==================== block 1
block_1/pdn.png
Drawn at 6 px/um. Pins as bars on the die edge.
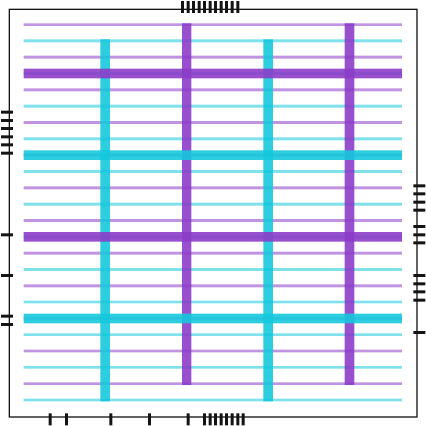

$ cat config.mk
export PLATFORM = sky130hd
export DESIGN_NAME = dragon_mover
export DESIGN_NICKNAME = d
export VERILOG_FILES = /design/src/rtl/dragon_mover.sv
export SDC_FILE = /design/constraint.sdc
export NUM_CORES = 1
export LEC_CHECK = 0
export CORE_MARGIN = 2
export CORE_UTILIZATION = 56
export DETAILED_ROUTE_END_ITERATION = 16
export PLACE_DENSITY = 0.93
export REMOVE_ABC_BUFFERS = 1
export SLEW_MARGIN = 0
export SYNTH_ARGS = -nofsm -noshare
export SYNTH_HDL_FRONTEND = slang
export SYNTH_SLANG_ARGS = --single-unit
$ cat constraint.sdc
create_clock -name clk -period 5.75 [get_ports clk]
set_input_delay 0.575 -clock clk [delete_from_list [all_inputs] [get_ports clk]]
set_output_delay 0.575 -clock clk [all_outputs]
set_load 0.03 [all_outputs]
$ cat src/rtl/dragon_mover.sv
// dragon_mover: grid-walking dragon head that chases a target one cell per
// MOVE_PERIOD triggers, with a stun state entered on a hit.
// Optional macro DRAGON_DIAGONAL_EN enables diagonal steps when both axes differ.
module dragon_mover #(
  parameter int unsigned MOVE_PERIOD   = 4,
  parameter int unsigned STUN_TRIGGERS = 8,
  parameter logic [7:0]  RESET_POS     = 8'h00
) (
  input  logic       clk,
  input  logic       reset,
  input  logic       trigger,
  input  logic       enable,
  input  logic [7:0] target_pos,
  input  logic [7:0] player_pos,
  input  logic [7:0] sheep_pos,
  input  logic       dragon_hurt,
  output logic [7:0] dragon_pos,
  output logic [6:0] dragon_state,
  output logic       target_reached_player,
  output logic       target_reached_sheep
);

  typedef enum logic {MOVE, STUN} state_t;

  localparam logic [3:0] PERIOD_LAST = 4'(MOVE_PERIOD - 1);
  localparam logic [7:0] STUN_LOAD   = 8'(STUN_TRIGGERS);
  localparam logic [3:0] Y_MAX       = 4'd11;

  state_t      state, state_nxt;
  logic [3:0]  period_cnt, period_nxt;
  logic [7:0]  stun_cnt, stun_nxt;
  logic [7:0]  pos, pos_nxt;
  logic [1:0]  dir, dir_nxt;
  logic        moving, moving_nxt;
  logic [2:0]  step_cnt, step_nxt;

  logic [3:0]        x, y, tx, ty;
  logic signed [4:0] dx, dy;
  logic [4:0]        adx, ady;
  logic [3:0]        step_x, step_y;
  logic [1:0]        step_dir;
  logic              step_moves;

  // Candidate step toward the (y-clamped) target from the current cell
  always_comb begin
    x          = pos[7:4];
    y          = pos[3:0];
    tx         = target_pos[7:4];
    ty         = (target_pos[3:0] > Y_MAX) ? Y_MAX : target_pos[3:0];
    dx         = signed'({1'b0, tx}) - signed'({1'b0, x});
    dy         = signed'({1'b0, ty}) - signed'({1'b0, y});
    adx        = dx[4] ? 5'(-dx) : 5'(dx);
    ady        = dy[4] ? 5'(-dy) : 5'(dy);
    step_x     = x;
    step_y     = y;
    step_dir   = dir;
    step_moves = 1'b0;
`ifdef DRAGON_DIAGONAL_EN
    if (dx != '0 && dy != '0) begin
      step_x     = dx[4] ? x - 4'd1 : x + 4'd1;
      step_y     = dy[4] ? y - 4'd1 : y + 4'd1;
      step_dir   = dx[4] ? 2'b11 : 2'b01;
      step_moves = 1'b1;
    end else
`endif
    if (dx != '0 && adx >= ady) begin
      step_x     = dx[4] ? x - 4'd1 : x + 4'd1;
      step_dir   = dx[4] ? 2'b11 : 2'b01;
      step_moves = 1'b1;
    end else if (dy != '0) begin
      step_y     = dy[4] ? y - 4'd1 : y + 4'd1;
      step_dir   = dy[4] ? 2'b00 : 2'b10;
      step_moves = 1'b1;
    end
  end

  // Next-state and counter/position update logic
  always_comb begin
    state_nxt  = state;
    period_nxt = period_cnt;
    stun_nxt   = stun_cnt;
    pos_nxt    = pos;
    dir_nxt    = dir;
    moving_nxt = 1'b0;
    step_nxt   = step_cnt;
    case (state)
      MOVE: begin
        // a hit wins over a coincident step
        if (dragon_hurt) begin
          state_nxt  = STUN;
          stun_nxt   = STUN_LOAD;
          step_nxt   = '0;
          period_nxt = '0;
        end else if (enable && trigger) begin
          if (period_cnt >= PERIOD_LAST) begin
            period_nxt = '0;
            if (step_moves) begin
              pos_nxt    = {step_x, step_y};
              dir_nxt    = step_dir;
              moving_nxt = 1'b1;
              if (step_cnt != 3'd7) step_nxt = step_cnt + 3'd1;
            end
          end else begin
            period_nxt = period_cnt + 4'd1;
          end
        end
      end
      STUN: begin
        if (enable && trigger) begin
          stun_nxt = stun_cnt - 8'd1;
          if (stun_cnt <= 8'd1) begin
            state_nxt  = MOVE;
            stun_nxt   = '0;
            period_nxt = '0;
          end
        end
      end
    endcase
  end

  // State, counters, position and registered reached flags
  always_ff @(posedge clk or posedge reset) begin
    if (reset) begin
      state                 <= MOVE;
      period_cnt            <= '0;
      stun_cnt              <= '0;
      pos                   <= RESET_POS;
      dir                   <= '0;
      moving                <= 1'b0;
      step_cnt              <= '0;
      target_reached_player <= 1'b0;
      target_reached_sheep  <= 1'b0;
    end else begin
      state                 <= state_nxt;
      period_cnt            <= period_nxt;
      stun_cnt              <= stun_nxt;
      pos                   <= pos_nxt;
      dir                   <= dir_nxt;
      moving                <= moving_nxt;
      step_cnt              <= step_nxt;
      target_reached_player <= (pos == player_pos);
      target_reached_sheep  <= (pos == sheep_pos);
    end
  end

  assign dragon_pos   = pos;
  assign dragon_state = {dir, (state == STUN), moving, step_cnt};

endmodule

==================== block 2
--- config.mk ---
export PLATFORM = sky130hd
export DESIGN_NAME = mem_access_stage
export DESIGN_NICKNAME = d
export VERILOG_FILES = /design/src/rtl/mem_access_stage.sv
export SDC_FILE = /design/constraint.sdc
export NUM_CORES = 1
export LEC_CHECK = 0
export CORE_MARGIN = 2
export CORE_UTILIZATION = 46
export DETAILED_ROUTE_END_ITERATION = 10
export PLACE_DENSITY = 0.81
export SETUP_SLACK_MARGIN = 0.4
export SYNTH_ARGS = -nofsm -noshare
export SYNTH_HDL_FRONTEND = slang
export SYNTH_SLANG_ARGS = --single-unit
--- constraint.sdc ---
create_clock -name clk -period 2.4 [get_ports clk]
set_input_delay 0.48 -clock clk [delete_from_list [all_inputs] [get_ports clk]]
set_output_delay 0.48 -clock clk [all_outputs]
set_load 0.005 [all_outputs]
--- src/rtl/mem_access_stage.sv ---
// MEM stage: issues loads/stores to a variable-latency data memory over req/ack and registers the WB bundle.
// Latency 1 cycle to wb_*; stall is raised combinationally while an access is outstanding, cleared in the ack cycle.
module mem_access_stage #(
    parameter int DSIZE   = 32,
    parameter int ASIZE   = 5,
    parameter int ISIZE   = 32,
    parameter int MEM_AW  = 10,
    parameter int TIMEOUT = 15
) (
    input  logic              clk,
    input  logic              rst,
    input  logic              wen_in,
    input  logic [DSIZE-1:0]  alu_in,
    input  logic [ASIZE-1:0]  waddr_in,
    input  logic [DSIZE-1:0]  rdata2_in,
    input  logic              jal_in,
    input  logic              memRead_in,
    input  logic              memWrite_in,
    input  logic              memtoReg_in,
    input  logic [ISIZE-1:0]  pc_in,
    output logic              stall,
    output logic              dmem_req,
    output logic              dmem_we,
    output logic [MEM_AW-1:0] dmem_addr,
    output logic [DSIZE-1:0]  dmem_wdata,
    input  logic              dmem_ack,
    input  logic [DSIZE-1:0]  dmem_rdata,
    output logic              wb_wen,
    output logic [ASIZE-1:0]  wb_waddr,
    output logic [DSIZE-1:0]  wb_wdata,
    output logic              mem_err
);

    // DROP spends one cycle with req low so the held, timed-out op is retired without reissue.
    typedef enum logic [1:0] {IDLE, BUSY, DROP} state_t;

    state_t             state, state_nxt;
    logic [7:0]         cnt, cnt_nxt;
    logic               mem_op;
    logic               pass, done, capture, abort;

    logic [DSIZE-1:0]   l_alu, l_wdata;
    logic [ASIZE-1:0]   l_waddr;
    logic               l_we, l_wen, l_m2r;

    logic               c_we, c_wen, c_m2r;
    logic [ASIZE-1:0]   c_waddr;
    logic [DSIZE-1:0]   c_alu;

    assign mem_op = memRead_in | memWrite_in;

    always_comb begin
        state_nxt  = state;
        cnt_nxt    = cnt;
        stall      = 1'b0;
        dmem_req   = 1'b0;
        dmem_we    = 1'b0;
        dmem_addr  = '0;
        dmem_wdata = '0;
        pass       = 1'b0;
        done       = 1'b0;
        capture    = 1'b0;
        abort      = 1'b0;
        case (state)
            IDLE: begin
                if (mem_op) begin
                    dmem_req   = 1'b1;
                    dmem_we    = memWrite_in;
                    dmem_addr  = alu_in[MEM_AW-1:0];
                    dmem_wdata = rdata2_in;
                    if (dmem_ack) begin
                        done = 1'b1;
                    end else begin
                        stall = 1'b1;
                        if (TIMEOUT <= 1) begin
                            abort     = 1'b1;
                            state_nxt = DROP;
                        end else begin
                            capture   = 1'b1;
                            state_nxt = BUSY;
                            cnt_nxt   = 8'd1;
                        end
                    end
                end else begin
                    pass = 1'b1;
                end
            end
            BUSY: begin
                dmem_req   = 1'b1;
                dmem_we    = l_we;
                dmem_addr  = l_alu[MEM_AW-1:0];
                dmem_wdata = l_wdata;
                if (dmem_ack) begin
                    done      = 1'b1;
                    state_nxt = IDLE;
                    cnt_nxt   = '0;
                end else begin
                    stall = 1'b1;
                    // cnt already includes the issue cycle, so this is the TIMEOUT-th stalled cycle
                    if (cnt >= 8'(TIMEOUT - 1)) begin
                        abort     = 1'b1;
                        state_nxt = DROP;
                        cnt_nxt   = '0;
                    end else begin
                        cnt_nxt = cnt + 8'd1;
                    end
                end
            end
            DROP: state_nxt = IDLE;
            default: state_nxt = IDLE;
        endcase
        if (!rst) begin
            stall      = 1'b0;
            dmem_req   = 1'b0;
            dmem_we    = 1'b0;
            dmem_addr  = '0;
            dmem_wdata = '0;
        end
    end

    always_comb begin
        c_we    = memWrite_in;
        c_wen   = wen_in;
        c_waddr = waddr_in;
        c_m2r   = memtoReg_in;
        c_alu   = alu_in;
        if (state == BUSY) begin
            c_we    = l_we;
            c_wen   = l_wen;
            c_waddr = l_waddr;
            c_m2r   = l_m2r;
            c_alu   = l_alu;
        end
    end

    always_ff @(posedge clk or negedge rst) begin
        if (!rst) begin
            state   <= IDLE;
            cnt     <= '0;
            l_alu   <= '0;
            l_wdata <= '0;
            l_waddr <= '0;
            l_we    <= 1'b0;
            l_wen   <= 1'b0;
            l_m2r   <= 1'b0;
            mem_err <= 1'b0;
        end else begin
            state <= state_nxt;
            cnt   <= cnt_nxt;
            if (capture) begin
                l_alu   <= alu_in;
                l_wdata <= rdata2_in;
                l_waddr <= waddr_in;
                l_we    <= memWrite_in;
                l_wen   <= wen_in;
                l_m2r   <= memtoReg_in;
            end
            if (abort) begin
                mem_err <= 1'b1;
            end
        end
    end

    always_ff @(posedge clk or negedge rst) begin
        if (!rst) begin
            wb_wen   <= 1'b0;
            wb_waddr <= '0;
            wb_wdata <= '0;
        end else if (pass) begin
            wb_wen   <= wen_in & (waddr_in != '0);
            wb_waddr <= waddr_in;
            wb_wdata <= jal_in ? DSIZE'(pc_in) : alu_in;
        end else if (done && !c_we) begin
            wb_wen   <= c_wen & (c_waddr != '0);
            wb_waddr <= c_waddr;
            wb_wdata <= c_m2r ? dmem_rdata : c_alu;
        end else begin
            // stall bubble, completed store, or abort: nothing to write back
            wb_wen <= 1'b0;
        end
    end

endmodule

==================== block 3
**src/rtl/fx2_reader_pkg.sv**
```systemverilog
// Shared types and sizing for the FX2 packet reader.
package fx2_reader_pkg;

   typedef enum logic [1:0] {
      IDLE   = 2'd0,
      XFER   = 2'd1,
      COMMIT = 2'd2
   } state_e;

   localparam int DEFAULT_PACKET_WORDS = 256;

   // 11 bits hold counts up to 1024, the largest supported packet.
   localparam int CNT_W = 11;

   typedef logic [CNT_W-1:0] cnt_t;

endpackage

```
**src/rtl/fx2_skid.sv**
```systemverilog
// One-entry hold register. Parks a returned FIFO word while the FX2
// endpoint reports full. clr has priority over load, and load has
// priority over take.
module fx2_skid (
   input  logic        clk_i,
   input  logic        reset_i,
   input  logic        clr_i,
   input  logic        load_i,
   input  logic        take_i,
   input  logic [15:0] d_i,
   output logic        valid_o,
   output logic [15:0] q_o
);

   logic        hold_valid_q;
   logic [15:0] hold_q;

   // Capture a parked word, or release it once it has been written out.
   always_ff @(posedge clk_i or negedge reset_i) begin
      if (!reset_i) begin
         hold_valid_q <= 1'b0;
         hold_q       <= '0;
      end else if (clr_i) begin
         hold_valid_q <= 1'b0;
      end else if (load_i) begin
         hold_q       <= d_i;
         hold_valid_q <= 1'b1;
      end else if (take_i) begin
         hold_valid_q <= 1'b0;
      end
   end

   assign valid_o = hold_valid_q;
   assign q_o     = hold_q;

endmodule

```
**src/rtl/fx2_packet_reader.sv**
```systemverilog
// Drains one packet at a time from the receive FIFO onto the FX2 slave
// FIFO bus. Only one FIFO read is in flight at a time, so the transfer
// rate is one word every two cycles.
//
//   state  | meaning
//   -------+-------------------------------------------------------------
//   IDLE   | waiting; idle_cnt counts up to HOLDOFF before a new start
//   XFER   | issuing reads and writing words to the FX2 bus
//   COMMIT | single cycle after the last write; bumps pkt_count
module fx2_packet_reader
   import fx2_reader_pkg::*;
#(
   parameter int PACKET_WORDS = DEFAULT_PACKET_WORDS,  // 2..1024
   parameter int HOLDOFF      = 2,                     // 0..255
   parameter bit PKTEND_EN    = 1'b0
) (
   input  logic        clk_i,
   input  logic        reset_i,
   input  logic        bus_reset_i,
   input  logic        enable_i,
   input  logic        packet_rdy_i,
   output logic        rd_req_o,
   input  logic [15:0] din_i,
   input  logic        ep_full_i,
   output logic [15:0] fd_o,
   output logic        slwr_o,
   output logic        pktend_o,
   output logic        busy_o,
   output logic [15:0] pkt_count_o
);

   localparam cnt_t       PW_C    = cnt_t'(PACKET_WORDS);
   localparam cnt_t       PW_LAST = cnt_t'(PACKET_WORDS - 1);
   localparam logic [7:0] HOLD_C  = 8'(HOLDOFF);

   state_e      state_q, state_d;
   logic [7:0]  idle_cnt_q, idle_cnt_d;
   cnt_t        req_cnt_q, req_cnt_d;
   cnt_t        wr_cnt_q, wr_cnt_d;
   logic        rd_pend_q;
   logic [15:0] fd_q;
   logic        slwr_q;
   logic        pktend_q;
   logic [15:0] pkt_count_q;

   logic        rd_req;
   logic        busy;
   logic        start_xfer;
   logic        hold_valid;
   logic [15:0] hold_q;
   logic        hold_load;
   logic        wr_from_din;
   logic        wr_from_hold;
   logic        wr_now;
   logic        last_wr;

   assign start_xfer   = (state_q == IDLE) && enable_i && packet_rdy_i &&
                         !ep_full_i && (idle_cnt_q == HOLD_C);
   // A returning word goes straight out unless the endpoint is full.
   assign wr_from_din  = rd_pend_q && !ep_full_i;
   assign hold_load    = rd_pend_q && ep_full_i;
   assign wr_from_hold = hold_valid && !ep_full_i && !rd_pend_q;
   assign wr_now       = wr_from_din || wr_from_hold;
   assign last_wr      = wr_now && (wr_cnt_q == PW_LAST);

   fx2_skid u_skid (
      .clk_i   (clk_i),
      .reset_i (reset_i),
      .clr_i   (bus_reset_i),
      .load_i  (hold_load),
      .take_i  (wr_from_hold),
      .d_i     (din_i),
      .valid_o (hold_valid),
      .q_o     (hold_q)
   );

   // State register.
   always_ff @(posedge clk_i or negedge reset_i) begin
      if (!reset_i) state_q <= IDLE;
      else          state_q <= state_d;
   end

   // Next-state logic; bus_reset overrides everything.
   always_comb begin
      state_d = state_q;
      case (state_q)
         IDLE:    if (start_xfer) state_d = XFER;
         XFER:    if (last_wr)    state_d = COMMIT;
         COMMIT:                  state_d = IDLE;
         default:                 state_d = IDLE;
      endcase
      if (bus_reset_i) state_d = IDLE;
   end

   // FSM outputs; the first read issues in the first XFER cycle.
   always_comb begin
      rd_req = (state_q == XFER) && (req_cnt_q < PW_C) && !ep_full_i &&
               !hold_valid && !rd_pend_q;
      busy   = (state_q == XFER) || (state_q == COMMIT);
   end

   // Next values of the holdoff timer and the read/write counters.
   always_comb begin
      idle_cnt_d = '0;
      req_cnt_d  = req_cnt_q;
      wr_cnt_d   = wr_cnt_q;
      if (state_q == IDLE && idle_cnt_q < HOLD_C) idle_cnt_d = idle_cnt_q + 8'd1;
      else if (state_q == IDLE)                   idle_cnt_d = idle_cnt_q;
      if (start_xfer) begin
         req_cnt_d = '0;
         wr_cnt_d  = '0;
      end else begin
         if (rd_req) req_cnt_d = req_cnt_q + cnt_t'(1);
         if (wr_now) wr_cnt_d  = wr_cnt_q + cnt_t'(1);
      end
      if (bus_reset_i) begin
         idle_cnt_d = '0;
         req_cnt_d  = '0;
         wr_cnt_d   = '0;
      end
   end

   // Counter registers.
   always_ff @(posedge clk_i or negedge reset_i) begin
      if (!reset_i) begin
         idle_cnt_q <= '0;
         req_cnt_q  <= '0;
         wr_cnt_q   <= '0;
      end else begin
         idle_cnt_q <= idle_cnt_d;
         req_cnt_q  <= req_cnt_d;
         wr_cnt_q   <= wr_cnt_d;
      end
   end

   // Registered FX2 bus outputs; the in-flight word is dropped on bus_reset.
   always_ff @(posedge clk_i or negedge reset_i) begin
      if (!reset_i) begin
         rd_pend_q   <= 1'b0;
         fd_q        <= '0;
         slwr_q      <= 1'b0;
         pktend_q    <= 1'b0;
         pkt_count_q <= '0;
      end else if (bus_reset_i) begin
         rd_pend_q   <= 1'b0;
         slwr_q      <= 1'b0;
         pktend_q    <= 1'b0;
         pkt_count_q <= '0;
      end else begin
         rd_pend_q <= rd_req;
         slwr_q    <= wr_now;
         pktend_q  <= (state_q == COMMIT) && PKTEND_EN;
         if (wr_from_din)       fd_q <= din_i;
         else if (wr_from_hold) fd_q <= hold_q;
         if (state_q == COMMIT) pkt_count_q <= pkt_count_q + 16'd1;
      end
   end

   assign rd_req_o    = rd_req;
   assign busy_o      = busy;
   assign fd_o        = fd_q;
   assign slwr_o      = slwr_q;
   assign pktend_o    = pktend_q;
   assign pkt_count_o = pkt_count_q;

endmodule

```
**config.mk**
```make
export PLATFORM = sky130hd
export DESIGN_NAME = fx2_packet_reader
export DESIGN_NICKNAME = d
export VERILOG_FILES = /design/src/rtl/fx2_reader_pkg.sv /design/src/rtl/fx2_skid.sv /design/src/rtl/fx2_packet_reader.sv
export SDC_FILE = /design/constraint.sdc
export NUM_CORES = 1
export LEC_CHECK = 0
export CAP_MARGIN = 30
export CORE_ASPECT_RATIO = 1.2
export CORE_MARGIN = 2
export CORE_UTILIZATION = 54
export CTS_CLUSTER_SIZE = 24
export DETAILED_ROUTE_END_ITERATION = 7
export GPL_ROUTABILITY_DRIVEN = 0
export GPL_TIMING_DRIVEN = 1
export PLACE_DENSITY = 0.88
export SLEW_MARGIN = 30
export SYNTH_ARGS = -nofsm -noshare
export SYNTH_HDL_FRONTEND = slang
export SYNTH_SLANG_ARGS = --single-unit
```
**constraint.sdc**
```tcl
create_clock -name clk_i -period 2.9 [get_ports clk_i]
set_clock_uncertainty 0.15 [all_clocks]
set_input_delay 0.725 -clock clk_i [delete_from_list [all_inputs] [get_ports clk_i]]
set_output_delay 0.725 -clock clk_i [all_outputs]
set_load 0.03 [all_outputs]
```
==================== block 4
File: config.mk
export PLATFORM = sky130hd
export DESIGN_NAME = round_sequencer
export DESIGN_NICKNAME = d
export VERILOG_FILES = /design/src/rtl/round_sequencer.sv
export SDC_FILE = /design/constraint.sdc
export NUM_CORES = 1
export LEC_CHECK = 0
export CORE_UTILIZATION = 40
export CTS_BUF_LIST = sky130_fd_sc_hd__clkbuf_4
export DETAILED_ROUTE_END_ITERATION = 8
export PLACE_DENSITY = 0.63
export SETUP_SLACK_MARGIN = 0.4
export SYNTH_ARGS = -nofsm -noshare
export SYNTH_HDL_FRONTEND = slang
export SYNTH_SLANG_ARGS = --single-unit
File: constraint.sdc
create_clock -name clock -period 5.66 [get_ports clock]
set_clock_uncertainty 0.1 [all_clocks]
set_input_delay 1.698 -clock clock [delete_from_list [all_inputs] [get_ports clock]]
set_output_delay 1.698 -clock clock [all_outputs]
set_load 0.02 [all_outputs]
File: src/rtl/round_sequencer.sv
// Game-round controller: serve/play/loss sequencing, life counting and
// result flags. All outputs are registered from the next-state decode so they
// line up with the state register.
// Optional feature: define ROUND_SEQUENCER_AUTO_SERVE_EN to auto-launch after
// SERVE_TIMEOUT frame ticks spent waiting in SERVE.
module round_sequencer #(
   parameter int unsigned LIVES         = 3,
   parameter int unsigned LOST_DELAY    = 60,
   parameter int unsigned SERVE_TIMEOUT = 180
) (
   input  logic       clock,
   input  logic       reset,
   input  logic       start,
   input  logic       frame_tick,
   input  logic       ball_lost,
   input  logic       bricks_clear,
   output logic [2:0] state,
   output logic       ball_park,
   output logic       move_en,
   output logic       launch,
   output logic [3:0] lives,
   output logic       game_over,
   output logic       game_win
);

   localparam int unsigned CntMax = (LOST_DELAY > SERVE_TIMEOUT) ? LOST_DELAY : SERVE_TIMEOUT;
   localparam int unsigned CntW   = $clog2(CntMax) + 1;

   localparam logic [CntW-1:0] LostLast  = CntW'(LOST_DELAY - 1);
   localparam logic [CntW-1:0] CntSat    = {CntW{1'b1}};
   localparam logic [3:0]      LivesInit = 4'(LIVES);

   typedef enum logic [2:0] {
      StIdle  = 3'd0,
      StServe = 3'd1,
      StPlay  = 3'd2,
      StLost  = 3'd3,
      StOver  = 3'd4,
      StWin   = 3'd5
   } state_e;

   state_e          state_q, state_d;
   logic [CntW-1:0] cnt_q, cnt_d;
   logic [3:0]      lives_q, lives_d;
   logic            start_q;
   logic            start_edge;
   logic            ball_park_q, ball_park_d;
   logic            move_en_q, move_en_d;
   logic            launch_q, launch_d;
   logic            game_over_q, game_over_d;
   logic            game_win_q, game_win_d;

   // start_q resets high so a button held through reset gives no edge
   assign start_edge = start & ~start_q;

`ifdef ROUND_SEQUENCER_AUTO_SERVE_EN
   localparam logic [CntW-1:0] ServeLast = CntW'(SERVE_TIMEOUT - 1);
   logic serve_timeout;
   assign serve_timeout = frame_tick && (cnt_q == ServeLast);
`endif

   // Next-state, counter and lives decode
   always_comb begin
      state_d = state_q;
      cnt_d   = cnt_q;
      lives_d = lives_q;
      unique case (state_q)
         StIdle: begin
            if (start_edge) begin
               state_d = StServe;
               lives_d = LivesInit;
            end
         end
         StServe: begin
`ifdef ROUND_SEQUENCER_AUTO_SERVE_EN
            // A coincident start edge and timeout still yield one transition
            if (start_edge || serve_timeout) begin
               state_d = StPlay;
            end else if (frame_tick && (cnt_q != CntSat)) begin
               cnt_d = cnt_q + CntW'(1);
            end
`else
            if (start_edge) begin
               state_d = StPlay;
            end
`endif
         end
         StPlay: begin
            if (bricks_clear) begin
               state_d = StWin;
            end else if (ball_lost) begin
               state_d = StLost;
               lives_d = (lives_q != 4'd0) ? lives_q - 4'd1 : 4'd0;
            end
         end
         StLost: begin
            if (frame_tick) begin
               if (cnt_q == LostLast) begin
                  state_d = (lives_q == 4'd0) ? StOver : StServe;
               end else if (cnt_q != CntSat) begin
                  cnt_d = cnt_q + CntW'(1);
               end
            end
         end
         StOver, StWin: begin
            // Back to IDLE only; a second press is needed to serve
            if (start_edge) begin
               state_d = StIdle;
            end
         end
         default: begin
            state_d = StIdle;
         end
      endcase
      // Every state is entered with a cleared delay counter
      if (state_d != state_q) begin
         cnt_d = '0;
      end
   end

   // Output decode from the next state so registered outputs track state_q
   always_comb begin
      ball_park_d = 1'b0;
      move_en_d   = 1'b0;
      game_over_d = 1'b0;
      game_win_d  = 1'b0;
      launch_d    = (state_q == StServe) && (state_d == StPlay);
      unique case (state_d)
         StIdle, StServe, StLost: ball_park_d = 1'b1;
         StPlay:                  move_en_d   = 1'b1;
         StOver:                  game_over_d = 1'b1;
         StWin:                   game_win_d  = 1'b1;
         default:                 ball_park_d = 1'b1;
      endcase
   end

   // State, counter, lives and output registers with synchronous reset
   always_ff @(posedge clock) begin
      if (reset) begin
         state_q     <= StIdle;
         cnt_q       <= '0;
         lives_q     <= LivesInit;
         start_q     <= 1'b1;
         ball_park_q <= 1'b1;
         move_en_q   <= 1'b0;
         launch_q    <= 1'b0;
         game_over_q <= 1'b0;
         game_win_q  <= 1'b0;
      end else begin
         state_q     <= state_d;
         cnt_q       <= cnt_d;
         lives_q     <= lives_d;
         start_q     <= start;
         ball_park_q <= ball_park_d;
         move_en_q   <= move_en_d;
         launch_q    <= launch_d;
         game_over_q <= game_over_d;
         game_win_q  <= game_win_d;
      end
   end

   assign state     = state_q;
   assign ball_park = ball_park_q;
   assign move_en   = move_en_q;
   assign launch    = launch_q;
   assign lives     = lives_q;
   assign game_over = game_over_q;
   assign game_win  = game_win_q;

endmodule

block_3/pdn.png
Drawn at 4 px/um. Pins as bars on the die edge.
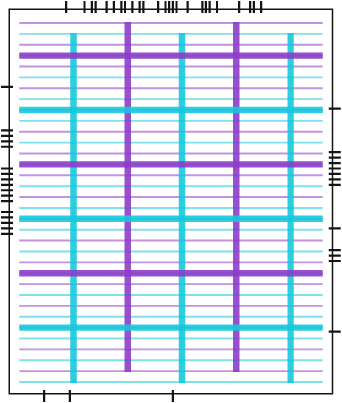
| color | net |
|---|---|
| purple | VDD |
| cyan | VSS |
met1 rails: 34
rows: 33
signal pins: 58
met5 straps: 6
Worst VDD drop: 315 uV
Die W: 80.4 um
Die Ht: 95.7 um
core area: 0.00681 mm^2

==> ci_impl_report.md, block 3 <==
### Yosys + OpenROAD results

| Metric | Value |
|---|---|
| Status | `finished, final reports clean` |
| Worst setup SP type | `input port` |
| Logic pwr share | `12.7%` |
| Final instance area | `between 0.004 and 0.005 mm^2` |
| Yosys stat chip area | `0.00379 mm^2` |
| # Post-CTS Setup Buffers | `0` |
| Fillers | `roughly 530` |
| Post-DP HPWL | `5.07 mm` |
| Adder Area Share | `about 2.6%` |
| Global route total overflow | `0` |
| RSZ-0062 raised after global routing | `no` |
| DR DRC count | `0` |
| CP max FO | `4` |
| Seq pwr share | `55.3%` |
| Num CTS Buffers | `9` |
| Main area contributors | `dfrtp_1 55%, mux2_2 4.8%, mux2i_1 4.5%` |
| Post-CTS sizing | `0` |
| Mapped cell area | `0.00379 mm^2` |
| Clk slew on worst S/H paths | `0.08 ns` |
| Crit path arrival time | `1.87 ns` |
| Fin Hold WS | `0.213 ns` |
| CTS Hold Buffers Added | `0` |
| PD cells | `478 mW/mm^2` |
| Synth cell types | `between 40 and 50` |
| Vias per cell | `between 5 and 6` |
| Asr flop ratio synth | `100%` |
-- block 3: worst paths after layout --
kind                            slack, ns          start             to
worst max register to register       0.27     state_q[1]    wr_cnt_q[8]
worst min-delay path                 0.21        reset_i   req_cnt_q[0]
max in group asynchronous            1.79        reset_i  idle_cnt_q[1]
worst min register to register       0.34  idle_cnt_q[4]  idle_cnt_q[4]
worst max-delay path                 0.16      ep_full_i       rd_req_o
min in group clk_i                   0.34  idle_cnt_q[4]  idle_cnt_q[4]
-- block 3: cell type report --
cell class / count / area share, %
clock buffer: 10 / 2.74
clock inverter: 6 / 0.860
inverter: 10 / 0.806
multi-input combinational: 242 / 34.5
sequential: 83 / 44.6
tap: 87 / 2.34
timing repair buffer: 68 / 14.1
-- block 3: power groups by stage --
stage / clock (mW) / combinational (mW) / sequential, mW
global placement: 0 / 0.276 / 1.25
CTS: 0.741 / 0.286 / 1.23
floorplan: 0 / 0.168 / 1.26
detailed placement: 0 / 0.286 / 1.25
global route: 0.786 / 0.321 / 1.24
finish: 0.713 / 0.283 / 1.23
-- block 3: worst max-delay path, cell delays in order --
cell,delay [ns]
clkdlybuf4s50_1,0.46
nor3b_1,0.28
nand2_1,0.17
inv_1,0.08
buf_4,0.15
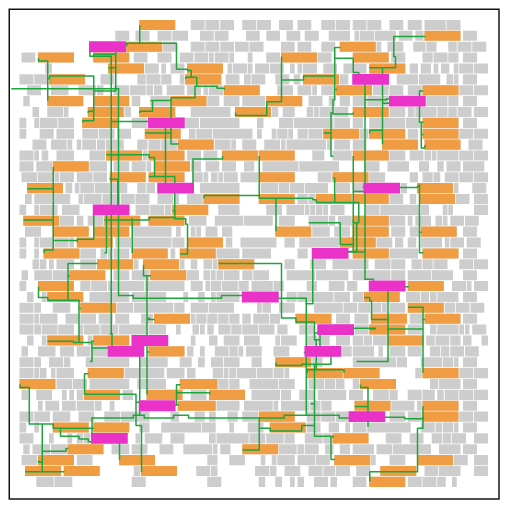
block_2/clock_map.png
Drawn at 4 px/um.
[green] clock wires | length: 1,660 um
[orange] flip-flops | count: 121
[magenta] cells driving clock nets | count: 17
flops lie: spread over the die
Clk Latency, worst-skew pair: 0.42 ns
Final Skew: 0.0100 ns
clock network power: 2.66 mW

==> ci_impl_report.md, block 2 <==
### Yosys + OpenROAD results

| Metric | Value |
|---|---|
| Status | `finished, final reports clean` |
| Psw | `2.30 mW` |
| Final slew viol count | `0` |
| Worst slew margin | `a little under a third` |
| First-pass GRT wire length | `35.9 mm` |
| PD cells | `between 700 and 800 mW/mm^2` |
| Crit path to | `dmem_wdata[24]` |
| Grt met2 use | `between 50% and 60%` |
| Asr flop ratio synth | `100%` |
| Die Ht | `122 um` |
| Initial antenna violation count | `0` |
| CP max FO | `8` |
| Flip-flops with a built-in enable | `0` |
| Crit path max-delay family | `buffers and inverters` |
| DP Area | `between 0.008 and 0.009 mm^2` |
| Most frequent CP cell | `buf_6` |
| Max-cap violations | `0` |
[block 2: layer usage]
layer | part of all wire (%) | vias to the layer above
li1 | - | 2860
met1 | 37 | 3278
met2 | 52 | 337
met3 | 7.9 | 59
met4 | 3.3 | 0
met5 | 0 | -
[block 2: power by group through the flow]
stage,Combinational [mW],Sequential (mW),Clock (mW)
finish,2.52,2.73,2.66
global route,2.66,2.77,2.79
CTS,2.15,2.70,2.67
detailed placement,1.89,2.70,0
global placement,1.84,2.67,0
floorplan,0.884,2.65,0
[block 2: sequential cells by signal (all words and copies together), names as in the netlist]
| register | flops |
|---|---|
| cnt | 8 |
| l_alu | 32 |
| l_m2r | 1 |
| l_waddr | 5 |
| l_wdata | 32 |
| l_we | 1 |
| l_wen | 1 |
| mem_err | 1 |
| state | 2 |
| wb_waddr | 5 |
| wb_wdata | 32 |
| wb_wen | 1 |
[block 2: cell type report]
class	instances	area, um^2
flip-flops and latches	121	3030
repair buffers	318	3310
multi-input cells	398	3690
fillers	796	2720
clock buffers	20	467
clock inverters	12	148
inverters	34	128
well taps	180	225
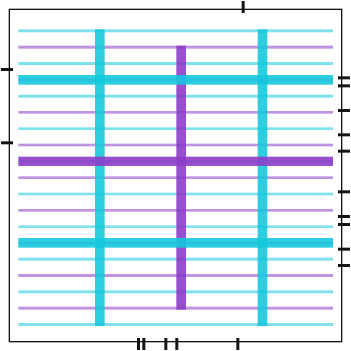
block_4/pdn.png
Drawn at 6 px/um. Pins as bars on the die edge.
| color | net |
|---|---|
| cyan | VSS |
| purple | VDD |
met1 rails: 19
met4 straps: 3
signal pins: 18

block_4/cell_classes.png
Drawn at 8 px/um. Fill, decap, tap and diode cells in gray.
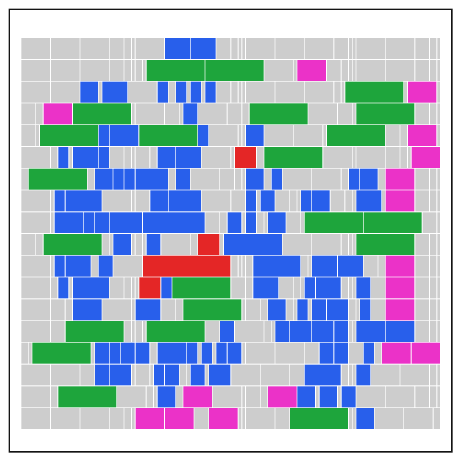
| color | class | cells |
|---|---|---|
| green | flip-flops | 22 |
| magenta | other buffers and delay cells | 17 |
| red | clock drivers and dummy loads | 4 |
| blue | all other logic | 99 |

==> ci_impl_report.md, block 4 <==
### Yosys + OpenROAD results

| Metric | Value |
|---|---|
| Status | `finished, final reports clean` |
| Die W | `55.1 um` |
| CP max FO | `12` |
| Post-synthesis cell count | `between 100 and 150` |
| PD cells | `222 mW/mm^2` |
| Mapped cell area | `0.00113 mm^2` |
| Clk Latency, worst-skew pair | `approximately 0.30 ns` |
| Most common cell in the synthesized netlist | `dfxtp_1` |
| Top Consumer | `registers` |
| Main area contributors | `dfxtp_1 39%, nor2_1 6.0%, nand3_1 3.1%` |
| Yosys cell count | `125` |
| Tcrit/Tclk final | `60.4%` |
| CP Buf/Inv Count | `1` |
| DRT iter0 DRCs | `28` |
| Gr usage total | `16.3%` |
| Inverter count | `5` |
| Clk slew on worst S/H paths | `0.12 ns` |
| Warnings, synthesis | `0` |
| Gp weighted congestion | `0.758` |
## block 4: registers in the layout, summed over array words and instances (netlist names)
name / flops
launch: 1
start_q: 1
state: 3
move_en: 1
ball_park: 1
lives: 4
cnt_q: 9
game_win: 1
game_over: 1
## block 4: worst reg2reg max path, stage by stage (launching register included)
cell	delay, ns
dfxtp_1	0.35
ha_1	0.25
nand2_1	0.08
nor2_1	0.04
and3_1	0.19
ha_1	0.19
or4_4	0.54
nor3_2	0.14
xnor2_1	0.15
nor2_2	0.04
## block 4: per-stage QoR
step | setup slack (ns) | std cells
after floorplan | 2.82 | 125
after global placement | 2.22 | 168
after detailed placement | 2.23 | 168
after CTS | 2.23 | 172
after global routing | 2.15 | 172
final | 2.24 | 172
## block 4: worst paths after layout
check | startpoint | end | slack [ns] | cells past startpoint
worst max register to register | cnt_q[0] | cnt_q[7] | 3.48 | 9
worst min register to register | lives[3] | lives[3] | 0.40 | 1
worst min-delay path | lives[3] | lives[3] | 0.40 | 1
worst max-delay path | state[1] | state[1] | 2.24 | 1
## block 4: per-layer routing
layer	track usage [%]	vias to the layer above	wire length (um)
li1	-	475	-
met2	24.7	27	997
met1	21.4	440	961
met4	7.50	0	23
met3	4.10	4	94
met5	0	-	0
block_1/cell_classes.png
Drawn at 6 px/um. Fill, decap, tap and diode cells in gray.
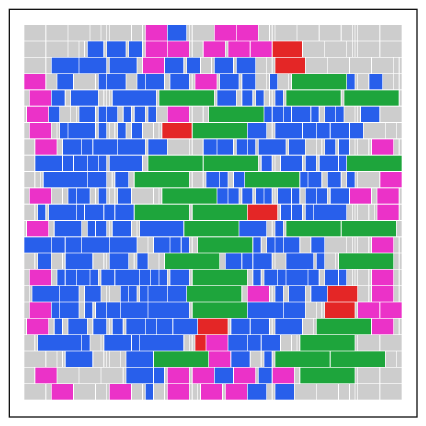
| color | class | cells |
|---|---|---|
| magenta | other buffers and delay cells | 45 |
| red | clock drivers and dummy loads | 8 |
| blue | all other logic | 209 |
| green | flip-flops | 29 |
Rows: 23
final instance area: 0.00287 mm^2
core area: 0.00394 mm^2
post-layout util: 72.7%

block_1/clock_map.png
Drawn at 8 px/um.
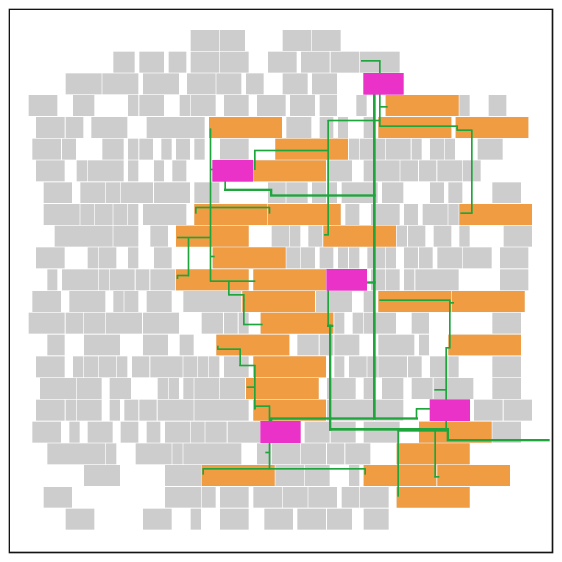
[green] clock wires | length: 367 um
[orange] flip-flops | count: 29
[magenta] cells driving clock nets | count: 5
routed clock nets: 6

About block_1/pdn.png:
| color | net |
|---|---|
| purple | VDD |
| cyan | VSS |
met4 straps: 4
met5 straps: 4
met1 rails: 24
rows: 23
signal pins: 46
Worst VDD drop: 171 uV
Die W: 67.7 um
Die Ht: 67.7 um

==> ci_impl_report.md, block 1 <==
### Yosys + OpenROAD results

| Metric | Value |
|---|---|
| WL met1 | `approximately 2 mm` |
| Yosys stat chip area | `around 0.0023 mm^2` |
| Max-cap violations | `0` |
| Max Root-Sink Buffers | `2` |
| Final slew viol count | `0` |
| Top Consumer | `combinational logic` |
| Status | `finished, final reports clean` |
| Layout Cells excl Fill | `341` |
| Warnings, synthesis | `0` |
| Cell at the slowest stage of the critical path | `or4b_2` |
| Final Skew | `0.00368 ns` |
| Tightest Hold Check Type | `reg -> reg` |
| Most instantiated cells after synthesis | `29 x dfrtp_1, 27 x xnor2_1, 24 x ha_1, 21 x nand2_1, 18 x inv_1` |
| Final hold viol count | `0` |
| Routed wl met2 | `2.36 mm` |
| Yosys cell count | `242` |
| Setup WS post-layout | `1.62 ns` |
-- block 1: layout make-up --
class / count / area (um^2) / area share [%]
Multi-Input combinational cell: 191 / 1460 / 50.9
Sequential cell: 29 / 726 / 25.3
Timing Repair Buffer: 45 / 450 / 15.7
Clock buffer: 7 / 96.3 / 3.36
Inverter: 18 / 67.6 / 2.36
Tap cell: 50 / 62.6 / 2.18
Clock inverter: 1 / 5.00 / 0.175
-- block 1: path summary, 6_finish.rpt --
| check | end | slack, ns |
|---|---|---|
| hold / removal | period_cnt[2] | 0.50 |
| min in group asynchronous | stun_cnt[6] | 0.86 |
| max in group asynchronous | dir[1] | 4.25 |
| hold reg to reg | period_cnt[2] | 0.50 |
| setup reg to reg | step_cnt[1] | 1.90 |
| setup / recovery | step_cnt[1] | 1.62 |
-- block 1: logic make-up (layout without fill, tap and decap cells) --
kind of cell,Yosys count,in the layout,synth area share [%]
simple gates,78,78,17.9
compound gates,49,49,15.2
xor+xnor,34,34,13.1
flops,29,29,31.9
fa+ha+maj,28,28,16.7
buf+inv,22,71,3.96
mux,2,2,1.16

==================== block 5
block_5/registers.png
Drawn at 6 px/um. Other sequential cells in the stronger gray, the rest of the logic in the fainter gray.
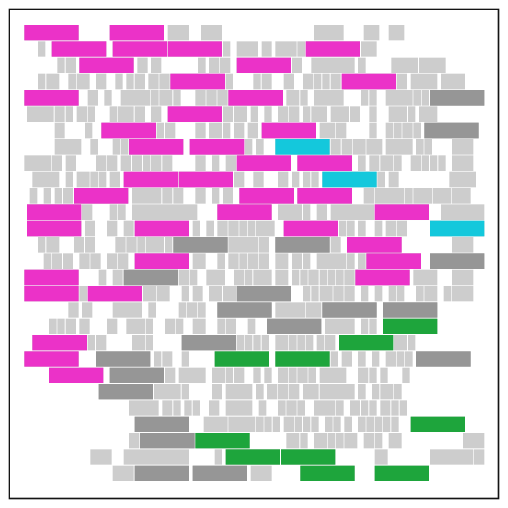

**src/rtl/pdm_capture_pkg.sv**
```systemverilog
// Shared audio constants and the capture-state encoding used by the
// PDM/PWM receive path and the other audio blocks around it.
package pdm_capture_pkg;

    // Default PCM word width of the audio path.
    localparam int AUDIO_BITDEPTH  = 12;

    // Sample window length is 2**SAMPLEFREQ_LOG2 clk cycles; 9 matches
    // the clk/512 sample_clock produced by the audio block.
    localparam int SAMPLEFREQ_LOG2 = 9;

    // SEEK waits for a framing edge, ACC integrates one window.
    typedef enum logic {
        SEEK = 1'b0,
        ACC  = 1'b1
    } capture_state_t;

endpackage

```
**src/rtl/pdm_capture_if.sv**
```systemverilog
// PCM sample stream: head sample plus valid/ready handshake.
// The producer uses the master view, the consumer the slave view.
interface pdm_capture_if
    import pdm_capture_pkg::*;
#(
    parameter int BITDEPTH = AUDIO_BITDEPTH
);
    logic [BITDEPTH-1:0] pcm;
    logic                pcm_valid;
    logic                pcm_ready;

    modport master (
        output pcm,
        output pcm_valid,
        input  pcm_ready
    );

    modport slave (
        input  pcm,
        input  pcm_valid,
        output pcm_ready
    );
endinterface

```
**src/rtl/pdm_capture_sample_fifo.sv**
```systemverilog
// Small synchronous FIFO with first-word-fall-through output: dout always
// shows the head entry. A push into a full FIFO is accepted only when a pop
// happens in the same cycle; otherwise it is ignored and contents stay put.
module sample_fifo #(
    parameter int WIDTH = 12,
    parameter int DEPTH = 4
) (
    input  logic             clk,
    input  logic             rst_n,
    input  logic             push,
    input  logic             pop,
    input  logic [WIDTH-1:0] din,
    output logic [WIDTH-1:0] dout,
    output logic             full,
    output logic             empty
);
    localparam int AW = $clog2(DEPTH);

    // Pointers carry one extra wrap bit so full and empty can be told apart.
    logic [AW:0]      wr_ptr_reg;
    logic [AW:0]      rd_ptr_reg;
    logic [WIDTH-1:0] mem_reg [DEPTH];
    logic             wr_en;
    logic             rd_en;

    assign empty = (wr_ptr_reg == rd_ptr_reg);
    assign full  = (wr_ptr_reg[AW] != rd_ptr_reg[AW]) &&
                   (wr_ptr_reg[AW-1:0] == rd_ptr_reg[AW-1:0]);
    assign rd_en = pop && !empty;
    assign wr_en = push && (!full || rd_en);
    assign dout  = mem_reg[rd_ptr_reg[AW-1:0]];

    // Storage: cleared on reset so the head output reads zero when empty.
    always_ff @(posedge clk or negedge rst_n) begin
        if (!rst_n) begin
            for (int i = 0; i < DEPTH; i++) begin
                mem_reg[i] <= '0;
            end
        end else if (wr_en) begin
            mem_reg[wr_ptr_reg[AW-1:0]] <= din;
        end
    end

    // Pointer advance for accepted pushes and pops.
    always_ff @(posedge clk or negedge rst_n) begin
        if (!rst_n) begin
            wr_ptr_reg <= '0;
            rd_ptr_reg <= '0;
        end else begin
            if (wr_en) begin
                wr_ptr_reg <= wr_ptr_reg + 1'b1;
            end
            if (rd_en) begin
                rd_ptr_reg <= rd_ptr_reg + 1'b1;
            end
        end
    end

endmodule

```
**src/rtl/pdm_capture.sv**
```systemverilog
// PDM/PWM capture: counts high cycles of a 1-bit stream over each
// sample_clock window, scales the count to a PCM word and queues it in a
// small FIFO behind a valid/ready handshake.
module pdm_capture
    import pdm_capture_pkg::*;
#(
    parameter int BITDEPTH   = AUDIO_BITDEPTH,
    parameter int DECIM_LOG2 = SAMPLEFREQ_LOG2,
    parameter int FIFO_DEPTH = 4
) (
    input  logic          clk,
    input  logic          rst_n,
    input  logic          sample_clock,
    input  logic          pdm_in,
    pdm_capture_if.master pcm_bus,
    output logic          locked,
    output logic          overflow,
    input  logic          clear_ovf
);
    localparam int CW = DECIM_LOG2 + 1;
    localparam int SW = BITDEPTH + DECIM_LOG2 + 1;
    localparam logic [CW-1:0] WLEN  = {1'b1, {DECIM_LOG2{1'b0}}};
    localparam logic [CW-1:0] WOVER = WLEN + CW'(1);

    logic           pdm_meta_reg;
    logic           bit_s_reg;
    logic           sc_reg;
    logic           sc_prev_reg;
    logic           sc_edge;

    capture_state_t state_reg, state_next;
    logic [CW-1:0]  ones_reg, ones_next;
    logic [CW-1:0]  wcnt_reg, wcnt_next;
    logic           locked_reg, locked_next;
    logic           overflow_reg, overflow_next;
    logic           push;
    logic [CW-1:0]  ones_inc;
    logic [CW-1:0]  wcnt_inc;

    logic [SW-1:0]       ones_wide;
    logic [SW-1:0]       scaled;
    logic [BITDEPTH-1:0] sample;

    logic                fifo_full;
    logic                fifo_empty;
    logic                pop;
    logic [BITDEPTH-1:0] fifo_dout;

    // Two-stage synchronizer for the stream, one stage plus history for framing.
    always_ff @(posedge clk or negedge rst_n) begin
        if (!rst_n) begin
            pdm_meta_reg <= 1'b0;
            bit_s_reg    <= 1'b0;
            sc_reg       <= 1'b0;
            sc_prev_reg  <= 1'b0;
        end else begin
            pdm_meta_reg <= pdm_in;
            bit_s_reg    <= pdm_meta_reg;
            sc_reg       <= sample_clock;
            sc_prev_reg  <= sc_reg;
        end
    end

    assign sc_edge = sc_reg && !sc_prev_reg;

    // Capture state, window counters and lock flag.
    always_ff @(posedge clk or negedge rst_n) begin
        if (!rst_n) begin
            state_reg    <= SEEK;
            ones_reg     <= '0;
            wcnt_reg     <= '0;
            locked_reg   <= 1'b0;
            overflow_reg <= 1'b0;
        end else begin
            state_reg    <= state_next;
            ones_reg     <= ones_next;
            wcnt_reg     <= wcnt_next;
            locked_reg   <= locked_next;
            overflow_reg <= overflow_next;
        end
    end

    // Window FSM. The edge cycle always opens a fresh window, so its bit_s is
    // the first one counted; that makes a clk/512 framing yield exactly
    // 512 counted cycles and lets the first full window follow the SEEK edge.
    always_comb begin
        state_next  = state_reg;
        ones_next   = ones_reg;
        wcnt_next   = wcnt_reg;
        locked_next = locked_reg;
        push        = 1'b0;
        ones_inc    = ones_reg + CW'(bit_s_reg);
        wcnt_inc    = wcnt_reg + CW'(1);
        case (state_reg)
            SEEK: begin
                if (sc_edge) begin
                    state_next = ACC;
                    ones_next  = CW'(bit_s_reg);
                    wcnt_next  = CW'(1);
                end
            end
            ACC: begin
                if (sc_edge) begin
                    ones_next = CW'(bit_s_reg);
                    wcnt_next = CW'(1);
                    if (wcnt_reg == WLEN) begin
                        push        = 1'b1;
                        locked_next = 1'b1;
                    end else begin
                        locked_next = 1'b0;
                    end
                end else if (wcnt_inc == WOVER) begin
                    // Expected edge never came: framing lost.
                    state_next  = SEEK;
                    locked_next = 1'b0;
                    ones_next   = '0;
                    wcnt_next   = '0;
                end else begin
                    ones_next = ones_inc;
                    wcnt_next = wcnt_inc;
                end
            end
            default: begin
                state_next = SEEK;
            end
        endcase
    end

    // Count to PCM: shift into the word width, then saturate so a window that
    // is all ones maps to full scale rather than wrapping to zero.
    assign ones_wide = SW'(ones_reg);
    generate
        if (BITDEPTH >= DECIM_LOG2) begin : g_scale_up
            assign scaled = ones_wide << (BITDEPTH - DECIM_LOG2);
        end else begin : g_scale_down
            assign scaled = ones_wide >> (DECIM_LOG2 - BITDEPTH);
        end
    endgenerate
    assign sample = (|scaled[SW-1:BITDEPTH]) ? '1 : scaled[BITDEPTH-1:0];

    // Sticky overflow: a dropped sample sets it, and setting beats clearing.
    always_comb begin
        overflow_next = overflow_reg;
        if (push && fifo_full && !pop) begin
            overflow_next = 1'b1;
        end else if (clear_ovf) begin
            overflow_next = 1'b0;
        end
    end

    assign pop = !fifo_empty && pcm_bus.pcm_ready;

    sample_fifo #(
        .WIDTH (BITDEPTH),
        .DEPTH (FIFO_DEPTH)
    ) u_fifo (
        .clk   (clk),
        .rst_n (rst_n),
        .push  (push),
        .pop   (pop),
        .din   (sample),
        .dout  (fifo_dout),
        .full  (fifo_full),
        .empty (fifo_empty)
    );

    assign pcm_bus.pcm       = fifo_dout;
    assign pcm_bus.pcm_valid = !fifo_empty;
    assign locked            = locked_reg;
    assign overflow          = overflow_reg;

endmodule

```
**src/flat_wrapper.sv**
```systemverilog
// flat-port wrapper written by rule: the top's interface ports become plain ports
module pdm_capture_flat import pdm_capture_pkg::*;
#(
    parameter int BITDEPTH   = AUDIO_BITDEPTH,
    parameter int DECIM_LOG2 = SAMPLEFREQ_LOG2,
    parameter int FIFO_DEPTH = 4
)
  (clk, rst_n, sample_clock, pdm_in, locked, overflow, clear_ovf, pcm_bus_pcm, pcm_bus_pcm_valid, pcm_bus_pcm_ready);
  pdm_capture_if #(.BITDEPTH(BITDEPTH)) pcm_bus_i ();
  input  logic clk;
  input  logic rst_n;
  input  logic sample_clock;
  input  logic pdm_in;
  output logic locked;
  output logic overflow;
  input  logic clear_ovf;
  output wire logic [$bits(pcm_bus_i.pcm)-1:0] pcm_bus_pcm;
  output wire logic [$bits(pcm_bus_i.pcm_valid)-1:0] pcm_bus_pcm_valid;
  input wire logic [$bits(pcm_bus_i.pcm_ready)-1:0] pcm_bus_pcm_ready;
  assign pcm_bus_pcm = pcm_bus_i.pcm;
  assign pcm_bus_pcm_valid = pcm_bus_i.pcm_valid;
  assign pcm_bus_i.pcm_ready = pcm_bus_pcm_ready;
  pdm_capture #(.BITDEPTH(BITDEPTH), .DECIM_LOG2(DECIM_LOG2), .FIFO_DEPTH(FIFO_DEPTH)) u_core (.clk(clk), .rst_n(rst_n), .sample_clock(sample_clock), .pdm_in(pdm_in), .pcm_bus(pcm_bus_i), .locked(locked), .overflow(overflow), .clear_ovf(clear_ovf));
endmodule
```
**config.mk**
```make
export PLATFORM = sky130hd
export DESIGN_NAME = pdm_capture_flat
export DESIGN_NICKNAME = d
export VERILOG_FILES = /design/src/rtl/pdm_capture_pkg.sv /design/src/rtl/pdm_capture_if.sv /design/src/rtl/pdm_capture_sample_fifo.sv /design/src/rtl/pdm_capture.sv /design/src/flat_wrapper.sv
export SDC_FILE = /design/constraint.sdc
export NUM_CORES = 1
export LEC_CHECK = 0
export ABC_AREA = 1
export CAP_MARGIN = 20
export CORE_MARGIN = 2
export CORE_UTILIZATION = 63
export CTS_CLUSTER_DIAMETER = 40
export CTS_CLUSTER_SIZE = 20
export DETAILED_ROUTE_END_ITERATION = 10
export PLACE_DENSITY = 0.85
export SYNTH_ARGS = -nofsm -noshare
export SYNTH_HDL_FRONTEND = slang
export SYNTH_SLANG_ARGS = --single-unit
```
**constraint.sdc**
```tcl
create_clock -name clk -period 2.7 [get_ports clk]
set_clock_uncertainty 0.15 [all_clocks]
set_input_delay 0.405 -clock clk [delete_from_list [all_inputs] [get_ports clk]]
set_output_delay 0.405 -clock clk [all_outputs]
set_load 0.03 [all_outputs]
```
==================== block 6
--- config.mk ---
export PLATFORM = sky130hd
export DESIGN_NAME = neuron_result_collector
export DESIGN_NICKNAME = d
export VERILOG_FILES = /design/src/rtl/neuron_result_collector.sv
export SDC_FILE = /design/constraint.sdc
export NUM_CORES = 1
export LEC_CHECK = 0
export CAP_MARGIN = 20
export CORE_UTILIZATION = 50
export CTS_BUF_LIST = sky130_fd_sc_hd__clkbuf_4
export CTS_CLUSTER_DIAMETER = 50
export CTS_CLUSTER_SIZE = 12
export DETAILED_ROUTE_END_ITERATION = 6
export PLACE_DENSITY_LB_ADDON = 0.1
export SLEW_MARGIN = 15
export SYNTH_ARGS = -nofsm -noshare
export SYNTH_HDL_FRONTEND = slang
export SYNTH_SLANG_ARGS = --single-unit
--- constraint.sdc ---
create_clock -name clk -period 3.4 [get_ports clk]
set_clock_uncertainty 0.15 [all_clocks]
set_input_delay 0.68 -clock clk [delete_from_list [all_inputs] [get_ports clk]]
set_output_delay 0.68 -clock clk [all_outputs]
set_load 0.02 [all_outputs]
--- src/rtl/neuron_result_collector.sv ---
// Collects one frame of signed neuron outputs and reports the argmax.
// Define COLLECT_READBACK_EN to keep a per-frame output buffer with readback.
module neuron_result_collector #(
  parameter int DATA_W    = 16,
  parameter int N_NEURONS = 10,
  parameter int IDX_W     = 4
) (
  input  logic              clk,
  input  logic              rst,
  input  logic              start,
  input  logic              in_valid,
  input  logic [DATA_W-1:0] in_data,
  output logic              in_ready,
  output logic              res_valid,
  output logic [IDX_W-1:0]  res_idx,
  output logic [DATA_W-1:0] res_max,
  input  logic              res_ack,
  output logic              busy
`ifdef COLLECT_READBACK_EN
  ,
  input  logic [IDX_W-1:0]  rd_addr,
  output logic [DATA_W-1:0] rd_data
`endif
);

  localparam logic [1:0] S_IDLE    = 2'd0;
  localparam logic [1:0] S_COLLECT = 2'd1;
  localparam logic [1:0] S_RESULT  = 2'd2;

  localparam logic [IDX_W-1:0] LAST = IDX_W'(N_NEURONS - 1);

  logic [1:0]       state;
  logic [IDX_W-1:0] count;
  logic             accept;
  logic             is_last;
  logic             take_max;

  assign in_ready = (state == S_COLLECT);

  // start wins over a same-cycle beat
  assign accept  = in_ready & in_valid & ~start;
  assign is_last = (count == LAST);

  assign take_max = (count == '0) ||
                    ($signed(in_data) > $signed(res_max));

  always_ff @(posedge clk or negedge rst) begin
    if (!rst) begin
      state     <= S_IDLE;
      busy      <= 1'b0;
      res_valid <= 1'b0;
      count     <= '0;
      res_idx   <= '0;
      res_max   <= '0;
    end else begin
      unique case (state)
        S_IDLE: begin
          if (start) begin
            state <= S_COLLECT;
            busy  <= 1'b1;
            count <= '0;
          end
        end
        S_COLLECT: begin
          if (start) begin
            count   <= '0;
            res_idx <= '0;
            res_max <= '0;
          end else if (accept) begin
            if (take_max) begin
              res_max <= in_data;
              res_idx <= count;
            end
            if (is_last) begin
              state     <= S_RESULT;
              res_valid <= 1'b1;
              count     <= '0;
            end else begin
              count <= count + 1'b1;
            end
          end
        end
        S_RESULT: begin
          if (res_ack) begin
            state     <= S_IDLE;
            busy      <= 1'b0;
            res_valid <= 1'b0;
          end
        end
        default: begin
          state     <= S_IDLE;
          busy      <= 1'b0;
          res_valid <= 1'b0;
          count     <= '0;
        end
      endcase
    end
  end

`ifdef COLLECT_READBACK_EN
  logic [DATA_W-1:0] mem [N_NEURONS];

  always_ff @(posedge clk or negedge rst) begin
    if (!rst) begin
      for (int i = 0; i < N_NEURONS; i++)
        mem[i] <= '0;
    end else if (accept) begin
      mem[count] <= in_data;
    end
  end

  always_comb begin
    rd_data = '0;
    if (int'(rd_addr) < N_NEURONS)
      rd_data = mem[rd_addr];
  end
`endif

endmodule

==================== block 7
$ cat src/rtl/calc_input_sequencer.sv
// Calculator front-end: synchronises and debounces ENTER/UNDO, then walks operand A -> B -> opcode -> show,
// issuing one-cycle load enables with a registered copy of the switches.
module calc_input_sequencer #(
    parameter int unsigned DATA_W          = 5,
    parameter int unsigned DEBOUNCE_CYCLES = 1_000_000
) (
    input  logic              clk,
    input  logic              rst,
    input  logic              btn_enter,
    input  logic              btn_undo,
    input  logic [DATA_W-1:0] sw_in,
    output logic [DATA_W-1:0] data_out,
    output logic              load_a,
    output logic              load_b,
    output logic              load_op,
    output logic              result_valid,
    output logic [3:0]        state_onehot
);

    localparam int unsigned CNT_W = $clog2(DEBOUNCE_CYCLES);
    localparam int unsigned NBTN  = 2;
    localparam logic [CNT_W-1:0] CNT_LAST = CNT_W'(DEBOUNCE_CYCLES - 1);

    typedef enum logic [1:0] {
        S_A    = 2'd0,
        S_B    = 2'd1,
        S_OP   = 2'd2,
        S_SHOW = 2'd3
    } state_t;

    // Button index 0 is ENTER, index 1 is UNDO.
    logic [NBTN-1:0]            btn_raw;
    logic [NBTN-1:0]            s1_q, s1_d;
    logic [NBTN-1:0]            s2_q, s2_d;
    logic [NBTN-1:0]            stable_q, stable_d;
    logic [NBTN-1:0]            stable_dly_q, stable_dly_d;
    logic [NBTN-1:0][CNT_W-1:0] cnt_q, cnt_d;
    logic [NBTN-1:0]            press_c;

    state_t            state_q, state_d;
    logic [DATA_W-1:0] data_out_q, data_out_d;
    logic              load_a_q, load_a_d;
    logic              load_b_q, load_b_d;
    logic              load_op_q, load_op_d;
    logic              result_valid_q, result_valid_d;
    logic [3:0]        state_onehot_q, state_onehot_d;

    assign btn_raw = {btn_undo, btn_enter};

    // Debounce: a level must differ from the stable value for DEBOUNCE_CYCLES consecutive edges.
    always_comb begin
        s1_d         = btn_raw;
        s2_d         = s1_q;
        stable_d     = stable_q;
        stable_dly_d = stable_q;
        cnt_d        = '0;
        for (int i = 0; i < int'(NBTN); i++) begin
            if (s2_q[i] != stable_q[i]) begin
                if (cnt_q[i] == CNT_LAST) begin
                    stable_d[i] = s2_q[i];
                end else begin
                    cnt_d[i] = cnt_q[i] + CNT_W'(1);
                end
            end
        end
    end

    assign press_c = stable_q & ~stable_dly_q;

    // Sequencer next state; undo takes priority over a simultaneous enter.
    always_comb begin
        state_d        = state_q;
        data_out_d     = data_out_q;
        load_a_d       = 1'b0;
        load_b_d       = 1'b0;
        load_op_d      = 1'b0;
        if (press_c[1]) begin
            case (state_q)
                S_A:    state_d = S_A;
                S_B:    state_d = S_A;
                S_OP:   state_d = S_B;
                S_SHOW: state_d = S_OP;
            endcase
        end else if (press_c[0]) begin
            case (state_q)
                S_A: begin
                    load_a_d   = 1'b1;
                    data_out_d = sw_in;
                    state_d    = S_B;
                end
                S_B: begin
                    load_b_d   = 1'b1;
                    data_out_d = sw_in;
                    state_d    = S_OP;
                end
                S_OP: begin
                    load_op_d  = 1'b1;
                    data_out_d = sw_in;
                    state_d    = S_SHOW;
                end
                S_SHOW: state_d = S_A;
            endcase
        end
        case (state_d)
            S_A:    state_onehot_d = 4'b0001;
            S_B:    state_onehot_d = 4'b0010;
            S_OP:   state_onehot_d = 4'b0100;
            S_SHOW: state_onehot_d = 4'b1000;
        endcase
        result_valid_d = (state_d == S_SHOW);
    end

    always_ff @(posedge clk) begin
        if (rst) begin
            s1_q           <= '0;
            s2_q           <= '0;
            stable_q       <= '0;
            stable_dly_q   <= '0;
            cnt_q          <= '0;
            state_q        <= S_A;
            data_out_q     <= '0;
            load_a_q       <= 1'b0;
            load_b_q       <= 1'b0;
            load_op_q      <= 1'b0;
            result_valid_q <= 1'b0;
            state_onehot_q <= 4'b0001;
        end else begin
            s1_q           <= s1_d;
            s2_q           <= s2_d;
            stable_q       <= stable_d;
            stable_dly_q   <= stable_dly_d;
            cnt_q          <= cnt_d;
            state_q        <= state_d;
            data_out_q     <= data_out_d;
            load_a_q       <= load_a_d;
            load_b_q       <= load_b_d;
            load_op_q      <= load_op_d;
            result_valid_q <= result_valid_d;
            state_onehot_q <= state_onehot_d;
        end
    end

    assign data_out     = data_out_q;
    assign load_a       = load_a_q;
    assign load_b       = load_b_q;
    assign load_op      = load_op_q;
    assign result_valid = result_valid_q;
    assign state_onehot = state_onehot_q;

endmodule

$ cat config.mk
export PLATFORM = sky130hd
export DESIGN_NAME = calc_input_sequencer
export DESIGN_NICKNAME = d
export VERILOG_FILES = /design/src/rtl/calc_input_sequencer.sv
export SDC_FILE = /design/constraint.sdc
export NUM_CORES = 1
export LEC_CHECK = 0
export CAP_MARGIN = 20
export CORE_MARGIN = 2
export CORE_UTILIZATION = 56
export CTS_CLUSTER_SIZE = 16
export DETAILED_ROUTE_END_ITERATION = 10
export DONT_BUFFER_PORTS = 1
export PLACE_DENSITY_LB_ADDON = 0.1
export SLEW_MARGIN = 20
export SYNTH_ARGS = -nofsm -noshare
export SYNTH_HDL_FRONTEND = slang
export SYNTH_SLANG_ARGS = --single-unit
$ cat constraint.sdc
create_clock -name clk -period 1.8 [get_ports clk]
set_input_delay 0.36 -clock clk [delete_from_list [all_inputs] [get_ports clk]]
set_output_delay 0.36 -clock clk [all_outputs]
set_load 0.01 [all_outputs]
block_7/final_congestion.png
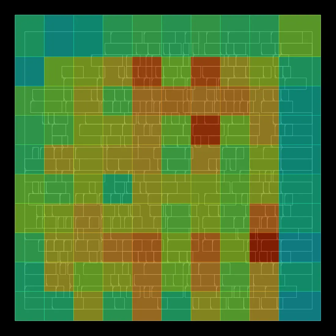
routed length per instance: 12.2 um
gr usage total: 20.0%
met3 usage: 8.75%
gr busiest metal: met2
post-layout util: 68.5%

block_7/cell_classes.png
Drawn at 6 px/um. Fill, decap, tap and diode cells in gray.
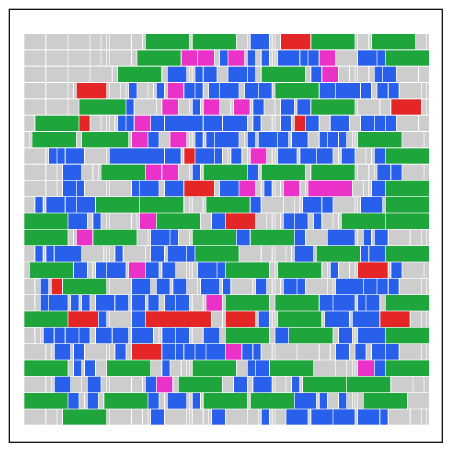
| color | class | cells |
|---|---|---|
| blue | all other logic | 212 |
| green | flip-flops | 62 |
| magenta | other buffers and delay cells | 25 |
| red | clock drivers and dummy loads | 15 |
core area: 0.00441 mm^2
final instance area: 0.00302 mm^2
Seq/total area: 41.1%

==> ci_impl_report.md, block 7 <==
### Yosys + OpenROAD results

| Metric | Value |
|---|---|
| Status | `finished, final reports clean` |
| Post-CTS sizing | `1` |
| Warnings, synthesis | `0` |
| Flip-flops with a built-in enable | `0` |
| CP max FO | `5` |
| Fin Hold WS | `0.0779 ns` |
| Dominant logic cell type in the layout | `dfxtp_1` |
| Synth cell types | `37` |
| Tightest Hold Check Type | `in -> reg` |
| M1 GR Usage | `23.3%` |
| Top reg by flops | `cnt_q` |
| Area fraction in mux cells | `roughly 2.8%` |
| Global route total overflow | `0` |
| WL met1 | `2.07 mm` |
| # diodes | `0` |
| DRT Pass-1 Iters | `4` |
| Final #Nets | `between 300 and 400` |
| ClkCell Share | `around 6.2%` |
| FF/Latch Area | `0.00124 mm^2` |
| Clock sink count | `62` |
| Leak | `1.02 nW` |
| Vias per cell | `about 5.5` |
| DRT Wirelength | `4.45 mm` |
| Worst slew margin | `about three quarters` |
| Final Skew | `0.00621 ns` |
| Via count | `~2,000` |
| # Post-CTS Setup Buffers | `1` |
[block 7: synth_stat cells, drive strengths merged, types with 2 or more instances]
cell type,instances,area share (%)
a21oi,16,3.1
nor4bb,2,0.77
clkbuf,9,1.3
mux2i,6,2.3
o21ai,14,2.9
and3,4,1.0
or4,7,2.0
nand2,12,1.7
and2,6,1.5
nor3,7,1.4
nor4,3,0.73
nor2,36,5.2
buf,3,0.63
and4,2,0.68
or3,11,2.7
inv,11,1.6
nor2b,8,1.9
nand4,11,2.7
o31ai,4,1.2
nand3,12,2.5
nand2b,2,0.48
dfxtp,62,48
xnor2,12,4.1
xor2,13,4.4
ha,6,2.9
[block 7: power by group]
group | leakage [nW] | total [mW] | switching [mW] | internal [mW]
combinational | 0.414 | 0.0203 | 0.0110 | 0.00934
clock | 0.102 | 1.17 | 0.516 | 0.658
sequential | 0.501 | 1.38 | 0.00274 | 1.38
total | 1.02 | 2.58 | 0.530 | 2.05
[block 7: through the flow]
step	area, um^2	setup WS (ns)	TNS, ns
after floorplan	2610	-0.0692	-0.0692
after global placement	2810	-0.0320	-0.0320
after detailed placement	2810	-0.0576	-0.0576
after CTS	3010	0.00321	0
after global routing	3020	-0.0510	-0.0510
final	3020	0.0106	0
block_6/final_congestion.png
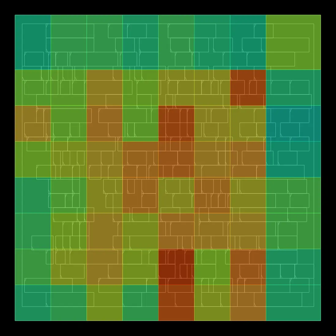
grt met2 use: 41.1%
gr usage total: 22.3%
met3 usage: 3.30%
routed length per instance: 13.9 um
M1 GR Usage: 26.8%

block_6/cell_classes.png
Drawn at 8 px/um. Fill, decap, tap and diode cells in gray.
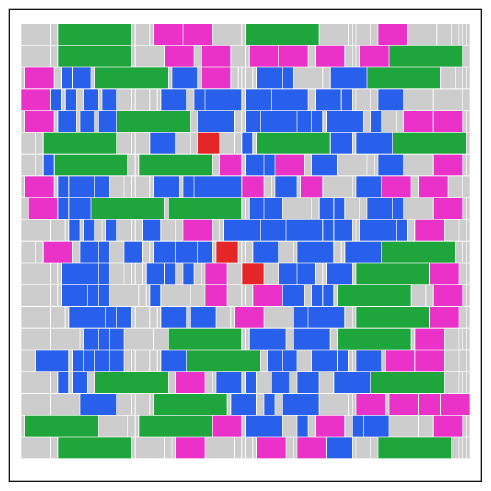
| color | class | cells |
|---|---|---|
| green | flip-flops | 28 |
| magenta | other buffers and delay cells | 49 |
| blue | all other logic | 127 |
| red | cells driving clock nets | 3 |
final instance area: 0.00215 mm^2
Rows: 20
core area: 0.00305 mm^2
Seq/total area: 32.7%
post-layout util: 70.3%

==> ci_impl_report.md, block 6 <==
### Yosys + OpenROAD results

| Metric | Value |
|---|---|
| Status | `finished, final reports clean` |
| Req. time, crit path | `between 3 and 4 ns` |
| Crit path to | `res_idx[3]` |
| Hold path start | `res_idx[1]` |
| RSZ-0062 raised after global routing | `no` |
| DP Area | `0.00212 mm^2` |
| PD cells | `between 300 and 400 mW/mm^2` |
| Combinational Gates | `between 100 and 150` |
| Warnings, synthesis | `0` |
| Routed wl met2 | `1.79 mm` |
| Max Root-Sink Buffers | `2` |
| DRT Pass-1 Iters | `4` |
| Synth cell types | `34` |
| Top cells excl fill/tap | `43 x clkdlybuf4s50_1, 28 x dfrtp_1, 21 x inv_1, 21 x a22o_1, 19 x ha_1` |
| Reg2reg end | `res_idx[3]` |
| OpenROAD warning count | `28` |
| Clk slew on worst S/H paths | `0.15 ns` |
| Max reg flops | `16` |
| R2r startpoint | `res_max[15]` |
| Global route total overflow | `0` |
| Via count | `around 1,400` |
| ClkCell Share | `1.05%` |
| Most used DFF post-synth | `dfrtp_1` |
| Tap cells | `44` |
| I/O pin cnt | `44` |
-- block 6: cell usage after synthesis, drive strengths merged, types with 2 or more instances --
cell type | n | area, um^2
dfrtp | 28 | 701
a22o | 21 | 184
inv | 21 | 78.8
ha | 19 | 238
a21oi | 10 | 65.1
nor2 | 10 | 37.5
nand2 | 9 | 33.8
o21ai | 5 | 25.0
nand4 | 4 | 31.3
buf | 3 | 21.3
nand3 | 3 | 15.0
nor2b | 3 | 18.8
a21o | 2 | 15.0
and2 | 2 | 12.5
nand2b | 2 | 12.5
nor3 | 2 | 10.0
nor4 | 2 | 18.8
-- block 6: report_power, final --
part,switching (mW),internal [mW],total [mW],leakage [nW]
Clock,0.0930,0.0415,0.134,0.0138
Combinational,0.132,0.130,0.263,0.570
Sequential,0.0259,0.360,0.386,0.369
Total,0.251,0.532,0.783,0.952
-- block 6: cell families (layout without fill, tap and decap cells) --
kind of cell             count (synthesis)  after routing  share of synthesized area (%)
AND/OR/NAND/NOR                         40             40                           13.1
multiplexers                             1              1                          0.698
buffers and inverters                   24             73                           6.20
adder cells (fa/ha/maj)                 19             19                           14.7
flip-flops                              28             28                           43.4
AND-OR/OR-AND                           46             46                           21.9
block_5/pdn.png
Drawn at 4 px/um. Pins as bars on the die edge.
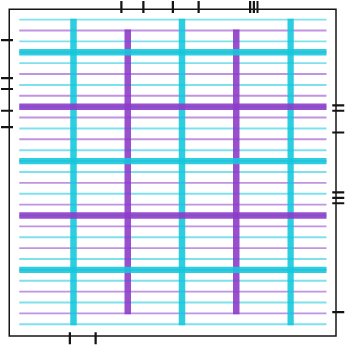
| color | net |
|---|---|
| cyan | VSS |
| purple | VDD |
met1 rails: 29
met5 straps: 5
core area: 0.00585 mm^2
Die Ht: 81.3 um
Worst VDD drop: 619 uV
Die W: 81.3 um

About block_5/registers.png:
| color | netlist name | placed flops |
|---|---|---|
| green | u_core.wcnt_reg | 10 |
| magenta | u_core.u_fifo.mem_reg | 40 |
| cyan | u_core.u_fifo.rd_ptr_reg | 3 |

==> ci_impl_report.md, block 5 <==
### Yosys + OpenROAD results

| Metric | Value |
|---|---|
| Status | `finished, final reports clean` |
| Mapped cell area | `0.00376 mm^2` |
| Area fraction in mux cells | `0.299%` |
| Die Area | `0.00661 mm^2` |
| OpenROAD warning count | `31` |
| DR DRC count | `0` |
| DR WL met3 | `408 um` |
| Crit path arrival time | `approximately 2.0 ns` |
| Clock root cell | `clkbuf_8` |
| Yosys cell count | `449` |
| Crit-path cells | `buf_4 > xor2_1 > a21oi_1 > nand2_1 > clkdlybuf4s50_1` |
| Slew @ Worst Pin | `slightly above 0.7 ns` |
| Clk Latency, worst-skew pair | `around 0.34 ns` |
| Cell at the slowest stage of the critical path | `clkdlybuf4s50_1` |
| RSZ-0062 raised after global routing | `no` |
| Met3 usage | `around 5.0%` |
| Largest logic family | `simple AND/OR/NAND/NOR gates` |
| Top cells excl fill/tap | `73 x dfrtp_1, 71 x nand2_1, 67 x o21ai_0` |
[block 5: cell type report]
class,instances,area share [%]
Clock buffer,11,3.57
Clock inverter,5,1.83
Inverter,68,6.03
Multi-Input combinational cell,288,36.9
Sequential cell,73,43.1
Tap cell,75,2.22
Timing Repair Buffer,27,6.32
[block 5: worst paths after layout]
kind                       cells after the start                        end                   startpoint  slack (ns)
setup / recovery                               5          pcm_bus_pcm_valid  u_core.u_fifo.rd_ptr_reg[0]        0.15
hold / removal                                 0           u_core.bit_s_reg          u_core.pdm_meta_reg        0.21
setup reg to reg                               9  u_core.u_fifo.mem_reg[41]           u_core.wcnt_reg[0]        0.43
hold reg to reg                                0           u_core.bit_s_reg          u_core.pdm_meta_reg        0.21
max in group asynchronous                      3  u_core.u_fifo.mem_reg[45]                        rst_n        1.62
min in group asynchronous                      3         u_core.wcnt_reg[5]                        rst_n        0.44
[block 5: power by group]
part	internal, mW	total, mW	leakage, nW	switching (mW)
clock	0.568	0.973	0.115	0.406
combinational	0.458	1.24	1.19	0.785
sequential	1.17	1.24	0.983	0.0709
total	2.19	3.45	2.29	1.26

## Gallery

Clock network drawn from the DEF.
shot_01.png
Drawn at 8 px/um.
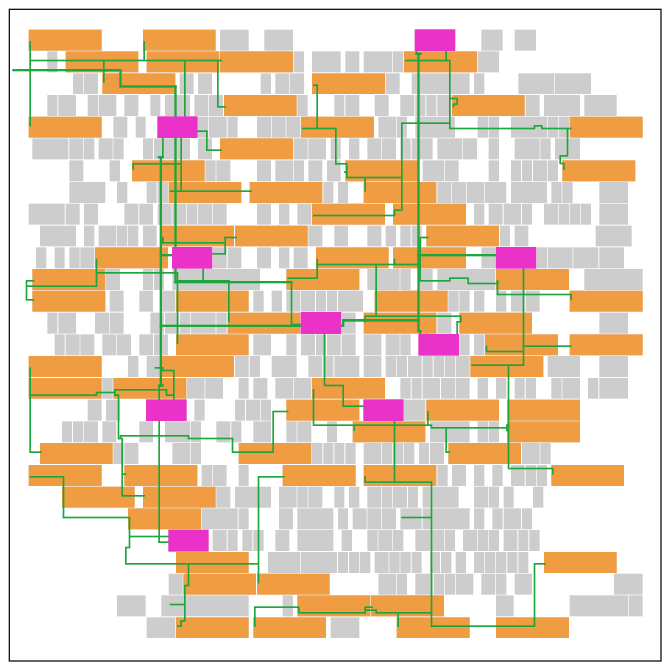
shot_02.png
Drawn at 10 px/um.
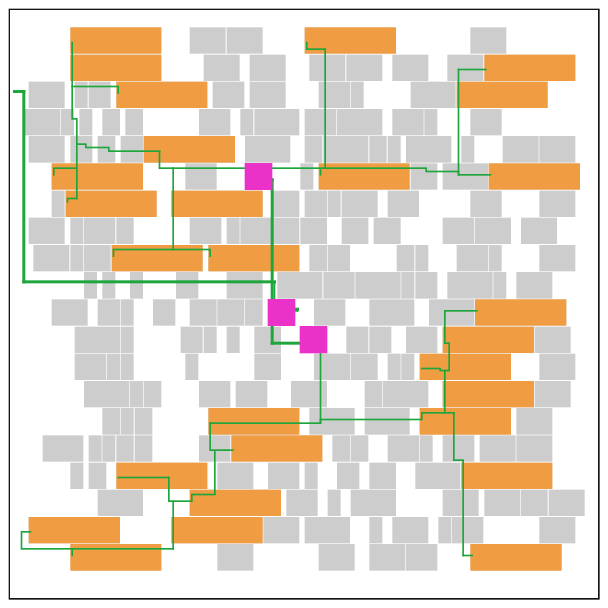
shot_03.png
Drawn at 8 px/um.
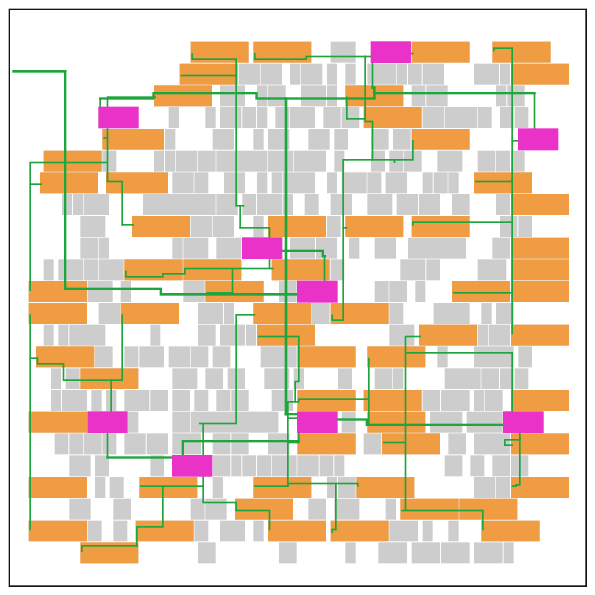
shot_02.png comes from block 6.
shot_03.png comes from block 7.
shot_01.png comes from block 5.


==================== block 8
block_8/cell_classes.png
Drawn at 4 px/um. Fill, decap, tap and diode cells in gray.
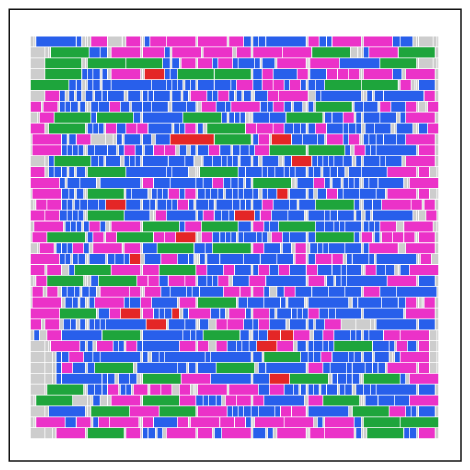

### config.mk
export PLATFORM = sky130hd
export DESIGN_NAME = program_counter_unit
export DESIGN_NICKNAME = d
export VERILOG_FILES = /design/src/rtl/program_counter_unit.sv
export SDC_FILE = /design/constraint.sdc
export NUM_CORES = 1
export LEC_CHECK = 0
export ABC_AREA = 1
export CORE_MARGIN = 5
export CORE_UTILIZATION = 44
export CTS_CLUSTER_DIAMETER = 120
export DETAILED_ROUTE_END_ITERATION = 6
export MAX_ROUTING_LAYER = met4
export PLACE_DENSITY = 0.75
export SLEW_MARGIN = 20
export SYNTH_ARGS = -nofsm -noshare
export SYNTH_HDL_FRONTEND = slang
export SYNTH_SLANG_ARGS = --single-unit
### constraint.sdc
create_clock -name clock -period 1.74 [get_ports clock]
set_input_delay 0.261 -clock clock [delete_from_list [all_inputs] [get_ports clock]]
set_output_delay 0.261 -clock clock [all_outputs]
set_load 0.05 [all_outputs]
### src/rtl/program_counter_unit.sv
// Fetch-stage PC with reset/exception vectors, branch redirect, stall and req/ack fetch.
// Define PC_TRACE_EN to add a circular trace of PcOut values at each applied redirect.
module program_counter_unit #(
  parameter int          WIDTH        = 32,
  parameter logic [WIDTH-1:0] RESET_VECTOR = '0,
  parameter logic [WIDTH-1:0] EXC_VECTOR   = WIDTH'(4),
  parameter int          STEP         = 4,
  parameter int          TRACE_DEPTH  = 8
) (
  input  logic             clock,
  input  logic             reset,
  input  logic             stall,
  input  logic             branchTaken,
  input  logic [WIDTH-1:0] branchTarget,
  input  logic             exception,
  output logic             fetchReq,
  input  logic             fetchAck,
  output logic [WIDTH-1:0] PcOut,
  output logic [WIDTH-1:0] PcPlus4,
  output logic [WIDTH-1:0] PcPlus8
`ifdef PC_TRACE_EN
  ,
  input  logic [$clog2(TRACE_DEPTH)-1:0] traceIdx,
  output logic [WIDTH-1:0]               traceData,
  output logic [$clog2(TRACE_DEPTH):0]   traceCount
`endif
);

  typedef enum logic [1:0] {
    BOOT,
    FETCH,
    STALL
  } state_t;

  state_t           state_q, state_d;
  logic [WIDTH-1:0] pc_q, pc_d;
  logic             pv_q, pv_d;
  logic             pe_q, pe_d;
  logic [WIDTH-1:0] pt_q, pt_d;
  logic             trace_we;

  logic             redir;
  logic [WIDTH-1:0] redir_tgt;
  logic [WIDTH-1:0] br_tgt;

  assign br_tgt    = {branchTarget[WIDTH-1:2], 2'b00};
  assign redir     = exception | branchTaken;
  assign redir_tgt = exception ? EXC_VECTOR : br_tgt;

  assign fetchReq = (state_q == FETCH);
  assign PcOut    = pc_q;
  assign PcPlus4  = pc_q + WIDTH'(4);
  assign PcPlus8  = pc_q + WIDTH'(8);

  always_comb begin
    state_d  = state_q;
    pc_d     = pc_q;
    pv_d     = pv_q;
    pe_d     = pe_q;
    pt_d     = pt_q;
    trace_we = 1'b0;
    unique case (state_q)
      BOOT: begin
        state_d = FETCH;
        if (redir) begin
          pc_d     = redir_tgt;
          trace_we = 1'b1;
          pv_d     = 1'b0;
          pe_d     = 1'b0;
        end
      end
      FETCH: begin
        if (stall) state_d = STALL;
        if (fetchAck) begin
          pv_d = 1'b0;
          pe_d = 1'b0;
          if (redir) begin
            pc_d     = redir_tgt;
            trace_we = 1'b1;
          end else if (pv_q) begin
            pc_d     = pt_q;
            trace_we = 1'b1;
          end else begin
            pc_d = pc_q + WIDTH'(STEP);
          end
        end else if (exception) begin
          // Address must hold; park the redirect until the transfer completes.
          pv_d = 1'b1;
          pe_d = 1'b1;
          pt_d = EXC_VECTOR;
        end else if (branchTaken && !pe_q) begin
          pv_d = 1'b1;
          pt_d = br_tgt;
        end
      end
      STALL: begin
        if (!stall) state_d = FETCH;
        if (redir) begin
          pc_d     = redir_tgt;
          trace_we = 1'b1;
          pv_d     = 1'b0;
          pe_d     = 1'b0;
        end
      end
      default: state_d = BOOT;
    endcase
  end

  always_ff @(posedge clock or posedge reset) begin
    if (reset) begin
      state_q <= BOOT;
      pc_q    <= RESET_VECTOR;
      pv_q    <= 1'b0;
      pe_q    <= 1'b0;
      pt_q    <= '0;
    end else begin
      state_q <= state_d;
      pc_q    <= pc_d;
      pv_q    <= pv_d;
      pe_q    <= pe_d;
      pt_q    <= pt_d;
    end
  end

`ifdef PC_TRACE_EN
  localparam int IW = $clog2(TRACE_DEPTH);

  logic [WIDTH-1:0] buf_q [TRACE_DEPTH];
  logic [IW-1:0]    wr_q;
  logic [IW:0]      cnt_q;

  always_ff @(posedge clock or posedge reset) begin
    if (reset) begin
      wr_q  <= '0;
      cnt_q <= '0;
    end else if (trace_we) begin
      wr_q <= wr_q + IW'(1);
      if (cnt_q != (IW+1)'(TRACE_DEPTH)) cnt_q <= cnt_q + 1'b1;
    end
  end

  always_ff @(posedge clock) begin
    if (trace_we) buf_q[wr_q] <= pc_q;
  end

  assign traceData  = buf_q[wr_q - IW'(1) - traceIdx];
  assign traceCount = cnt_q;
`else
  logic unused_trace;
  assign unused_trace = trace_we;
`endif

endmodule
==================== block 9
### config.mk
export PLATFORM = sky130hd
export DESIGN_NAME = id_ex_stage
export DESIGN_NICKNAME = d
export VERILOG_FILES = /design/src/rtl/id_ex_stage_pkg.sv /design/src/rtl/id_ex_stage_load_use_detect.sv /design/src/rtl/id_ex_stage.sv
export SDC_FILE = /design/constraint.sdc
export NUM_CORES = 1
export LEC_CHECK = 0
export ABC_CLOCK_PERIOD_IN_PS = 2390
export CAP_MARGIN = 0
export CORE_ASPECT_RATIO = 0.6
export CORE_MARGIN = 2
export CORE_UTILIZATION = 41
export DETAILED_ROUTE_END_ITERATION = 16
export GPL_TIMING_DRIVEN = 1
export PLACE_DENSITY = 0.81
export SYNTH_ARGS = -nofsm -noshare
export SYNTH_HDL_FRONTEND = slang
export SYNTH_SLANG_ARGS = --single-unit
### constraint.sdc
create_clock -name clk -period 2.39 [get_ports clk]
set_input_delay 0.3585 -clock clk [delete_from_list [all_inputs] [get_ports clk]]
set_output_delay 0.3585 -clock clk [all_outputs]
set_load 0.01 [all_outputs]
### src/rtl/id_ex_stage_pkg.sv
// Shared widths, ALU op-class encodings and payload types for the ID/EX pipeline register.
package id_ex_stage_pkg;

    localparam int unsigned DATA_W     = 32;
    localparam int unsigned REG_ADDR_W = 5;
    localparam int unsigned CNT_W      = 16;
    localparam int unsigned ALU_OP_W   = 3;
    localparam int unsigned CTRL_W     = 11;

    // ALU op classes produced by the ID control unit
    localparam logic [ALU_OP_W-1:0] ALU_OP_R    = 3'b111;
    localparam logic [ALU_OP_W-1:0] ALU_OP_ADDI = 3'b100;
    localparam logic [ALU_OP_W-1:0] ALU_OP_LUI  = 3'b000;
    localparam logic [ALU_OP_W-1:0] ALU_OP_ORI  = 3'b001;
    localparam logic [ALU_OP_W-1:0] ALU_OP_ANDI = 3'b010;
    localparam logic [ALU_OP_W-1:0] ALU_OP_LW   = 3'b011;
    localparam logic [ALU_OP_W-1:0] ALU_OP_SW   = 3'b101;

    // Control bundle: eight single-bit controls plus the ALU op class (CTRL_W bits)
    typedef struct packed {
        logic                reg_dst;
        logic                branch_eq;
        logic                branch_ne;
        logic                mem_read;
        logic                mem_to_reg;
        logic                mem_write;
        logic                alu_src;
        logic                reg_write;
        logic [ALU_OP_W-1:0] alu_op;
    } ctrl_t;

    // Datapath operands and register specifiers carried alongside the controls
    typedef struct packed {
        logic [DATA_W-1:0]     pc_plus4;
        logic [DATA_W-1:0]     rs_data;
        logic [DATA_W-1:0]     rt_data;
        logic [DATA_W-1:0]     imm_ext;
        logic [REG_ADDR_W-1:0] rs_addr;
        logic [REG_ADDR_W-1:0] rt_addr;
        logic [REG_ADDR_W-1:0] rd_addr;
    } payload_t;

    // Increment that sticks at all-ones instead of wrapping
    function automatic logic [CNT_W-1:0] sat_inc(input logic [CNT_W-1:0] v);
        return (v == '1) ? v : v + CNT_W'(1);
    endfunction

endpackage

### src/rtl/id_ex_stage_load_use_detect.sv
// Load-use hazard compare: a load in EX whose destination feeds the instruction in ID.
module load_use_detect
    import id_ex_stage_pkg::*;
(
    input  logic                  ex_valid_i,
    input  logic                  ex_mem_read_i,
    input  logic [REG_ADDR_W-1:0] ex_rt_addr_i,
    input  logic                  id_valid_i,
    input  logic [REG_ADDR_W-1:0] id_rs_addr_i,
    input  logic [REG_ADDR_W-1:0] id_rt_addr_i,
    output logic                  hazard_c_o
);

    logic dest_live_c;
    logic src_match_c;

    // $0 never carries a dependency; rs and rt are both compared for every opcode
    always_comb begin
        dest_live_c = ex_valid_i & ex_mem_read_i & (ex_rt_addr_i != '0);
        src_match_c = (ex_rt_addr_i == id_rs_addr_i) | (ex_rt_addr_i == id_rt_addr_i);
        hazard_c_o  = dest_live_c & id_valid_i & src_match_c;
    end

endmodule

### src/rtl/id_ex_stage.sv
// ID/EX pipeline register with flush/hold/load-use bubble insertion and a bubble counter.
module id_ex_stage
    import id_ex_stage_pkg::*;
(
    input  logic                  clk,
    input  logic                  reset,
    input  logic                  reg_dst_i,
    input  logic                  branch_eq_i,
    input  logic                  branch_ne_i,
    input  logic                  mem_read_i,
    input  logic                  mem_to_reg_i,
    input  logic                  mem_write_i,
    input  logic                  alu_src_i,
    input  logic                  reg_write_i,
    input  logic [ALU_OP_W-1:0]   alu_op_i,
    input  logic                  valid_i,
    input  logic [DATA_W-1:0]     pc_plus4_i,
    input  logic [DATA_W-1:0]     rs_data_i,
    input  logic [DATA_W-1:0]     rt_data_i,
    input  logic [DATA_W-1:0]     imm_ext_i,
    input  logic [REG_ADDR_W-1:0] rs_addr_i,
    input  logic [REG_ADDR_W-1:0] rt_addr_i,
    input  logic [REG_ADDR_W-1:0] rd_addr_i,
    input  logic                  flush_i,
    input  logic                  hold_i,
    output logic                  reg_dst_o,
    output logic                  branch_eq_o,
    output logic                  branch_ne_o,
    output logic                  mem_read_o,
    output logic                  mem_to_reg_o,
    output logic                  mem_write_o,
    output logic                  alu_src_o,
    output logic                  reg_write_o,
    output logic [ALU_OP_W-1:0]   alu_op_o,
    output logic                  valid_o,
    output logic [DATA_W-1:0]     pc_plus4_o,
    output logic [DATA_W-1:0]     rs_data_o,
    output logic [DATA_W-1:0]     rt_data_o,
    output logic [DATA_W-1:0]     imm_ext_o,
    output logic [REG_ADDR_W-1:0] rs_addr_o,
    output logic [REG_ADDR_W-1:0] rt_addr_o,
    output logic [REG_ADDR_W-1:0] rd_addr_o,
    output logic                  stall_o,
    output logic [CNT_W-1:0]      bubble_cnt_o
);

    ctrl_t            ctrl_q,       ctrl_d;
    logic             valid_q,      valid_d;
    payload_t         payload_q,    payload_d;
    logic [CNT_W-1:0] bubble_cnt_q, bubble_cnt_d;

    ctrl_t            ctrl_in_c;
    payload_t         payload_in_c;
    logic             stall_c;

    // Pack the incoming ID fields into the bus payload types
    always_comb begin
        ctrl_in_c.reg_dst    = reg_dst_i;
        ctrl_in_c.branch_eq  = branch_eq_i;
        ctrl_in_c.branch_ne  = branch_ne_i;
        ctrl_in_c.mem_read   = mem_read_i;
        ctrl_in_c.mem_to_reg = mem_to_reg_i;
        ctrl_in_c.mem_write  = mem_write_i;
        ctrl_in_c.alu_src    = alu_src_i;
        ctrl_in_c.reg_write  = reg_write_i;
        ctrl_in_c.alu_op     = alu_op_i;

        payload_in_c.pc_plus4 = pc_plus4_i;
        payload_in_c.rs_data  = rs_data_i;
        payload_in_c.rt_data  = rt_data_i;
        payload_in_c.imm_ext  = imm_ext_i;
        payload_in_c.rs_addr  = rs_addr_i;
        payload_in_c.rt_addr  = rt_addr_i;
        payload_in_c.rd_addr  = rd_addr_i;
    end

    // Hazard compare sees only registered EX state and ID inputs, never flush/hold
    load_use_detect u_load_use_detect (
        .ex_valid_i    (valid_q),
        .ex_mem_read_i (ctrl_q.mem_read),
        .ex_rt_addr_i  (payload_q.rt_addr),
        .id_valid_i    (valid_i),
        .id_rs_addr_i  (rs_addr_i),
        .id_rt_addr_i  (rt_addr_i),
        .hazard_c_o    (stall_c)
    );

    // Next-state select: flush > hold > load-use stall > normal load; bubbles keep data fields
    always_comb begin
        ctrl_d       = ctrl_q;
        valid_d      = valid_q;
        payload_d    = payload_q;
        bubble_cnt_d = bubble_cnt_q;

        if (flush_i) begin
            ctrl_d  = '0;
            valid_d = 1'b0;
        end else if (hold_i) begin
            // frozen: everything keeps its value
        end else if (stall_c) begin
            ctrl_d       = '0;
            valid_d      = 1'b0;
            bubble_cnt_d = sat_inc(bubble_cnt_q);
        end else if (!valid_i) begin
            ctrl_d  = '0;
            valid_d = 1'b0;
        end else begin
            ctrl_d    = ctrl_in_c;
            valid_d   = 1'b1;
            payload_d = payload_in_c;
        end
    end

    // Pipeline state; reset clears everything asynchronously
    always_ff @(posedge clk or negedge reset) begin
        if (!reset) begin
            ctrl_q       <= '0;
            valid_q      <= 1'b0;
            payload_q    <= '0;
            bubble_cnt_q <= '0;
        end else begin
            ctrl_q       <= ctrl_d;
            valid_q      <= valid_d;
            payload_q    <= payload_d;
            bubble_cnt_q <= bubble_cnt_d;
        end
    end

    // Output mapping
    always_comb begin
        reg_dst_o    = ctrl_q.reg_dst;
        branch_eq_o  = ctrl_q.branch_eq;
        branch_ne_o  = ctrl_q.branch_ne;
        mem_read_o   = ctrl_q.mem_read;
        mem_to_reg_o = ctrl_q.mem_to_reg;
        mem_write_o  = ctrl_q.mem_write;
        alu_src_o    = ctrl_q.alu_src;
        reg_write_o  = ctrl_q.reg_write;
        alu_op_o     = ctrl_q.alu_op;
        valid_o      = valid_q;
        pc_plus4_o   = payload_q.pc_plus4;
        rs_data_o    = payload_q.rs_data;
        rt_data_o    = payload_q.rt_data;
        imm_ext_o    = payload_q.imm_ext;
        rs_addr_o    = payload_q.rs_addr;
        rt_addr_o    = payload_q.rt_addr;
        rd_addr_o    = payload_q.rd_addr;
        stall_o      = stall_c;
        bubble_cnt_o = bubble_cnt_q;
    end

endmodule

==================== block 10
$ cat config.mk
export PLATFORM = sky130hd
export DESIGN_NAME = reg_spill_ctrl_flat
export DESIGN_NICKNAME = d
export VERILOG_FILES = /design/src/rtl/reg_spill_ctrl_pkg.sv /design/src/rtl/reg_spill_ctrl_if.sv /design/src/rtl/reg_spill_ctrl.sv /design/src/flat_wrapper.sv
export SDC_FILE = /design/constraint.sdc
export NUM_CORES = 1
export LEC_CHECK = 0
export CORE_AREA = 2 2 93 68
export DETAILED_ROUTE_END_ITERATION = 8
export DIE_AREA = 0 0 95 70
export GPL_ROUTABILITY_DRIVEN = 0
export SLEW_MARGIN = 5
export SYNTH_ARGS = -nofsm -noshare
export SYNTH_HDL_FRONTEND = slang
export SYNTH_SLANG_ARGS = --single-unit
$ cat constraint.sdc
create_clock -name CLK -period 3 [get_ports CLK]
set_input_delay 0.6 -clock CLK [delete_from_list [all_inputs] [get_ports CLK]]
set_output_delay 0.6 -clock CLK [all_outputs]
set_load 0.02 [all_outputs]
$ cat src/rtl/reg_spill_ctrl_pkg.sv
// reg_ctrl_pkg
// Shared types for the register spill/fill sequencer:
//   state_t    - sequencer states
//   MODE_SPILL - register file -> data memory
//   MODE_FILL  - data memory -> register file
package reg_ctrl_pkg;

  typedef enum logic [1:0] {
    IDLE = 2'd0,
    REQ  = 2'd1,
    WB   = 2'd2,
    FIN  = 2'd3
  } state_t;

  localparam logic MODE_SPILL = 1'b0;
  localparam logic MODE_FILL  = 1'b1;

endpackage

$ cat src/rtl/reg_spill_ctrl_if.sv
// reg_spill_ctrl_if
// Data-memory port used by the spill/fill sequencer.
//   MEM_REQ   - request, held until MEM_ACK
//   MEM_WE    - 1 = write (spill), 0 = read (fill)
//   MEM_ADDR  - word address
//   MEM_WDATA - write data
//   MEM_RDATA - read data, valid together with MEM_ACK
//   MEM_ACK   - request complete (may arrive in the same cycle as MEM_REQ)
// Modports: master = sequencer side, slave = memory side.
interface reg_spill_ctrl_if #(
  parameter int W  = 8,
  parameter int AW = 8
) ();

  logic          MEM_REQ;
  logic          MEM_WE;
  logic [AW-1:0] MEM_ADDR;
  logic [W-1:0]  MEM_WDATA;
  logic [W-1:0]  MEM_RDATA;
  logic          MEM_ACK;

  modport master (
    output MEM_REQ,
    output MEM_WE,
    output MEM_ADDR,
    output MEM_WDATA,
    input  MEM_RDATA,
    input  MEM_ACK
  );

  modport slave (
    input  MEM_REQ,
    input  MEM_WE,
    input  MEM_ADDR,
    input  MEM_WDATA,
    output MEM_RDATA,
    output MEM_ACK
  );

endinterface

$ cat src/rtl/reg_spill_ctrl.sv
// reg_spill_ctrl
// Saves (spill) or restores (fill) a contiguous, possibly wrapping, range of
// register-file entries to/from data memory for context save. While BUSY the
// sequencer owns the register-file index and write strobes; the core stalls.
// Ports:
//   CLK, RESET           - clock, asynchronous active-high reset
//   START, MODE          - start request (IDLE only), 0 = spill / 1 = fill
//   FIRST_REG, LAST_REG  - inclusive register range, wraps 15 -> 0
//   BASE_ADDR            - memory address of FIRST_REG
//   BUSY, DONE           - busy flag, one-cycle completion pulse
//   RF_INDEX, RF_REG_WRITE, RF_ACC_WRITE, RF_IMME, RF_DATA - reg file controls
//   RF_REG_IN, RF_ACC_IN - reg file read data (register / accumulator)
//   mem                  - data-memory port (master side)
module reg_spill_ctrl
  import reg_ctrl_pkg::*;
#(
  parameter int W  = 8,
  parameter int D  = 4,
  parameter int AW = 8
) (
  input  logic          CLK,
  input  logic          RESET,
  input  logic          START,
  input  logic          MODE,
  input  logic [D-1:0]  FIRST_REG,
  input  logic [D-1:0]  LAST_REG,
  input  logic [AW-1:0] BASE_ADDR,
  output logic          BUSY,
  output logic          DONE,
  output logic [D-1:0]  RF_INDEX,
  output logic          RF_REG_WRITE,
  output logic          RF_ACC_WRITE,
  output logic          RF_IMME,
  output logic [W-1:0]  RF_DATA,
  input  logic [W-1:0]  RF_REG_IN,
  input  logic [W-1:0]  RF_ACC_IN,
  reg_spill_ctrl_if.master mem
);

  state_t        state;
  state_t        next_state;
  logic          mode;
  logic [D-1:0]  last;
  logic [D-1:0]  cur;
  logic [AW-1:0] addr;
  logic [W-1:0]  data;

  logic          cur_is_acc;
  logic          at_last;

  assign cur_is_acc = (cur == '0);
  assign at_last    = (cur == last);

  // State register.
  always_ff @(posedge CLK or posedge RESET) begin
    if (RESET) begin
      state <= IDLE;
    end else begin
      state <= next_state;
    end
  end

  // Latched configuration and transfer datapath. Mode and end index are
  // captured only on an accepted START so input changes mid-run are harmless.
  // Index and address advance in WB only when more registers remain, so both
  // wrap naturally at their own widths.
  always_ff @(posedge CLK or posedge RESET) begin
    if (RESET) begin
      mode <= MODE_SPILL;
      last <= '0;
      cur  <= '0;
      addr <= '0;
      data <= '0;
    end else begin
      case (state)
        IDLE: begin
          if (START) begin
            mode <= MODE;
            last <= LAST_REG;
            cur  <= FIRST_REG;
            addr <= BASE_ADDR;
          end
        end
        REQ: begin
          if (mem.MEM_ACK && (mode == MODE_FILL)) begin
            data <= mem.MEM_RDATA;
          end
        end
        WB: begin
          if (!at_last) begin
            cur  <= cur + D'(1);
            addr <= addr + AW'(1);
          end
        end
        default: ;
      endcase
    end
  end

  // Next-state and output decode. The accumulator lives at index 0 and has
  // its own read port and write strobe, so both the spill data mux and the
  // fill write strobe select on cur == 0.
  always_comb begin
    next_state    = state;
    BUSY          = (state != IDLE);
    DONE          = 1'b0;
    RF_INDEX      = '0;
    RF_REG_WRITE  = 1'b0;
    RF_ACC_WRITE  = 1'b0;
    RF_IMME       = 1'b0;
    RF_DATA       = '0;
    mem.MEM_REQ   = 1'b0;
    mem.MEM_WE    = 1'b0;
    mem.MEM_ADDR  = '0;
    mem.MEM_WDATA = '0;

    if (state != IDLE) begin
      RF_INDEX = cur;
    end

    case (state)
      IDLE: begin
        if (START) begin
          next_state = REQ;
        end
      end
      REQ: begin
        mem.MEM_REQ   = 1'b1;
        mem.MEM_WE    = (mode == MODE_SPILL);
        mem.MEM_ADDR  = addr;
        mem.MEM_WDATA = cur_is_acc ? RF_ACC_IN : RF_REG_IN;
        if (mem.MEM_ACK) begin
          next_state = WB;
        end
      end
      WB: begin
        if (mode == MODE_FILL) begin
          RF_DATA = data;
          if (cur_is_acc) begin
            RF_ACC_WRITE = 1'b1;
          end else begin
            RF_REG_WRITE = 1'b1;
          end
        end
        next_state = at_last ? FIN : REQ;
      end
      FIN: begin
        DONE       = 1'b1;
        next_state = IDLE;
      end
      default: begin
        next_state = IDLE;
      end
    endcase
  end

endmodule

$ cat src/flat_wrapper.sv
// flat-port wrapper written by rule: the top's interface ports become plain ports
module reg_spill_ctrl_flat import reg_ctrl_pkg::*;
#(
  parameter int W  = 8,
  parameter int D  = 4,
  parameter int AW = 8
)
  (CLK, RESET, START, MODE, FIRST_REG, LAST_REG, BASE_ADDR, BUSY, DONE, RF_INDEX, RF_REG_WRITE, RF_ACC_WRITE, RF_IMME, RF_DATA, RF_REG_IN, RF_ACC_IN, mem_MEM_REQ, mem_MEM_WE, mem_MEM_ADDR, mem_MEM_WDATA, mem_MEM_RDATA, mem_MEM_ACK);
  reg_spill_ctrl_if #(.W(W), .AW(AW)) mem_i ();
  input  logic CLK;
  input  logic RESET;
  input  logic START;
  input  logic MODE;
  input  logic [D-1:0] FIRST_REG;
  input  logic [D-1:0] LAST_REG;
  input  logic [AW-1:0] BASE_ADDR;
  output logic BUSY;
  output logic DONE;
  output logic [D-1:0] RF_INDEX;
  output logic RF_REG_WRITE;
  output logic RF_ACC_WRITE;
  output logic RF_IMME;
  output logic [W-1:0] RF_DATA;
  input  logic [W-1:0] RF_REG_IN;
  input  logic [W-1:0] RF_ACC_IN;
  output wire logic [$bits(mem_i.MEM_REQ)-1:0] mem_MEM_REQ;
  output wire logic [$bits(mem_i.MEM_WE)-1:0] mem_MEM_WE;
  output wire logic [$bits(mem_i.MEM_ADDR)-1:0] mem_MEM_ADDR;
  output wire logic [$bits(mem_i.MEM_WDATA)-1:0] mem_MEM_WDATA;
  input wire logic [$bits(mem_i.MEM_RDATA)-1:0] mem_MEM_RDATA;
  input wire logic [$bits(mem_i.MEM_ACK)-1:0] mem_MEM_ACK;
  assign mem_MEM_REQ = mem_i.MEM_REQ;
  assign mem_MEM_WE = mem_i.MEM_WE;
  assign mem_MEM_ADDR = mem_i.MEM_ADDR;
  assign mem_MEM_WDATA = mem_i.MEM_WDATA;
  assign mem_i.MEM_RDATA = mem_MEM_RDATA;
  assign mem_i.MEM_ACK = mem_MEM_ACK;
  reg_spill_ctrl #(.W(W), .D(D), .AW(AW)) u_core (.CLK(CLK), .RESET(RESET), .START(START), .MODE(MODE), .FIRST_REG(FIRST_REG), .LAST_REG(LAST_REG), .BASE_ADDR(BASE_ADDR), .BUSY(BUSY), .DONE(DONE), .RF_INDEX(RF_INDEX), .RF_REG_WRITE(RF_REG_WRITE), .RF_ACC_WRITE(RF_ACC_WRITE), .RF_IMME(RF_IMME), .RF_DATA(RF_DATA), .RF_REG_IN(RF_REG_IN), .RF_ACC_IN(RF_ACC_IN), .mem(mem_i));
endmodule
block_8/pdn.png
Drawn at 3 px/um. Pins as bars on the die edge.
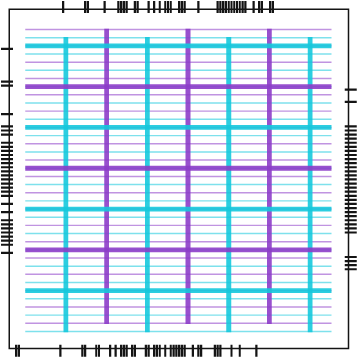
| color | net |
|---|---|
| cyan | VSS |
| purple | VDD |
rows: 37
signal pins: 135
met4 straps: 7
met5 straps: 7
met1 rails: 38
core area: 0.0103 mm^2
Die Ht: 113 um

Notes on block_8/cell_classes.png above:
| color | class | cells |
|---|---|---|
| green | flip-flops | 64 |
| red | clock drivers and dummy loads | 16 |
| blue | all other logic | 620 |
| magenta | other buffers and delay cells | 252 |

==> ci_impl_report.md, block 8 <==
### Yosys + OpenROAD results

| Metric | Value |
|---|---|
| Top Consumer | `combinational logic` |
| DP Area | `0.00793 mm^2` |
| Worst VDD drop | `roughly 1900 uV` |
| Final slew viol count | `0` |
| Final #Nets | `987` |
| Failing checks | `DRC, setup timing` |
| Routed length per instance | `25.3 um` |
| DR DRC count | `56` |
| Status | `complete, but fails checks` |
| Num CTS Buffers | `9` |
| Final setup viols | `83` |
| Tightest Hold Check Type | `in -> async` |
| Final hold viol count | `0` |
| Comb. pwr | `15.7 mW` |
| Synth Seq Share | `34.6%` |
| Yosys stat chip area | `0.00463 mm^2` |
| Setup WS post-layout | `-0.747 ns` |
| Req. time, crit path | `approximately 1.5 ns` |
| Main area contributors | `dfrtp_1 35%, nand2_1 17%, inv_1 8.6%` |
==> block 8: worst max path at each step <==
stage                   from  cells after the start          end
finish              PcOut[3]                      9  PcPlus8[26]
global route        PcOut[3]                      9  PcPlus8[26]
CTS                 PcOut[3]                      9  PcPlus8[26]
detailed placement  PcOut[3]                      8  PcPlus4[30]
floorplan           PcOut[3]                      7  PcPlus8[22]
global placement    PcOut[3]                      8  PcPlus8[25]
==> block 8: state kept, by name, summed over array words and instances, names as in the netlist <==
register and cells:
PcOut 30, pe_q 1, pt_q 30, pv_q 1, state_q 2
==> block 8: cell families after synthesis <==
kind of cell             after synthesis  share of synthesized area [%]
AND-OR/OR-AND                        134                           15.7
other                                  1                         0.0810
AND/OR/NAND/NOR                      333                           30.4
buffers and inverters                142                           12.3
flip-flops                            64                           34.6
adder cells (fa/ha/maj)                2                          0.540
XOR/XNOR                              34                           6.43
==> block 8: per-layer routing <==
layer,global-route usage [%],up-vias,share of wire (%)
li1,-,2662,-
met1,40.0,3091,31
met2,56.6,770,46
met3,6.36,305,13
met4,15.4,0,9.5
met5,-,-,0
block_9/registers.png
Drawn at 4 px/um. Other sequential cells in the stronger gray, the rest of the logic in the fainter gray.
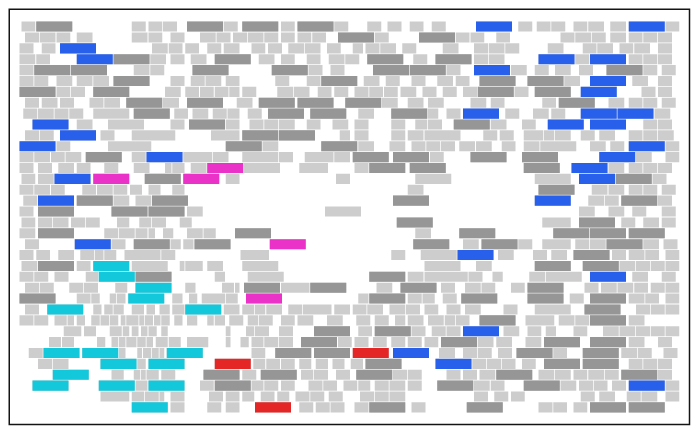
| color | netlist name | placed flops |
|---|---|---|
| magenta | rs_addr_o | 5 |
| red | alu_op_o | 3 |
| blue | pc_plus4_o | 32 |
| cyan | bubble_cnt_o | 16 |
FF/Latch Area: 0.00428 mm^2
post-layout util: 68.7%
Seq/total area: 38.5%

==> ci_impl_report.md, block 9 <==
### Yosys + OpenROAD results

| Metric | Value |
|---|---|
| Status | `finished, final reports clean` |
| RSZ-0062 raised after global routing | `no` |
| Critical path class | `reg -> reg` |
| Most used DFF post-synth | `dfrtp_1` |
| Leak | `4.61 nW` |
| Logic pwr share | `between 20% and 30%` |
| DRT antenna net count | `0` |
| Share of cells above drive strength 1 | `8.66%` |
| Crit path max-delay family | `simple AND/OR/NAND/NOR gates` |
| Yosys stat chip area | `0.00676 mm^2` |
| Most frequent CP cell | `buf_12` |
| Final Skew | `0.0113 ns` |
| Flop+latch power | `3.61 mW` |
| Worst reg-to-reg path cell count | `7` |
| FF+latch count, synth | `around 170` |
| Post-Syn Nets | `589` |
| Top cell area share | `63.3%` |
| Clk Latency, worst-skew pair | `0.41 ns` |
| Rows | `36` |
| DRT iter0 DRCs | `224` |
[block 9: metrics by stage]
step / setup TNS, ns / area (um^2) / power, mW
after global placement: -0.0205 / 10500 / 5.73
after floorplan: 0 / 6760 / 4.31
after CTS: 0 / 11100 / 8.74
after global routing: 0 / 11100 / 9.02
final: 0 / 11100 / 8.63
after detailed placement: -0.00805 / 10500 / 5.82
[block 9: area by class of cell]
cell class                      instances  area, um^2
Clock buffer                           18         439
Clock inverter                         14         183
Fill cell                            1145        5070
Inverter                                3        11.3
Multi-Input combinational cell        234        2280
Sequential cell                       171        4280
Tap cell                              209         262
Timing Repair Buffer                  357        3650
[block 9: repair_timing]
action,4_1_cts,5_1_grt
endpoints found under the hold margin,48,0
setup endpoints to repair,1,15
hold buffers,1,0
gates resized,2,1
pin swaps,1,2
buffers inserted,1,0
[block 9: metal layers]
metal,vias up,global-route usage [%],routed length (um)
li1,2238,-,-
met1,2387,24.4,7190
met2,215,33.8,8920
met3,39,6.81,1550
met4,0,9.01,539
met5,-,0,0
block_10/registers.png
Drawn at 4 px/um. Other sequential cells in the stronger gray, the rest of the logic in the fainter gray.
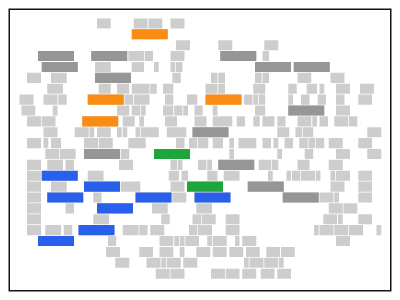
| color | netlist name | placed flops |
|---|---|---|
| orange | u_core.cur | 4 |
| blue | u_core.data | 8 |
| green | u_core.state | 2 |
not colored: 13

==> ci_impl_report.md, block 10 <==
### Yosys + OpenROAD results

| Metric | Value |
|---|---|
| Status | `finished, final reports clean` |
| RSZ-0062 raised after global routing | `no` |
| Via count | `1,592` |
| R2r setup slk | `1.18 ns` |
| Net Sw Frac | `~43%` |
| Psw | `1.01 mW` |
| Clock tree from TritonCTS | `done` |
| Crit path to | `mem_MEM_WDATA[6]` |
| Clk pwr share | `8.9%` |
| Clk Latency, worst-skew pair | `0.27 ns` |
| Worst reg-to-reg path cell count | `3` |
| Gate Area | `921 um^2` |
| Clk slew on worst S/H paths | `around 0.09 ns` |
| Min-Delay Endpoint | `u_core.data[7]` |
| Flop+latch power | `0.753 mW` |
==> block 10: flip-flops by register name (all words and copies together) (netlist names) <==
name	flops
u_core.addr	8
u_core.cur	4
u_core.data	8
u_core.last	4
u_core.mode	1
u_core.state	2
==> block 10: cells in the mapped netlist <==
cell and n:
dfrtp_1 27, nor2_1 17, mux2_2 14, nand2_1 12
and3_1 11, mux2i_1 10, and2_1 9, inv_1 6
buf_2 5, o21ai_0 5, a21oi_1 4, nand3_1 4
nand4_1 4, xnor2_1 4, clkbuf_1 3, ha_1 3
nand2b_1 3, nor2b_1 3, nor3b_1 3, o22ai_1 3
a31oi_1 2, a32o_1 2, a32oi_1 2, and4_1 2
nor3_1 2, o22a_1 2, o311ai_0 2, o31ai_1 2
a21o_1 1, a21oi_2 1, and4_4 1, buf_1 1
buf_4 1, clkinv_1 1, conb_1 1, nand3_2 1
o21bai_1 1, or3_1 1
==> block 10: stage by stage <==
stage          std cells  area [um^2]
4_1_cts              331         2580
2_1_floorplan        176         1670
5_1_grt              331         2580
6_report             331         2580
3_3_place_gp         327         2540
3_5_place_dp         327         2540

==================== block 11
**src/rtl/terc_decoder.sv**
```systemverilog
// terc_decoder: instruction register, 4-phase sequencer and control-strobe decode for the terc core.
// The IR is loaded on the edge that ends FETCH; selects are decoded from the IR and strobes from
// the current phase, the IR and hold.
module terc_decoder #(
  parameter int unsigned WIDTH     = 16,
  parameter int unsigned OP_WIDTH  = 4,
  parameter int unsigned REG_WIDTH = 3,
  parameter int unsigned IM_WIDTH  = 9
) (
  input  logic                 clk,
  input  logic                 res,
  input  logic [WIDTH-1:0]     inst,
  input  logic                 hold,
  output logic [1:0]           state,
  output logic [OP_WIDTH-1:0]  op,
  output logic [REG_WIDTH-1:0] lSel,
  output logic [REG_WIDTH-1:0] rSel,
  output logic [REG_WIDTH-1:0] oSel,
  output logic [WIDTH-1:0]     imm,
  output logic                 immSel,
  output logic                 LOUTdec,
  output logic                 ROUTdec,
  output logic                 OINdec,
  output logic                 CSdec,
  output logic                 RW,
  output logic                 illegal,
  output logic [15:0]          retired
);

  localparam logic [1:0] StFetch  = 2'd0;
  localparam logic [1:0] StDecode = 2'd1;
  localparam logic [1:0] StExec   = 2'd2;
  localparam logic [1:0] StWrite  = 2'd3;

  // Field positions, counted down from the top of the word.
  localparam int unsigned OpLsb = WIDTH - OP_WIDTH;
  localparam int unsigned RdLsb = OpLsb - REG_WIDTH;
  localparam int unsigned RsLsb = RdLsb - REG_WIDTH;
  localparam int unsigned RtLsb = RsLsb - REG_WIDTH;

  localparam logic [OP_WIDTH-1:0] OpAluLast = OP_WIDTH'(5);
  localparam logic [OP_WIDTH-1:0] OpLoadi   = OP_WIDTH'(6);
  localparam logic [OP_WIDTH-1:0] OpLoad    = OP_WIDTH'(7);
  localparam logic [OP_WIDTH-1:0] OpStore   = OP_WIDTH'(8);

  logic [1:0]       state_q, state_d;
  logic [WIDTH-1:0] ir_q, ir_d;
  logic [15:0]      retired_q, retired_d;

  logic [OP_WIDTH-1:0]  op_w;
  logic [REG_WIDTH-1:0] rd_w, rs_w, rt_w;
  logic                 is_alu, is_loadi, is_load, is_store;

  assign op_w = ir_q[OpLsb +: OP_WIDTH];
  assign rd_w = ir_q[RdLsb +: REG_WIDTH];
  assign rs_w = ir_q[RsLsb +: REG_WIDTH];
  assign rt_w = ir_q[RtLsb +: REG_WIDTH];

  assign is_alu   = (op_w <= OpAluLast);
  assign is_loadi = (op_w == OpLoadi);
  assign is_load  = (op_w == OpLoad);
  assign is_store = (op_w == OpStore);

  // Next-state: advance phase, latch IR at end of FETCH, count retirement at end of WRITE.
  always_comb begin
    state_d   = state_q;
    ir_d      = ir_q;
    retired_d = retired_q;
    if (!hold) begin
      state_d = state_q + 2'd1;
      if (state_q == StFetch) begin
        ir_d = inst;
      end
      if (state_q == StWrite) begin
        retired_d = retired_q + 16'd1;
      end
    end
  end

  // State registers with synchronous active-low reset that overrides hold.
  always_ff @(posedge clk) begin
    if (!res) begin
      state_q   <= StFetch;
      ir_q      <= '0;
      retired_q <= '0;
    end else begin
      state_q   <= state_d;
      ir_q      <= ir_d;
      retired_q <= retired_d;
    end
  end

  // Register selects and immediate, decoded purely from the IR.
  always_comb begin
    lSel   = '0;
    rSel   = '0;
    oSel   = '0;
    immSel = 1'b0;
    if (is_alu) begin
      lSel = rs_w;
      rSel = rt_w;
      oSel = rd_w;
    end else if (is_loadi) begin
      oSel   = rd_w;
      immSel = 1'b1;
    end else if (is_load) begin
      lSel = rs_w;
      oSel = rd_w;
    end else if (is_store) begin
      // STORE puts the address register in the rd slot.
      lSel = rd_w;
      rSel = rs_w;
    end
  end

  // Per-phase strobes; hold suppresses them so a phase never strobes twice.
  always_comb begin
    LOUTdec = 1'b0;
    ROUTdec = 1'b0;
    OINdec  = 1'b0;
    CSdec   = 1'b0;
    RW      = 1'b1;
    if (!hold) begin
      case (state_q)
        StExec: begin
          if (is_alu) begin
            LOUTdec = 1'b1;
            ROUTdec = 1'b1;
          end else if (is_load) begin
            LOUTdec = 1'b1;
            CSdec   = 1'b1;
          end else if (is_store) begin
            LOUTdec = 1'b1;
            ROUTdec = 1'b1;
            CSdec   = 1'b1;
            RW      = 1'b0;
          end
        end
        StWrite: begin
          if (is_alu || is_loadi) begin
            OINdec = 1'b1;
          end else if (is_load) begin
            CSdec  = 1'b1;
            OINdec = 1'b1;
          end
        end
        default: ;
      endcase
    end
  end

  assign state   = state_q;
  assign op      = op_w;
  assign imm     = {{(WIDTH - IM_WIDTH){1'b0}}, ir_q[IM_WIDTH-1:0]};
  assign illegal = !(is_alu || is_loadi || is_load || is_store);
  assign retired = retired_q;

endmodule

```
**config.mk**
```make
export PLATFORM = sky130hd
export DESIGN_NAME = terc_decoder
export DESIGN_NICKNAME = d
export VERILOG_FILES = /design/src/rtl/terc_decoder.sv
export SDC_FILE = /design/constraint.sdc
export NUM_CORES = 1
export LEC_CHECK = 0
export ABC_AREA = 1
export CAP_MARGIN = 30
export CORE_ASPECT_RATIO = 1.1
export CORE_MARGIN = 4
export CORE_UTILIZATION = 40
export DETAILED_ROUTE_END_ITERATION = 8
export HOLD_SLACK_MARGIN = 0.05
export PLACE_DENSITY = 0.81
export REMOVE_ABC_BUFFERS = 1
export SYNTH_ARGS = -nofsm -noshare
export SYNTH_HDL_FRONTEND = slang
export SYNTH_SLANG_ARGS = --single-unit
```
**constraint.sdc**
```tcl
create_clock -name clk -period 1.7 [get_ports clk]
set_clock_uncertainty 0.15 [all_clocks]
set_input_delay 0.34 -clock clk [delete_from_list [all_inputs] [get_ports clk]]
set_output_delay 0.34 -clock clk [all_outputs]
set_load 0.05 [all_outputs]
```
block_11/pdn.png
Drawn at 4 px/um. Pins as bars on the die edge.
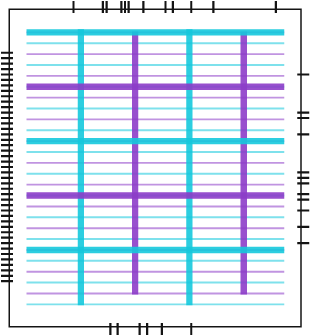
| color | net |
|---|---|
| purple | VDD |
| cyan | VSS |
rows: 25
met5 straps: 5
met1 rails: 26

==> ci_impl_report.md <==
### Yosys + OpenROAD results

| Metric | Value |
|---|---|
| Die Ht | `just under 80 um` |
| Crit path max-delay family | `flip-flops` |
| Leak | `1.47 nW` |
| Clock network power | `0.776 mW` |
| I/O pin cnt | `~73` |
| Warnings, synthesis | `0` |
| Die W | `slightly above 70 um` |
| FF/Latch Area | `702 um^2` |
| Tcrit/Tclk final | `116%` |
| Status | `complete, but fails checks` |
| Routed length per instance | `21.8 um` |
| Setup WS post-layout | `-0.280 ns` |
| Num CTS Buffers | `5` |
| Via count | `2,232` |
| Failing checks | `setup timing` |
| Top Consumer | `combinational logic` |
| Setup TNS | `-2.80 ns` |
| Comb. pwr | `roughly 1.0 mW` |
| Final setup viols | `15` |
[final timing paths]
path	startpoint	end	slack, ns	depth (start not counted)
setup reg to reg	state[1]	ir_q[5]	0.02	7
hold reg to reg	retired[6]	retired[6]	0.39	1
hold / removal	hold	state[1]	0.26	3
setup / recovery	ir_q[13]	CSdec	-0.28	6
[per-stage QoR]
step	area, um^2	cells	hold WS [ns]
floorplan	1670	236	0.279
global placement	3060	379	0.319
detailed placement	3060	379	0.350
CTS	3370	393	0.382
global route	3530	395	0.269
finish	3530	395	0.255
[worst min-delay path, stage by stage]
cell and delay, ns:
dlymetal6s2s_1 0.13, buf_4 0.13, a21oi_1 0.07
[flip-flops by register name (all words and copies together) (netlist names)]
signal and count:
ir_q 16, retired 16, state 2
[area by class of cell]
| class | count | share of cell area [%] |
|---|---|---|
| inverters | 27 | 3.15 |
| clock inverters | 3 | 1.13 |
| flip-flops and latches | 34 | 19.9 |
| clock buffers | 5 | 1.95 |
| well taps | 54 | 1.91 |
| repair buffers | 97 | 40.6 |
| multi-input cells | 175 | 31.4 |
[per-layer routing]
layer	vias to the layer above	wire length (um)
met3	55	925
met4	0	607
met5	-	0
met1	1034	2990
li1	963	-
met2	180	4080


==> notes/layouts.md <==
Pictures saved along the way, in no particular order.

Sequential cells colored by netlist name.
picture 1
Drawn at 4 px/um. Other sequential cells in the stronger gray, the rest of the logic in the fainter gray.
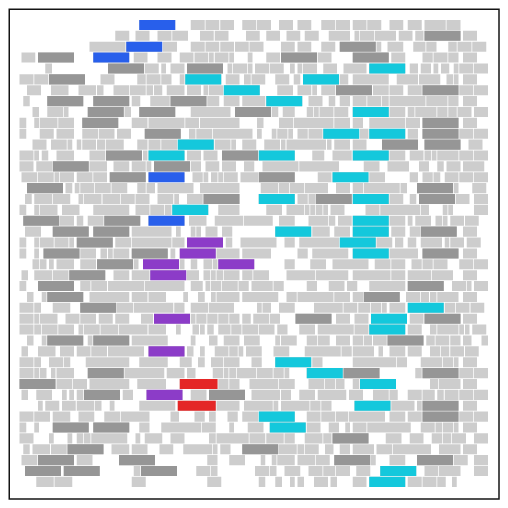
picture 2
Drawn at 6 px/um. Other sequential cells in the stronger gray, the rest of the logic in the fainter gray.
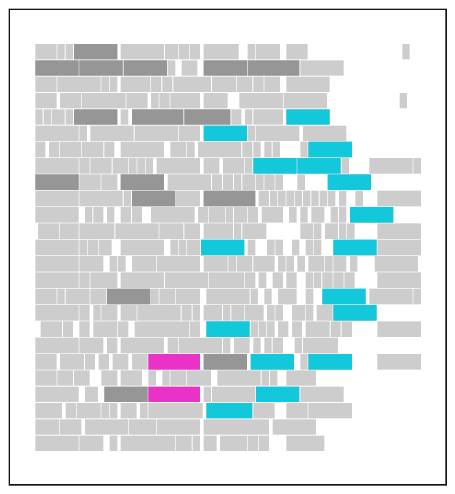
picture 3
Drawn at 4 px/um. Other sequential cells in the stronger gray, the rest of the logic in the fainter gray.
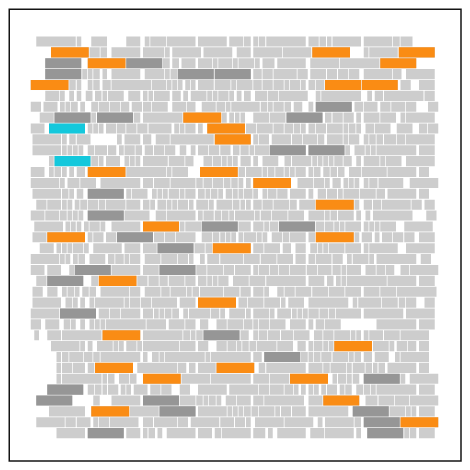
picture 4
Drawn at 8 px/um. Other sequential cells in the stronger gray, the rest of the logic in the fainter gray.
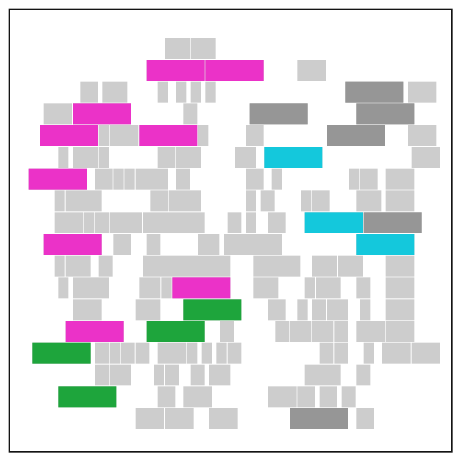
picture 5
Drawn at 8 px/um. Other sequential cells in the stronger gray, the rest of the logic in the fainter gray.
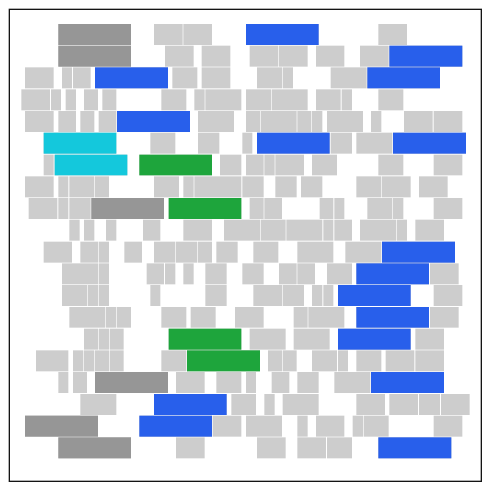
picture 6
Drawn at 4 px/um. Other sequential cells in the stronger gray, the rest of the logic in the fainter gray.
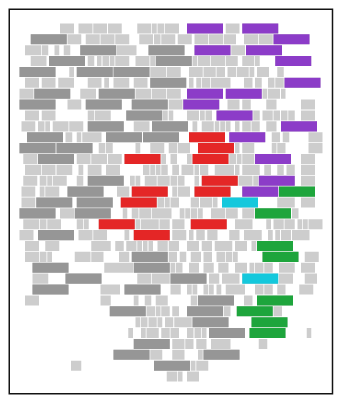
| picture | from |
|---|---|
| picture 4 | block 4 |
| picture 5 | block 6 |
| picture 3 | block 8 |
| picture 2 | block 11 |
| picture 6 | block 3 |
| picture 1 | block 2 |
The one with the most sequential cells is picture 1.
The one with the fewest sequential cells is picture 4.


==> gallery <==
Supply network.
panel A
Drawn at 4 px/um. Pins as bars on the die edge.
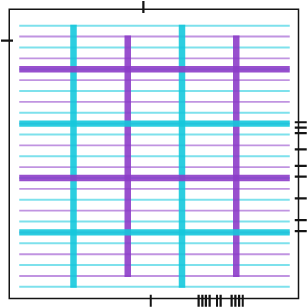
panel B
Drawn at 3 px/um. Pins as bars on the die edge.
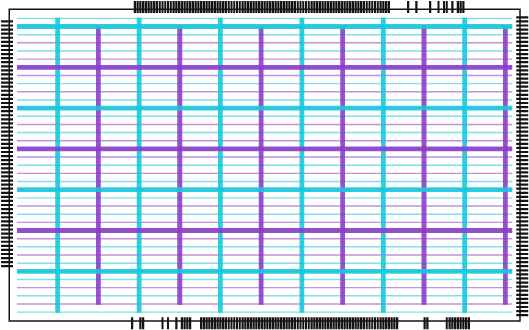
panel C
Drawn at 3 px/um. Pins as bars on the die edge.
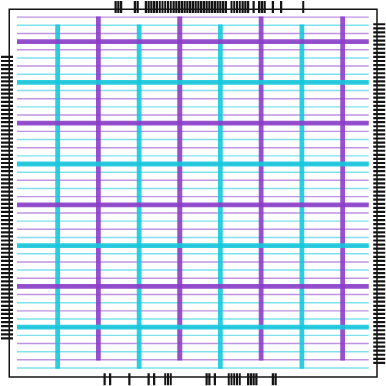
panel D
Drawn at 6 px/um. Pins as bars on the die edge.
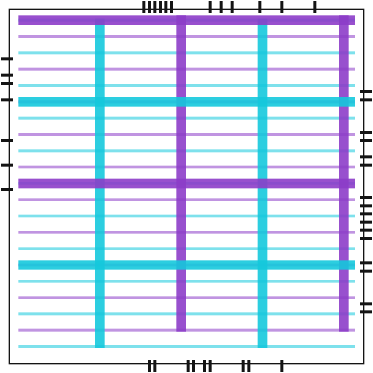
panel E
Drawn at 4 px/um. Pins as bars on the die edge.
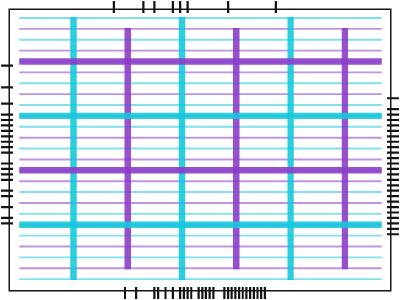
| from | picture |
|---|---|
| block 2 | panel C |
| block 6 | panel D |
| block 10 | panel E |
| block 9 | panel B |
| block 7 | panel A |

Key to panel A:
| color | net |
|---|---|
| purple | VDD |
| cyan | VSS |
met1 rails: 25
met4 straps: 4

Power figures rest on the tool's default switching activity, not on a simulated workload.
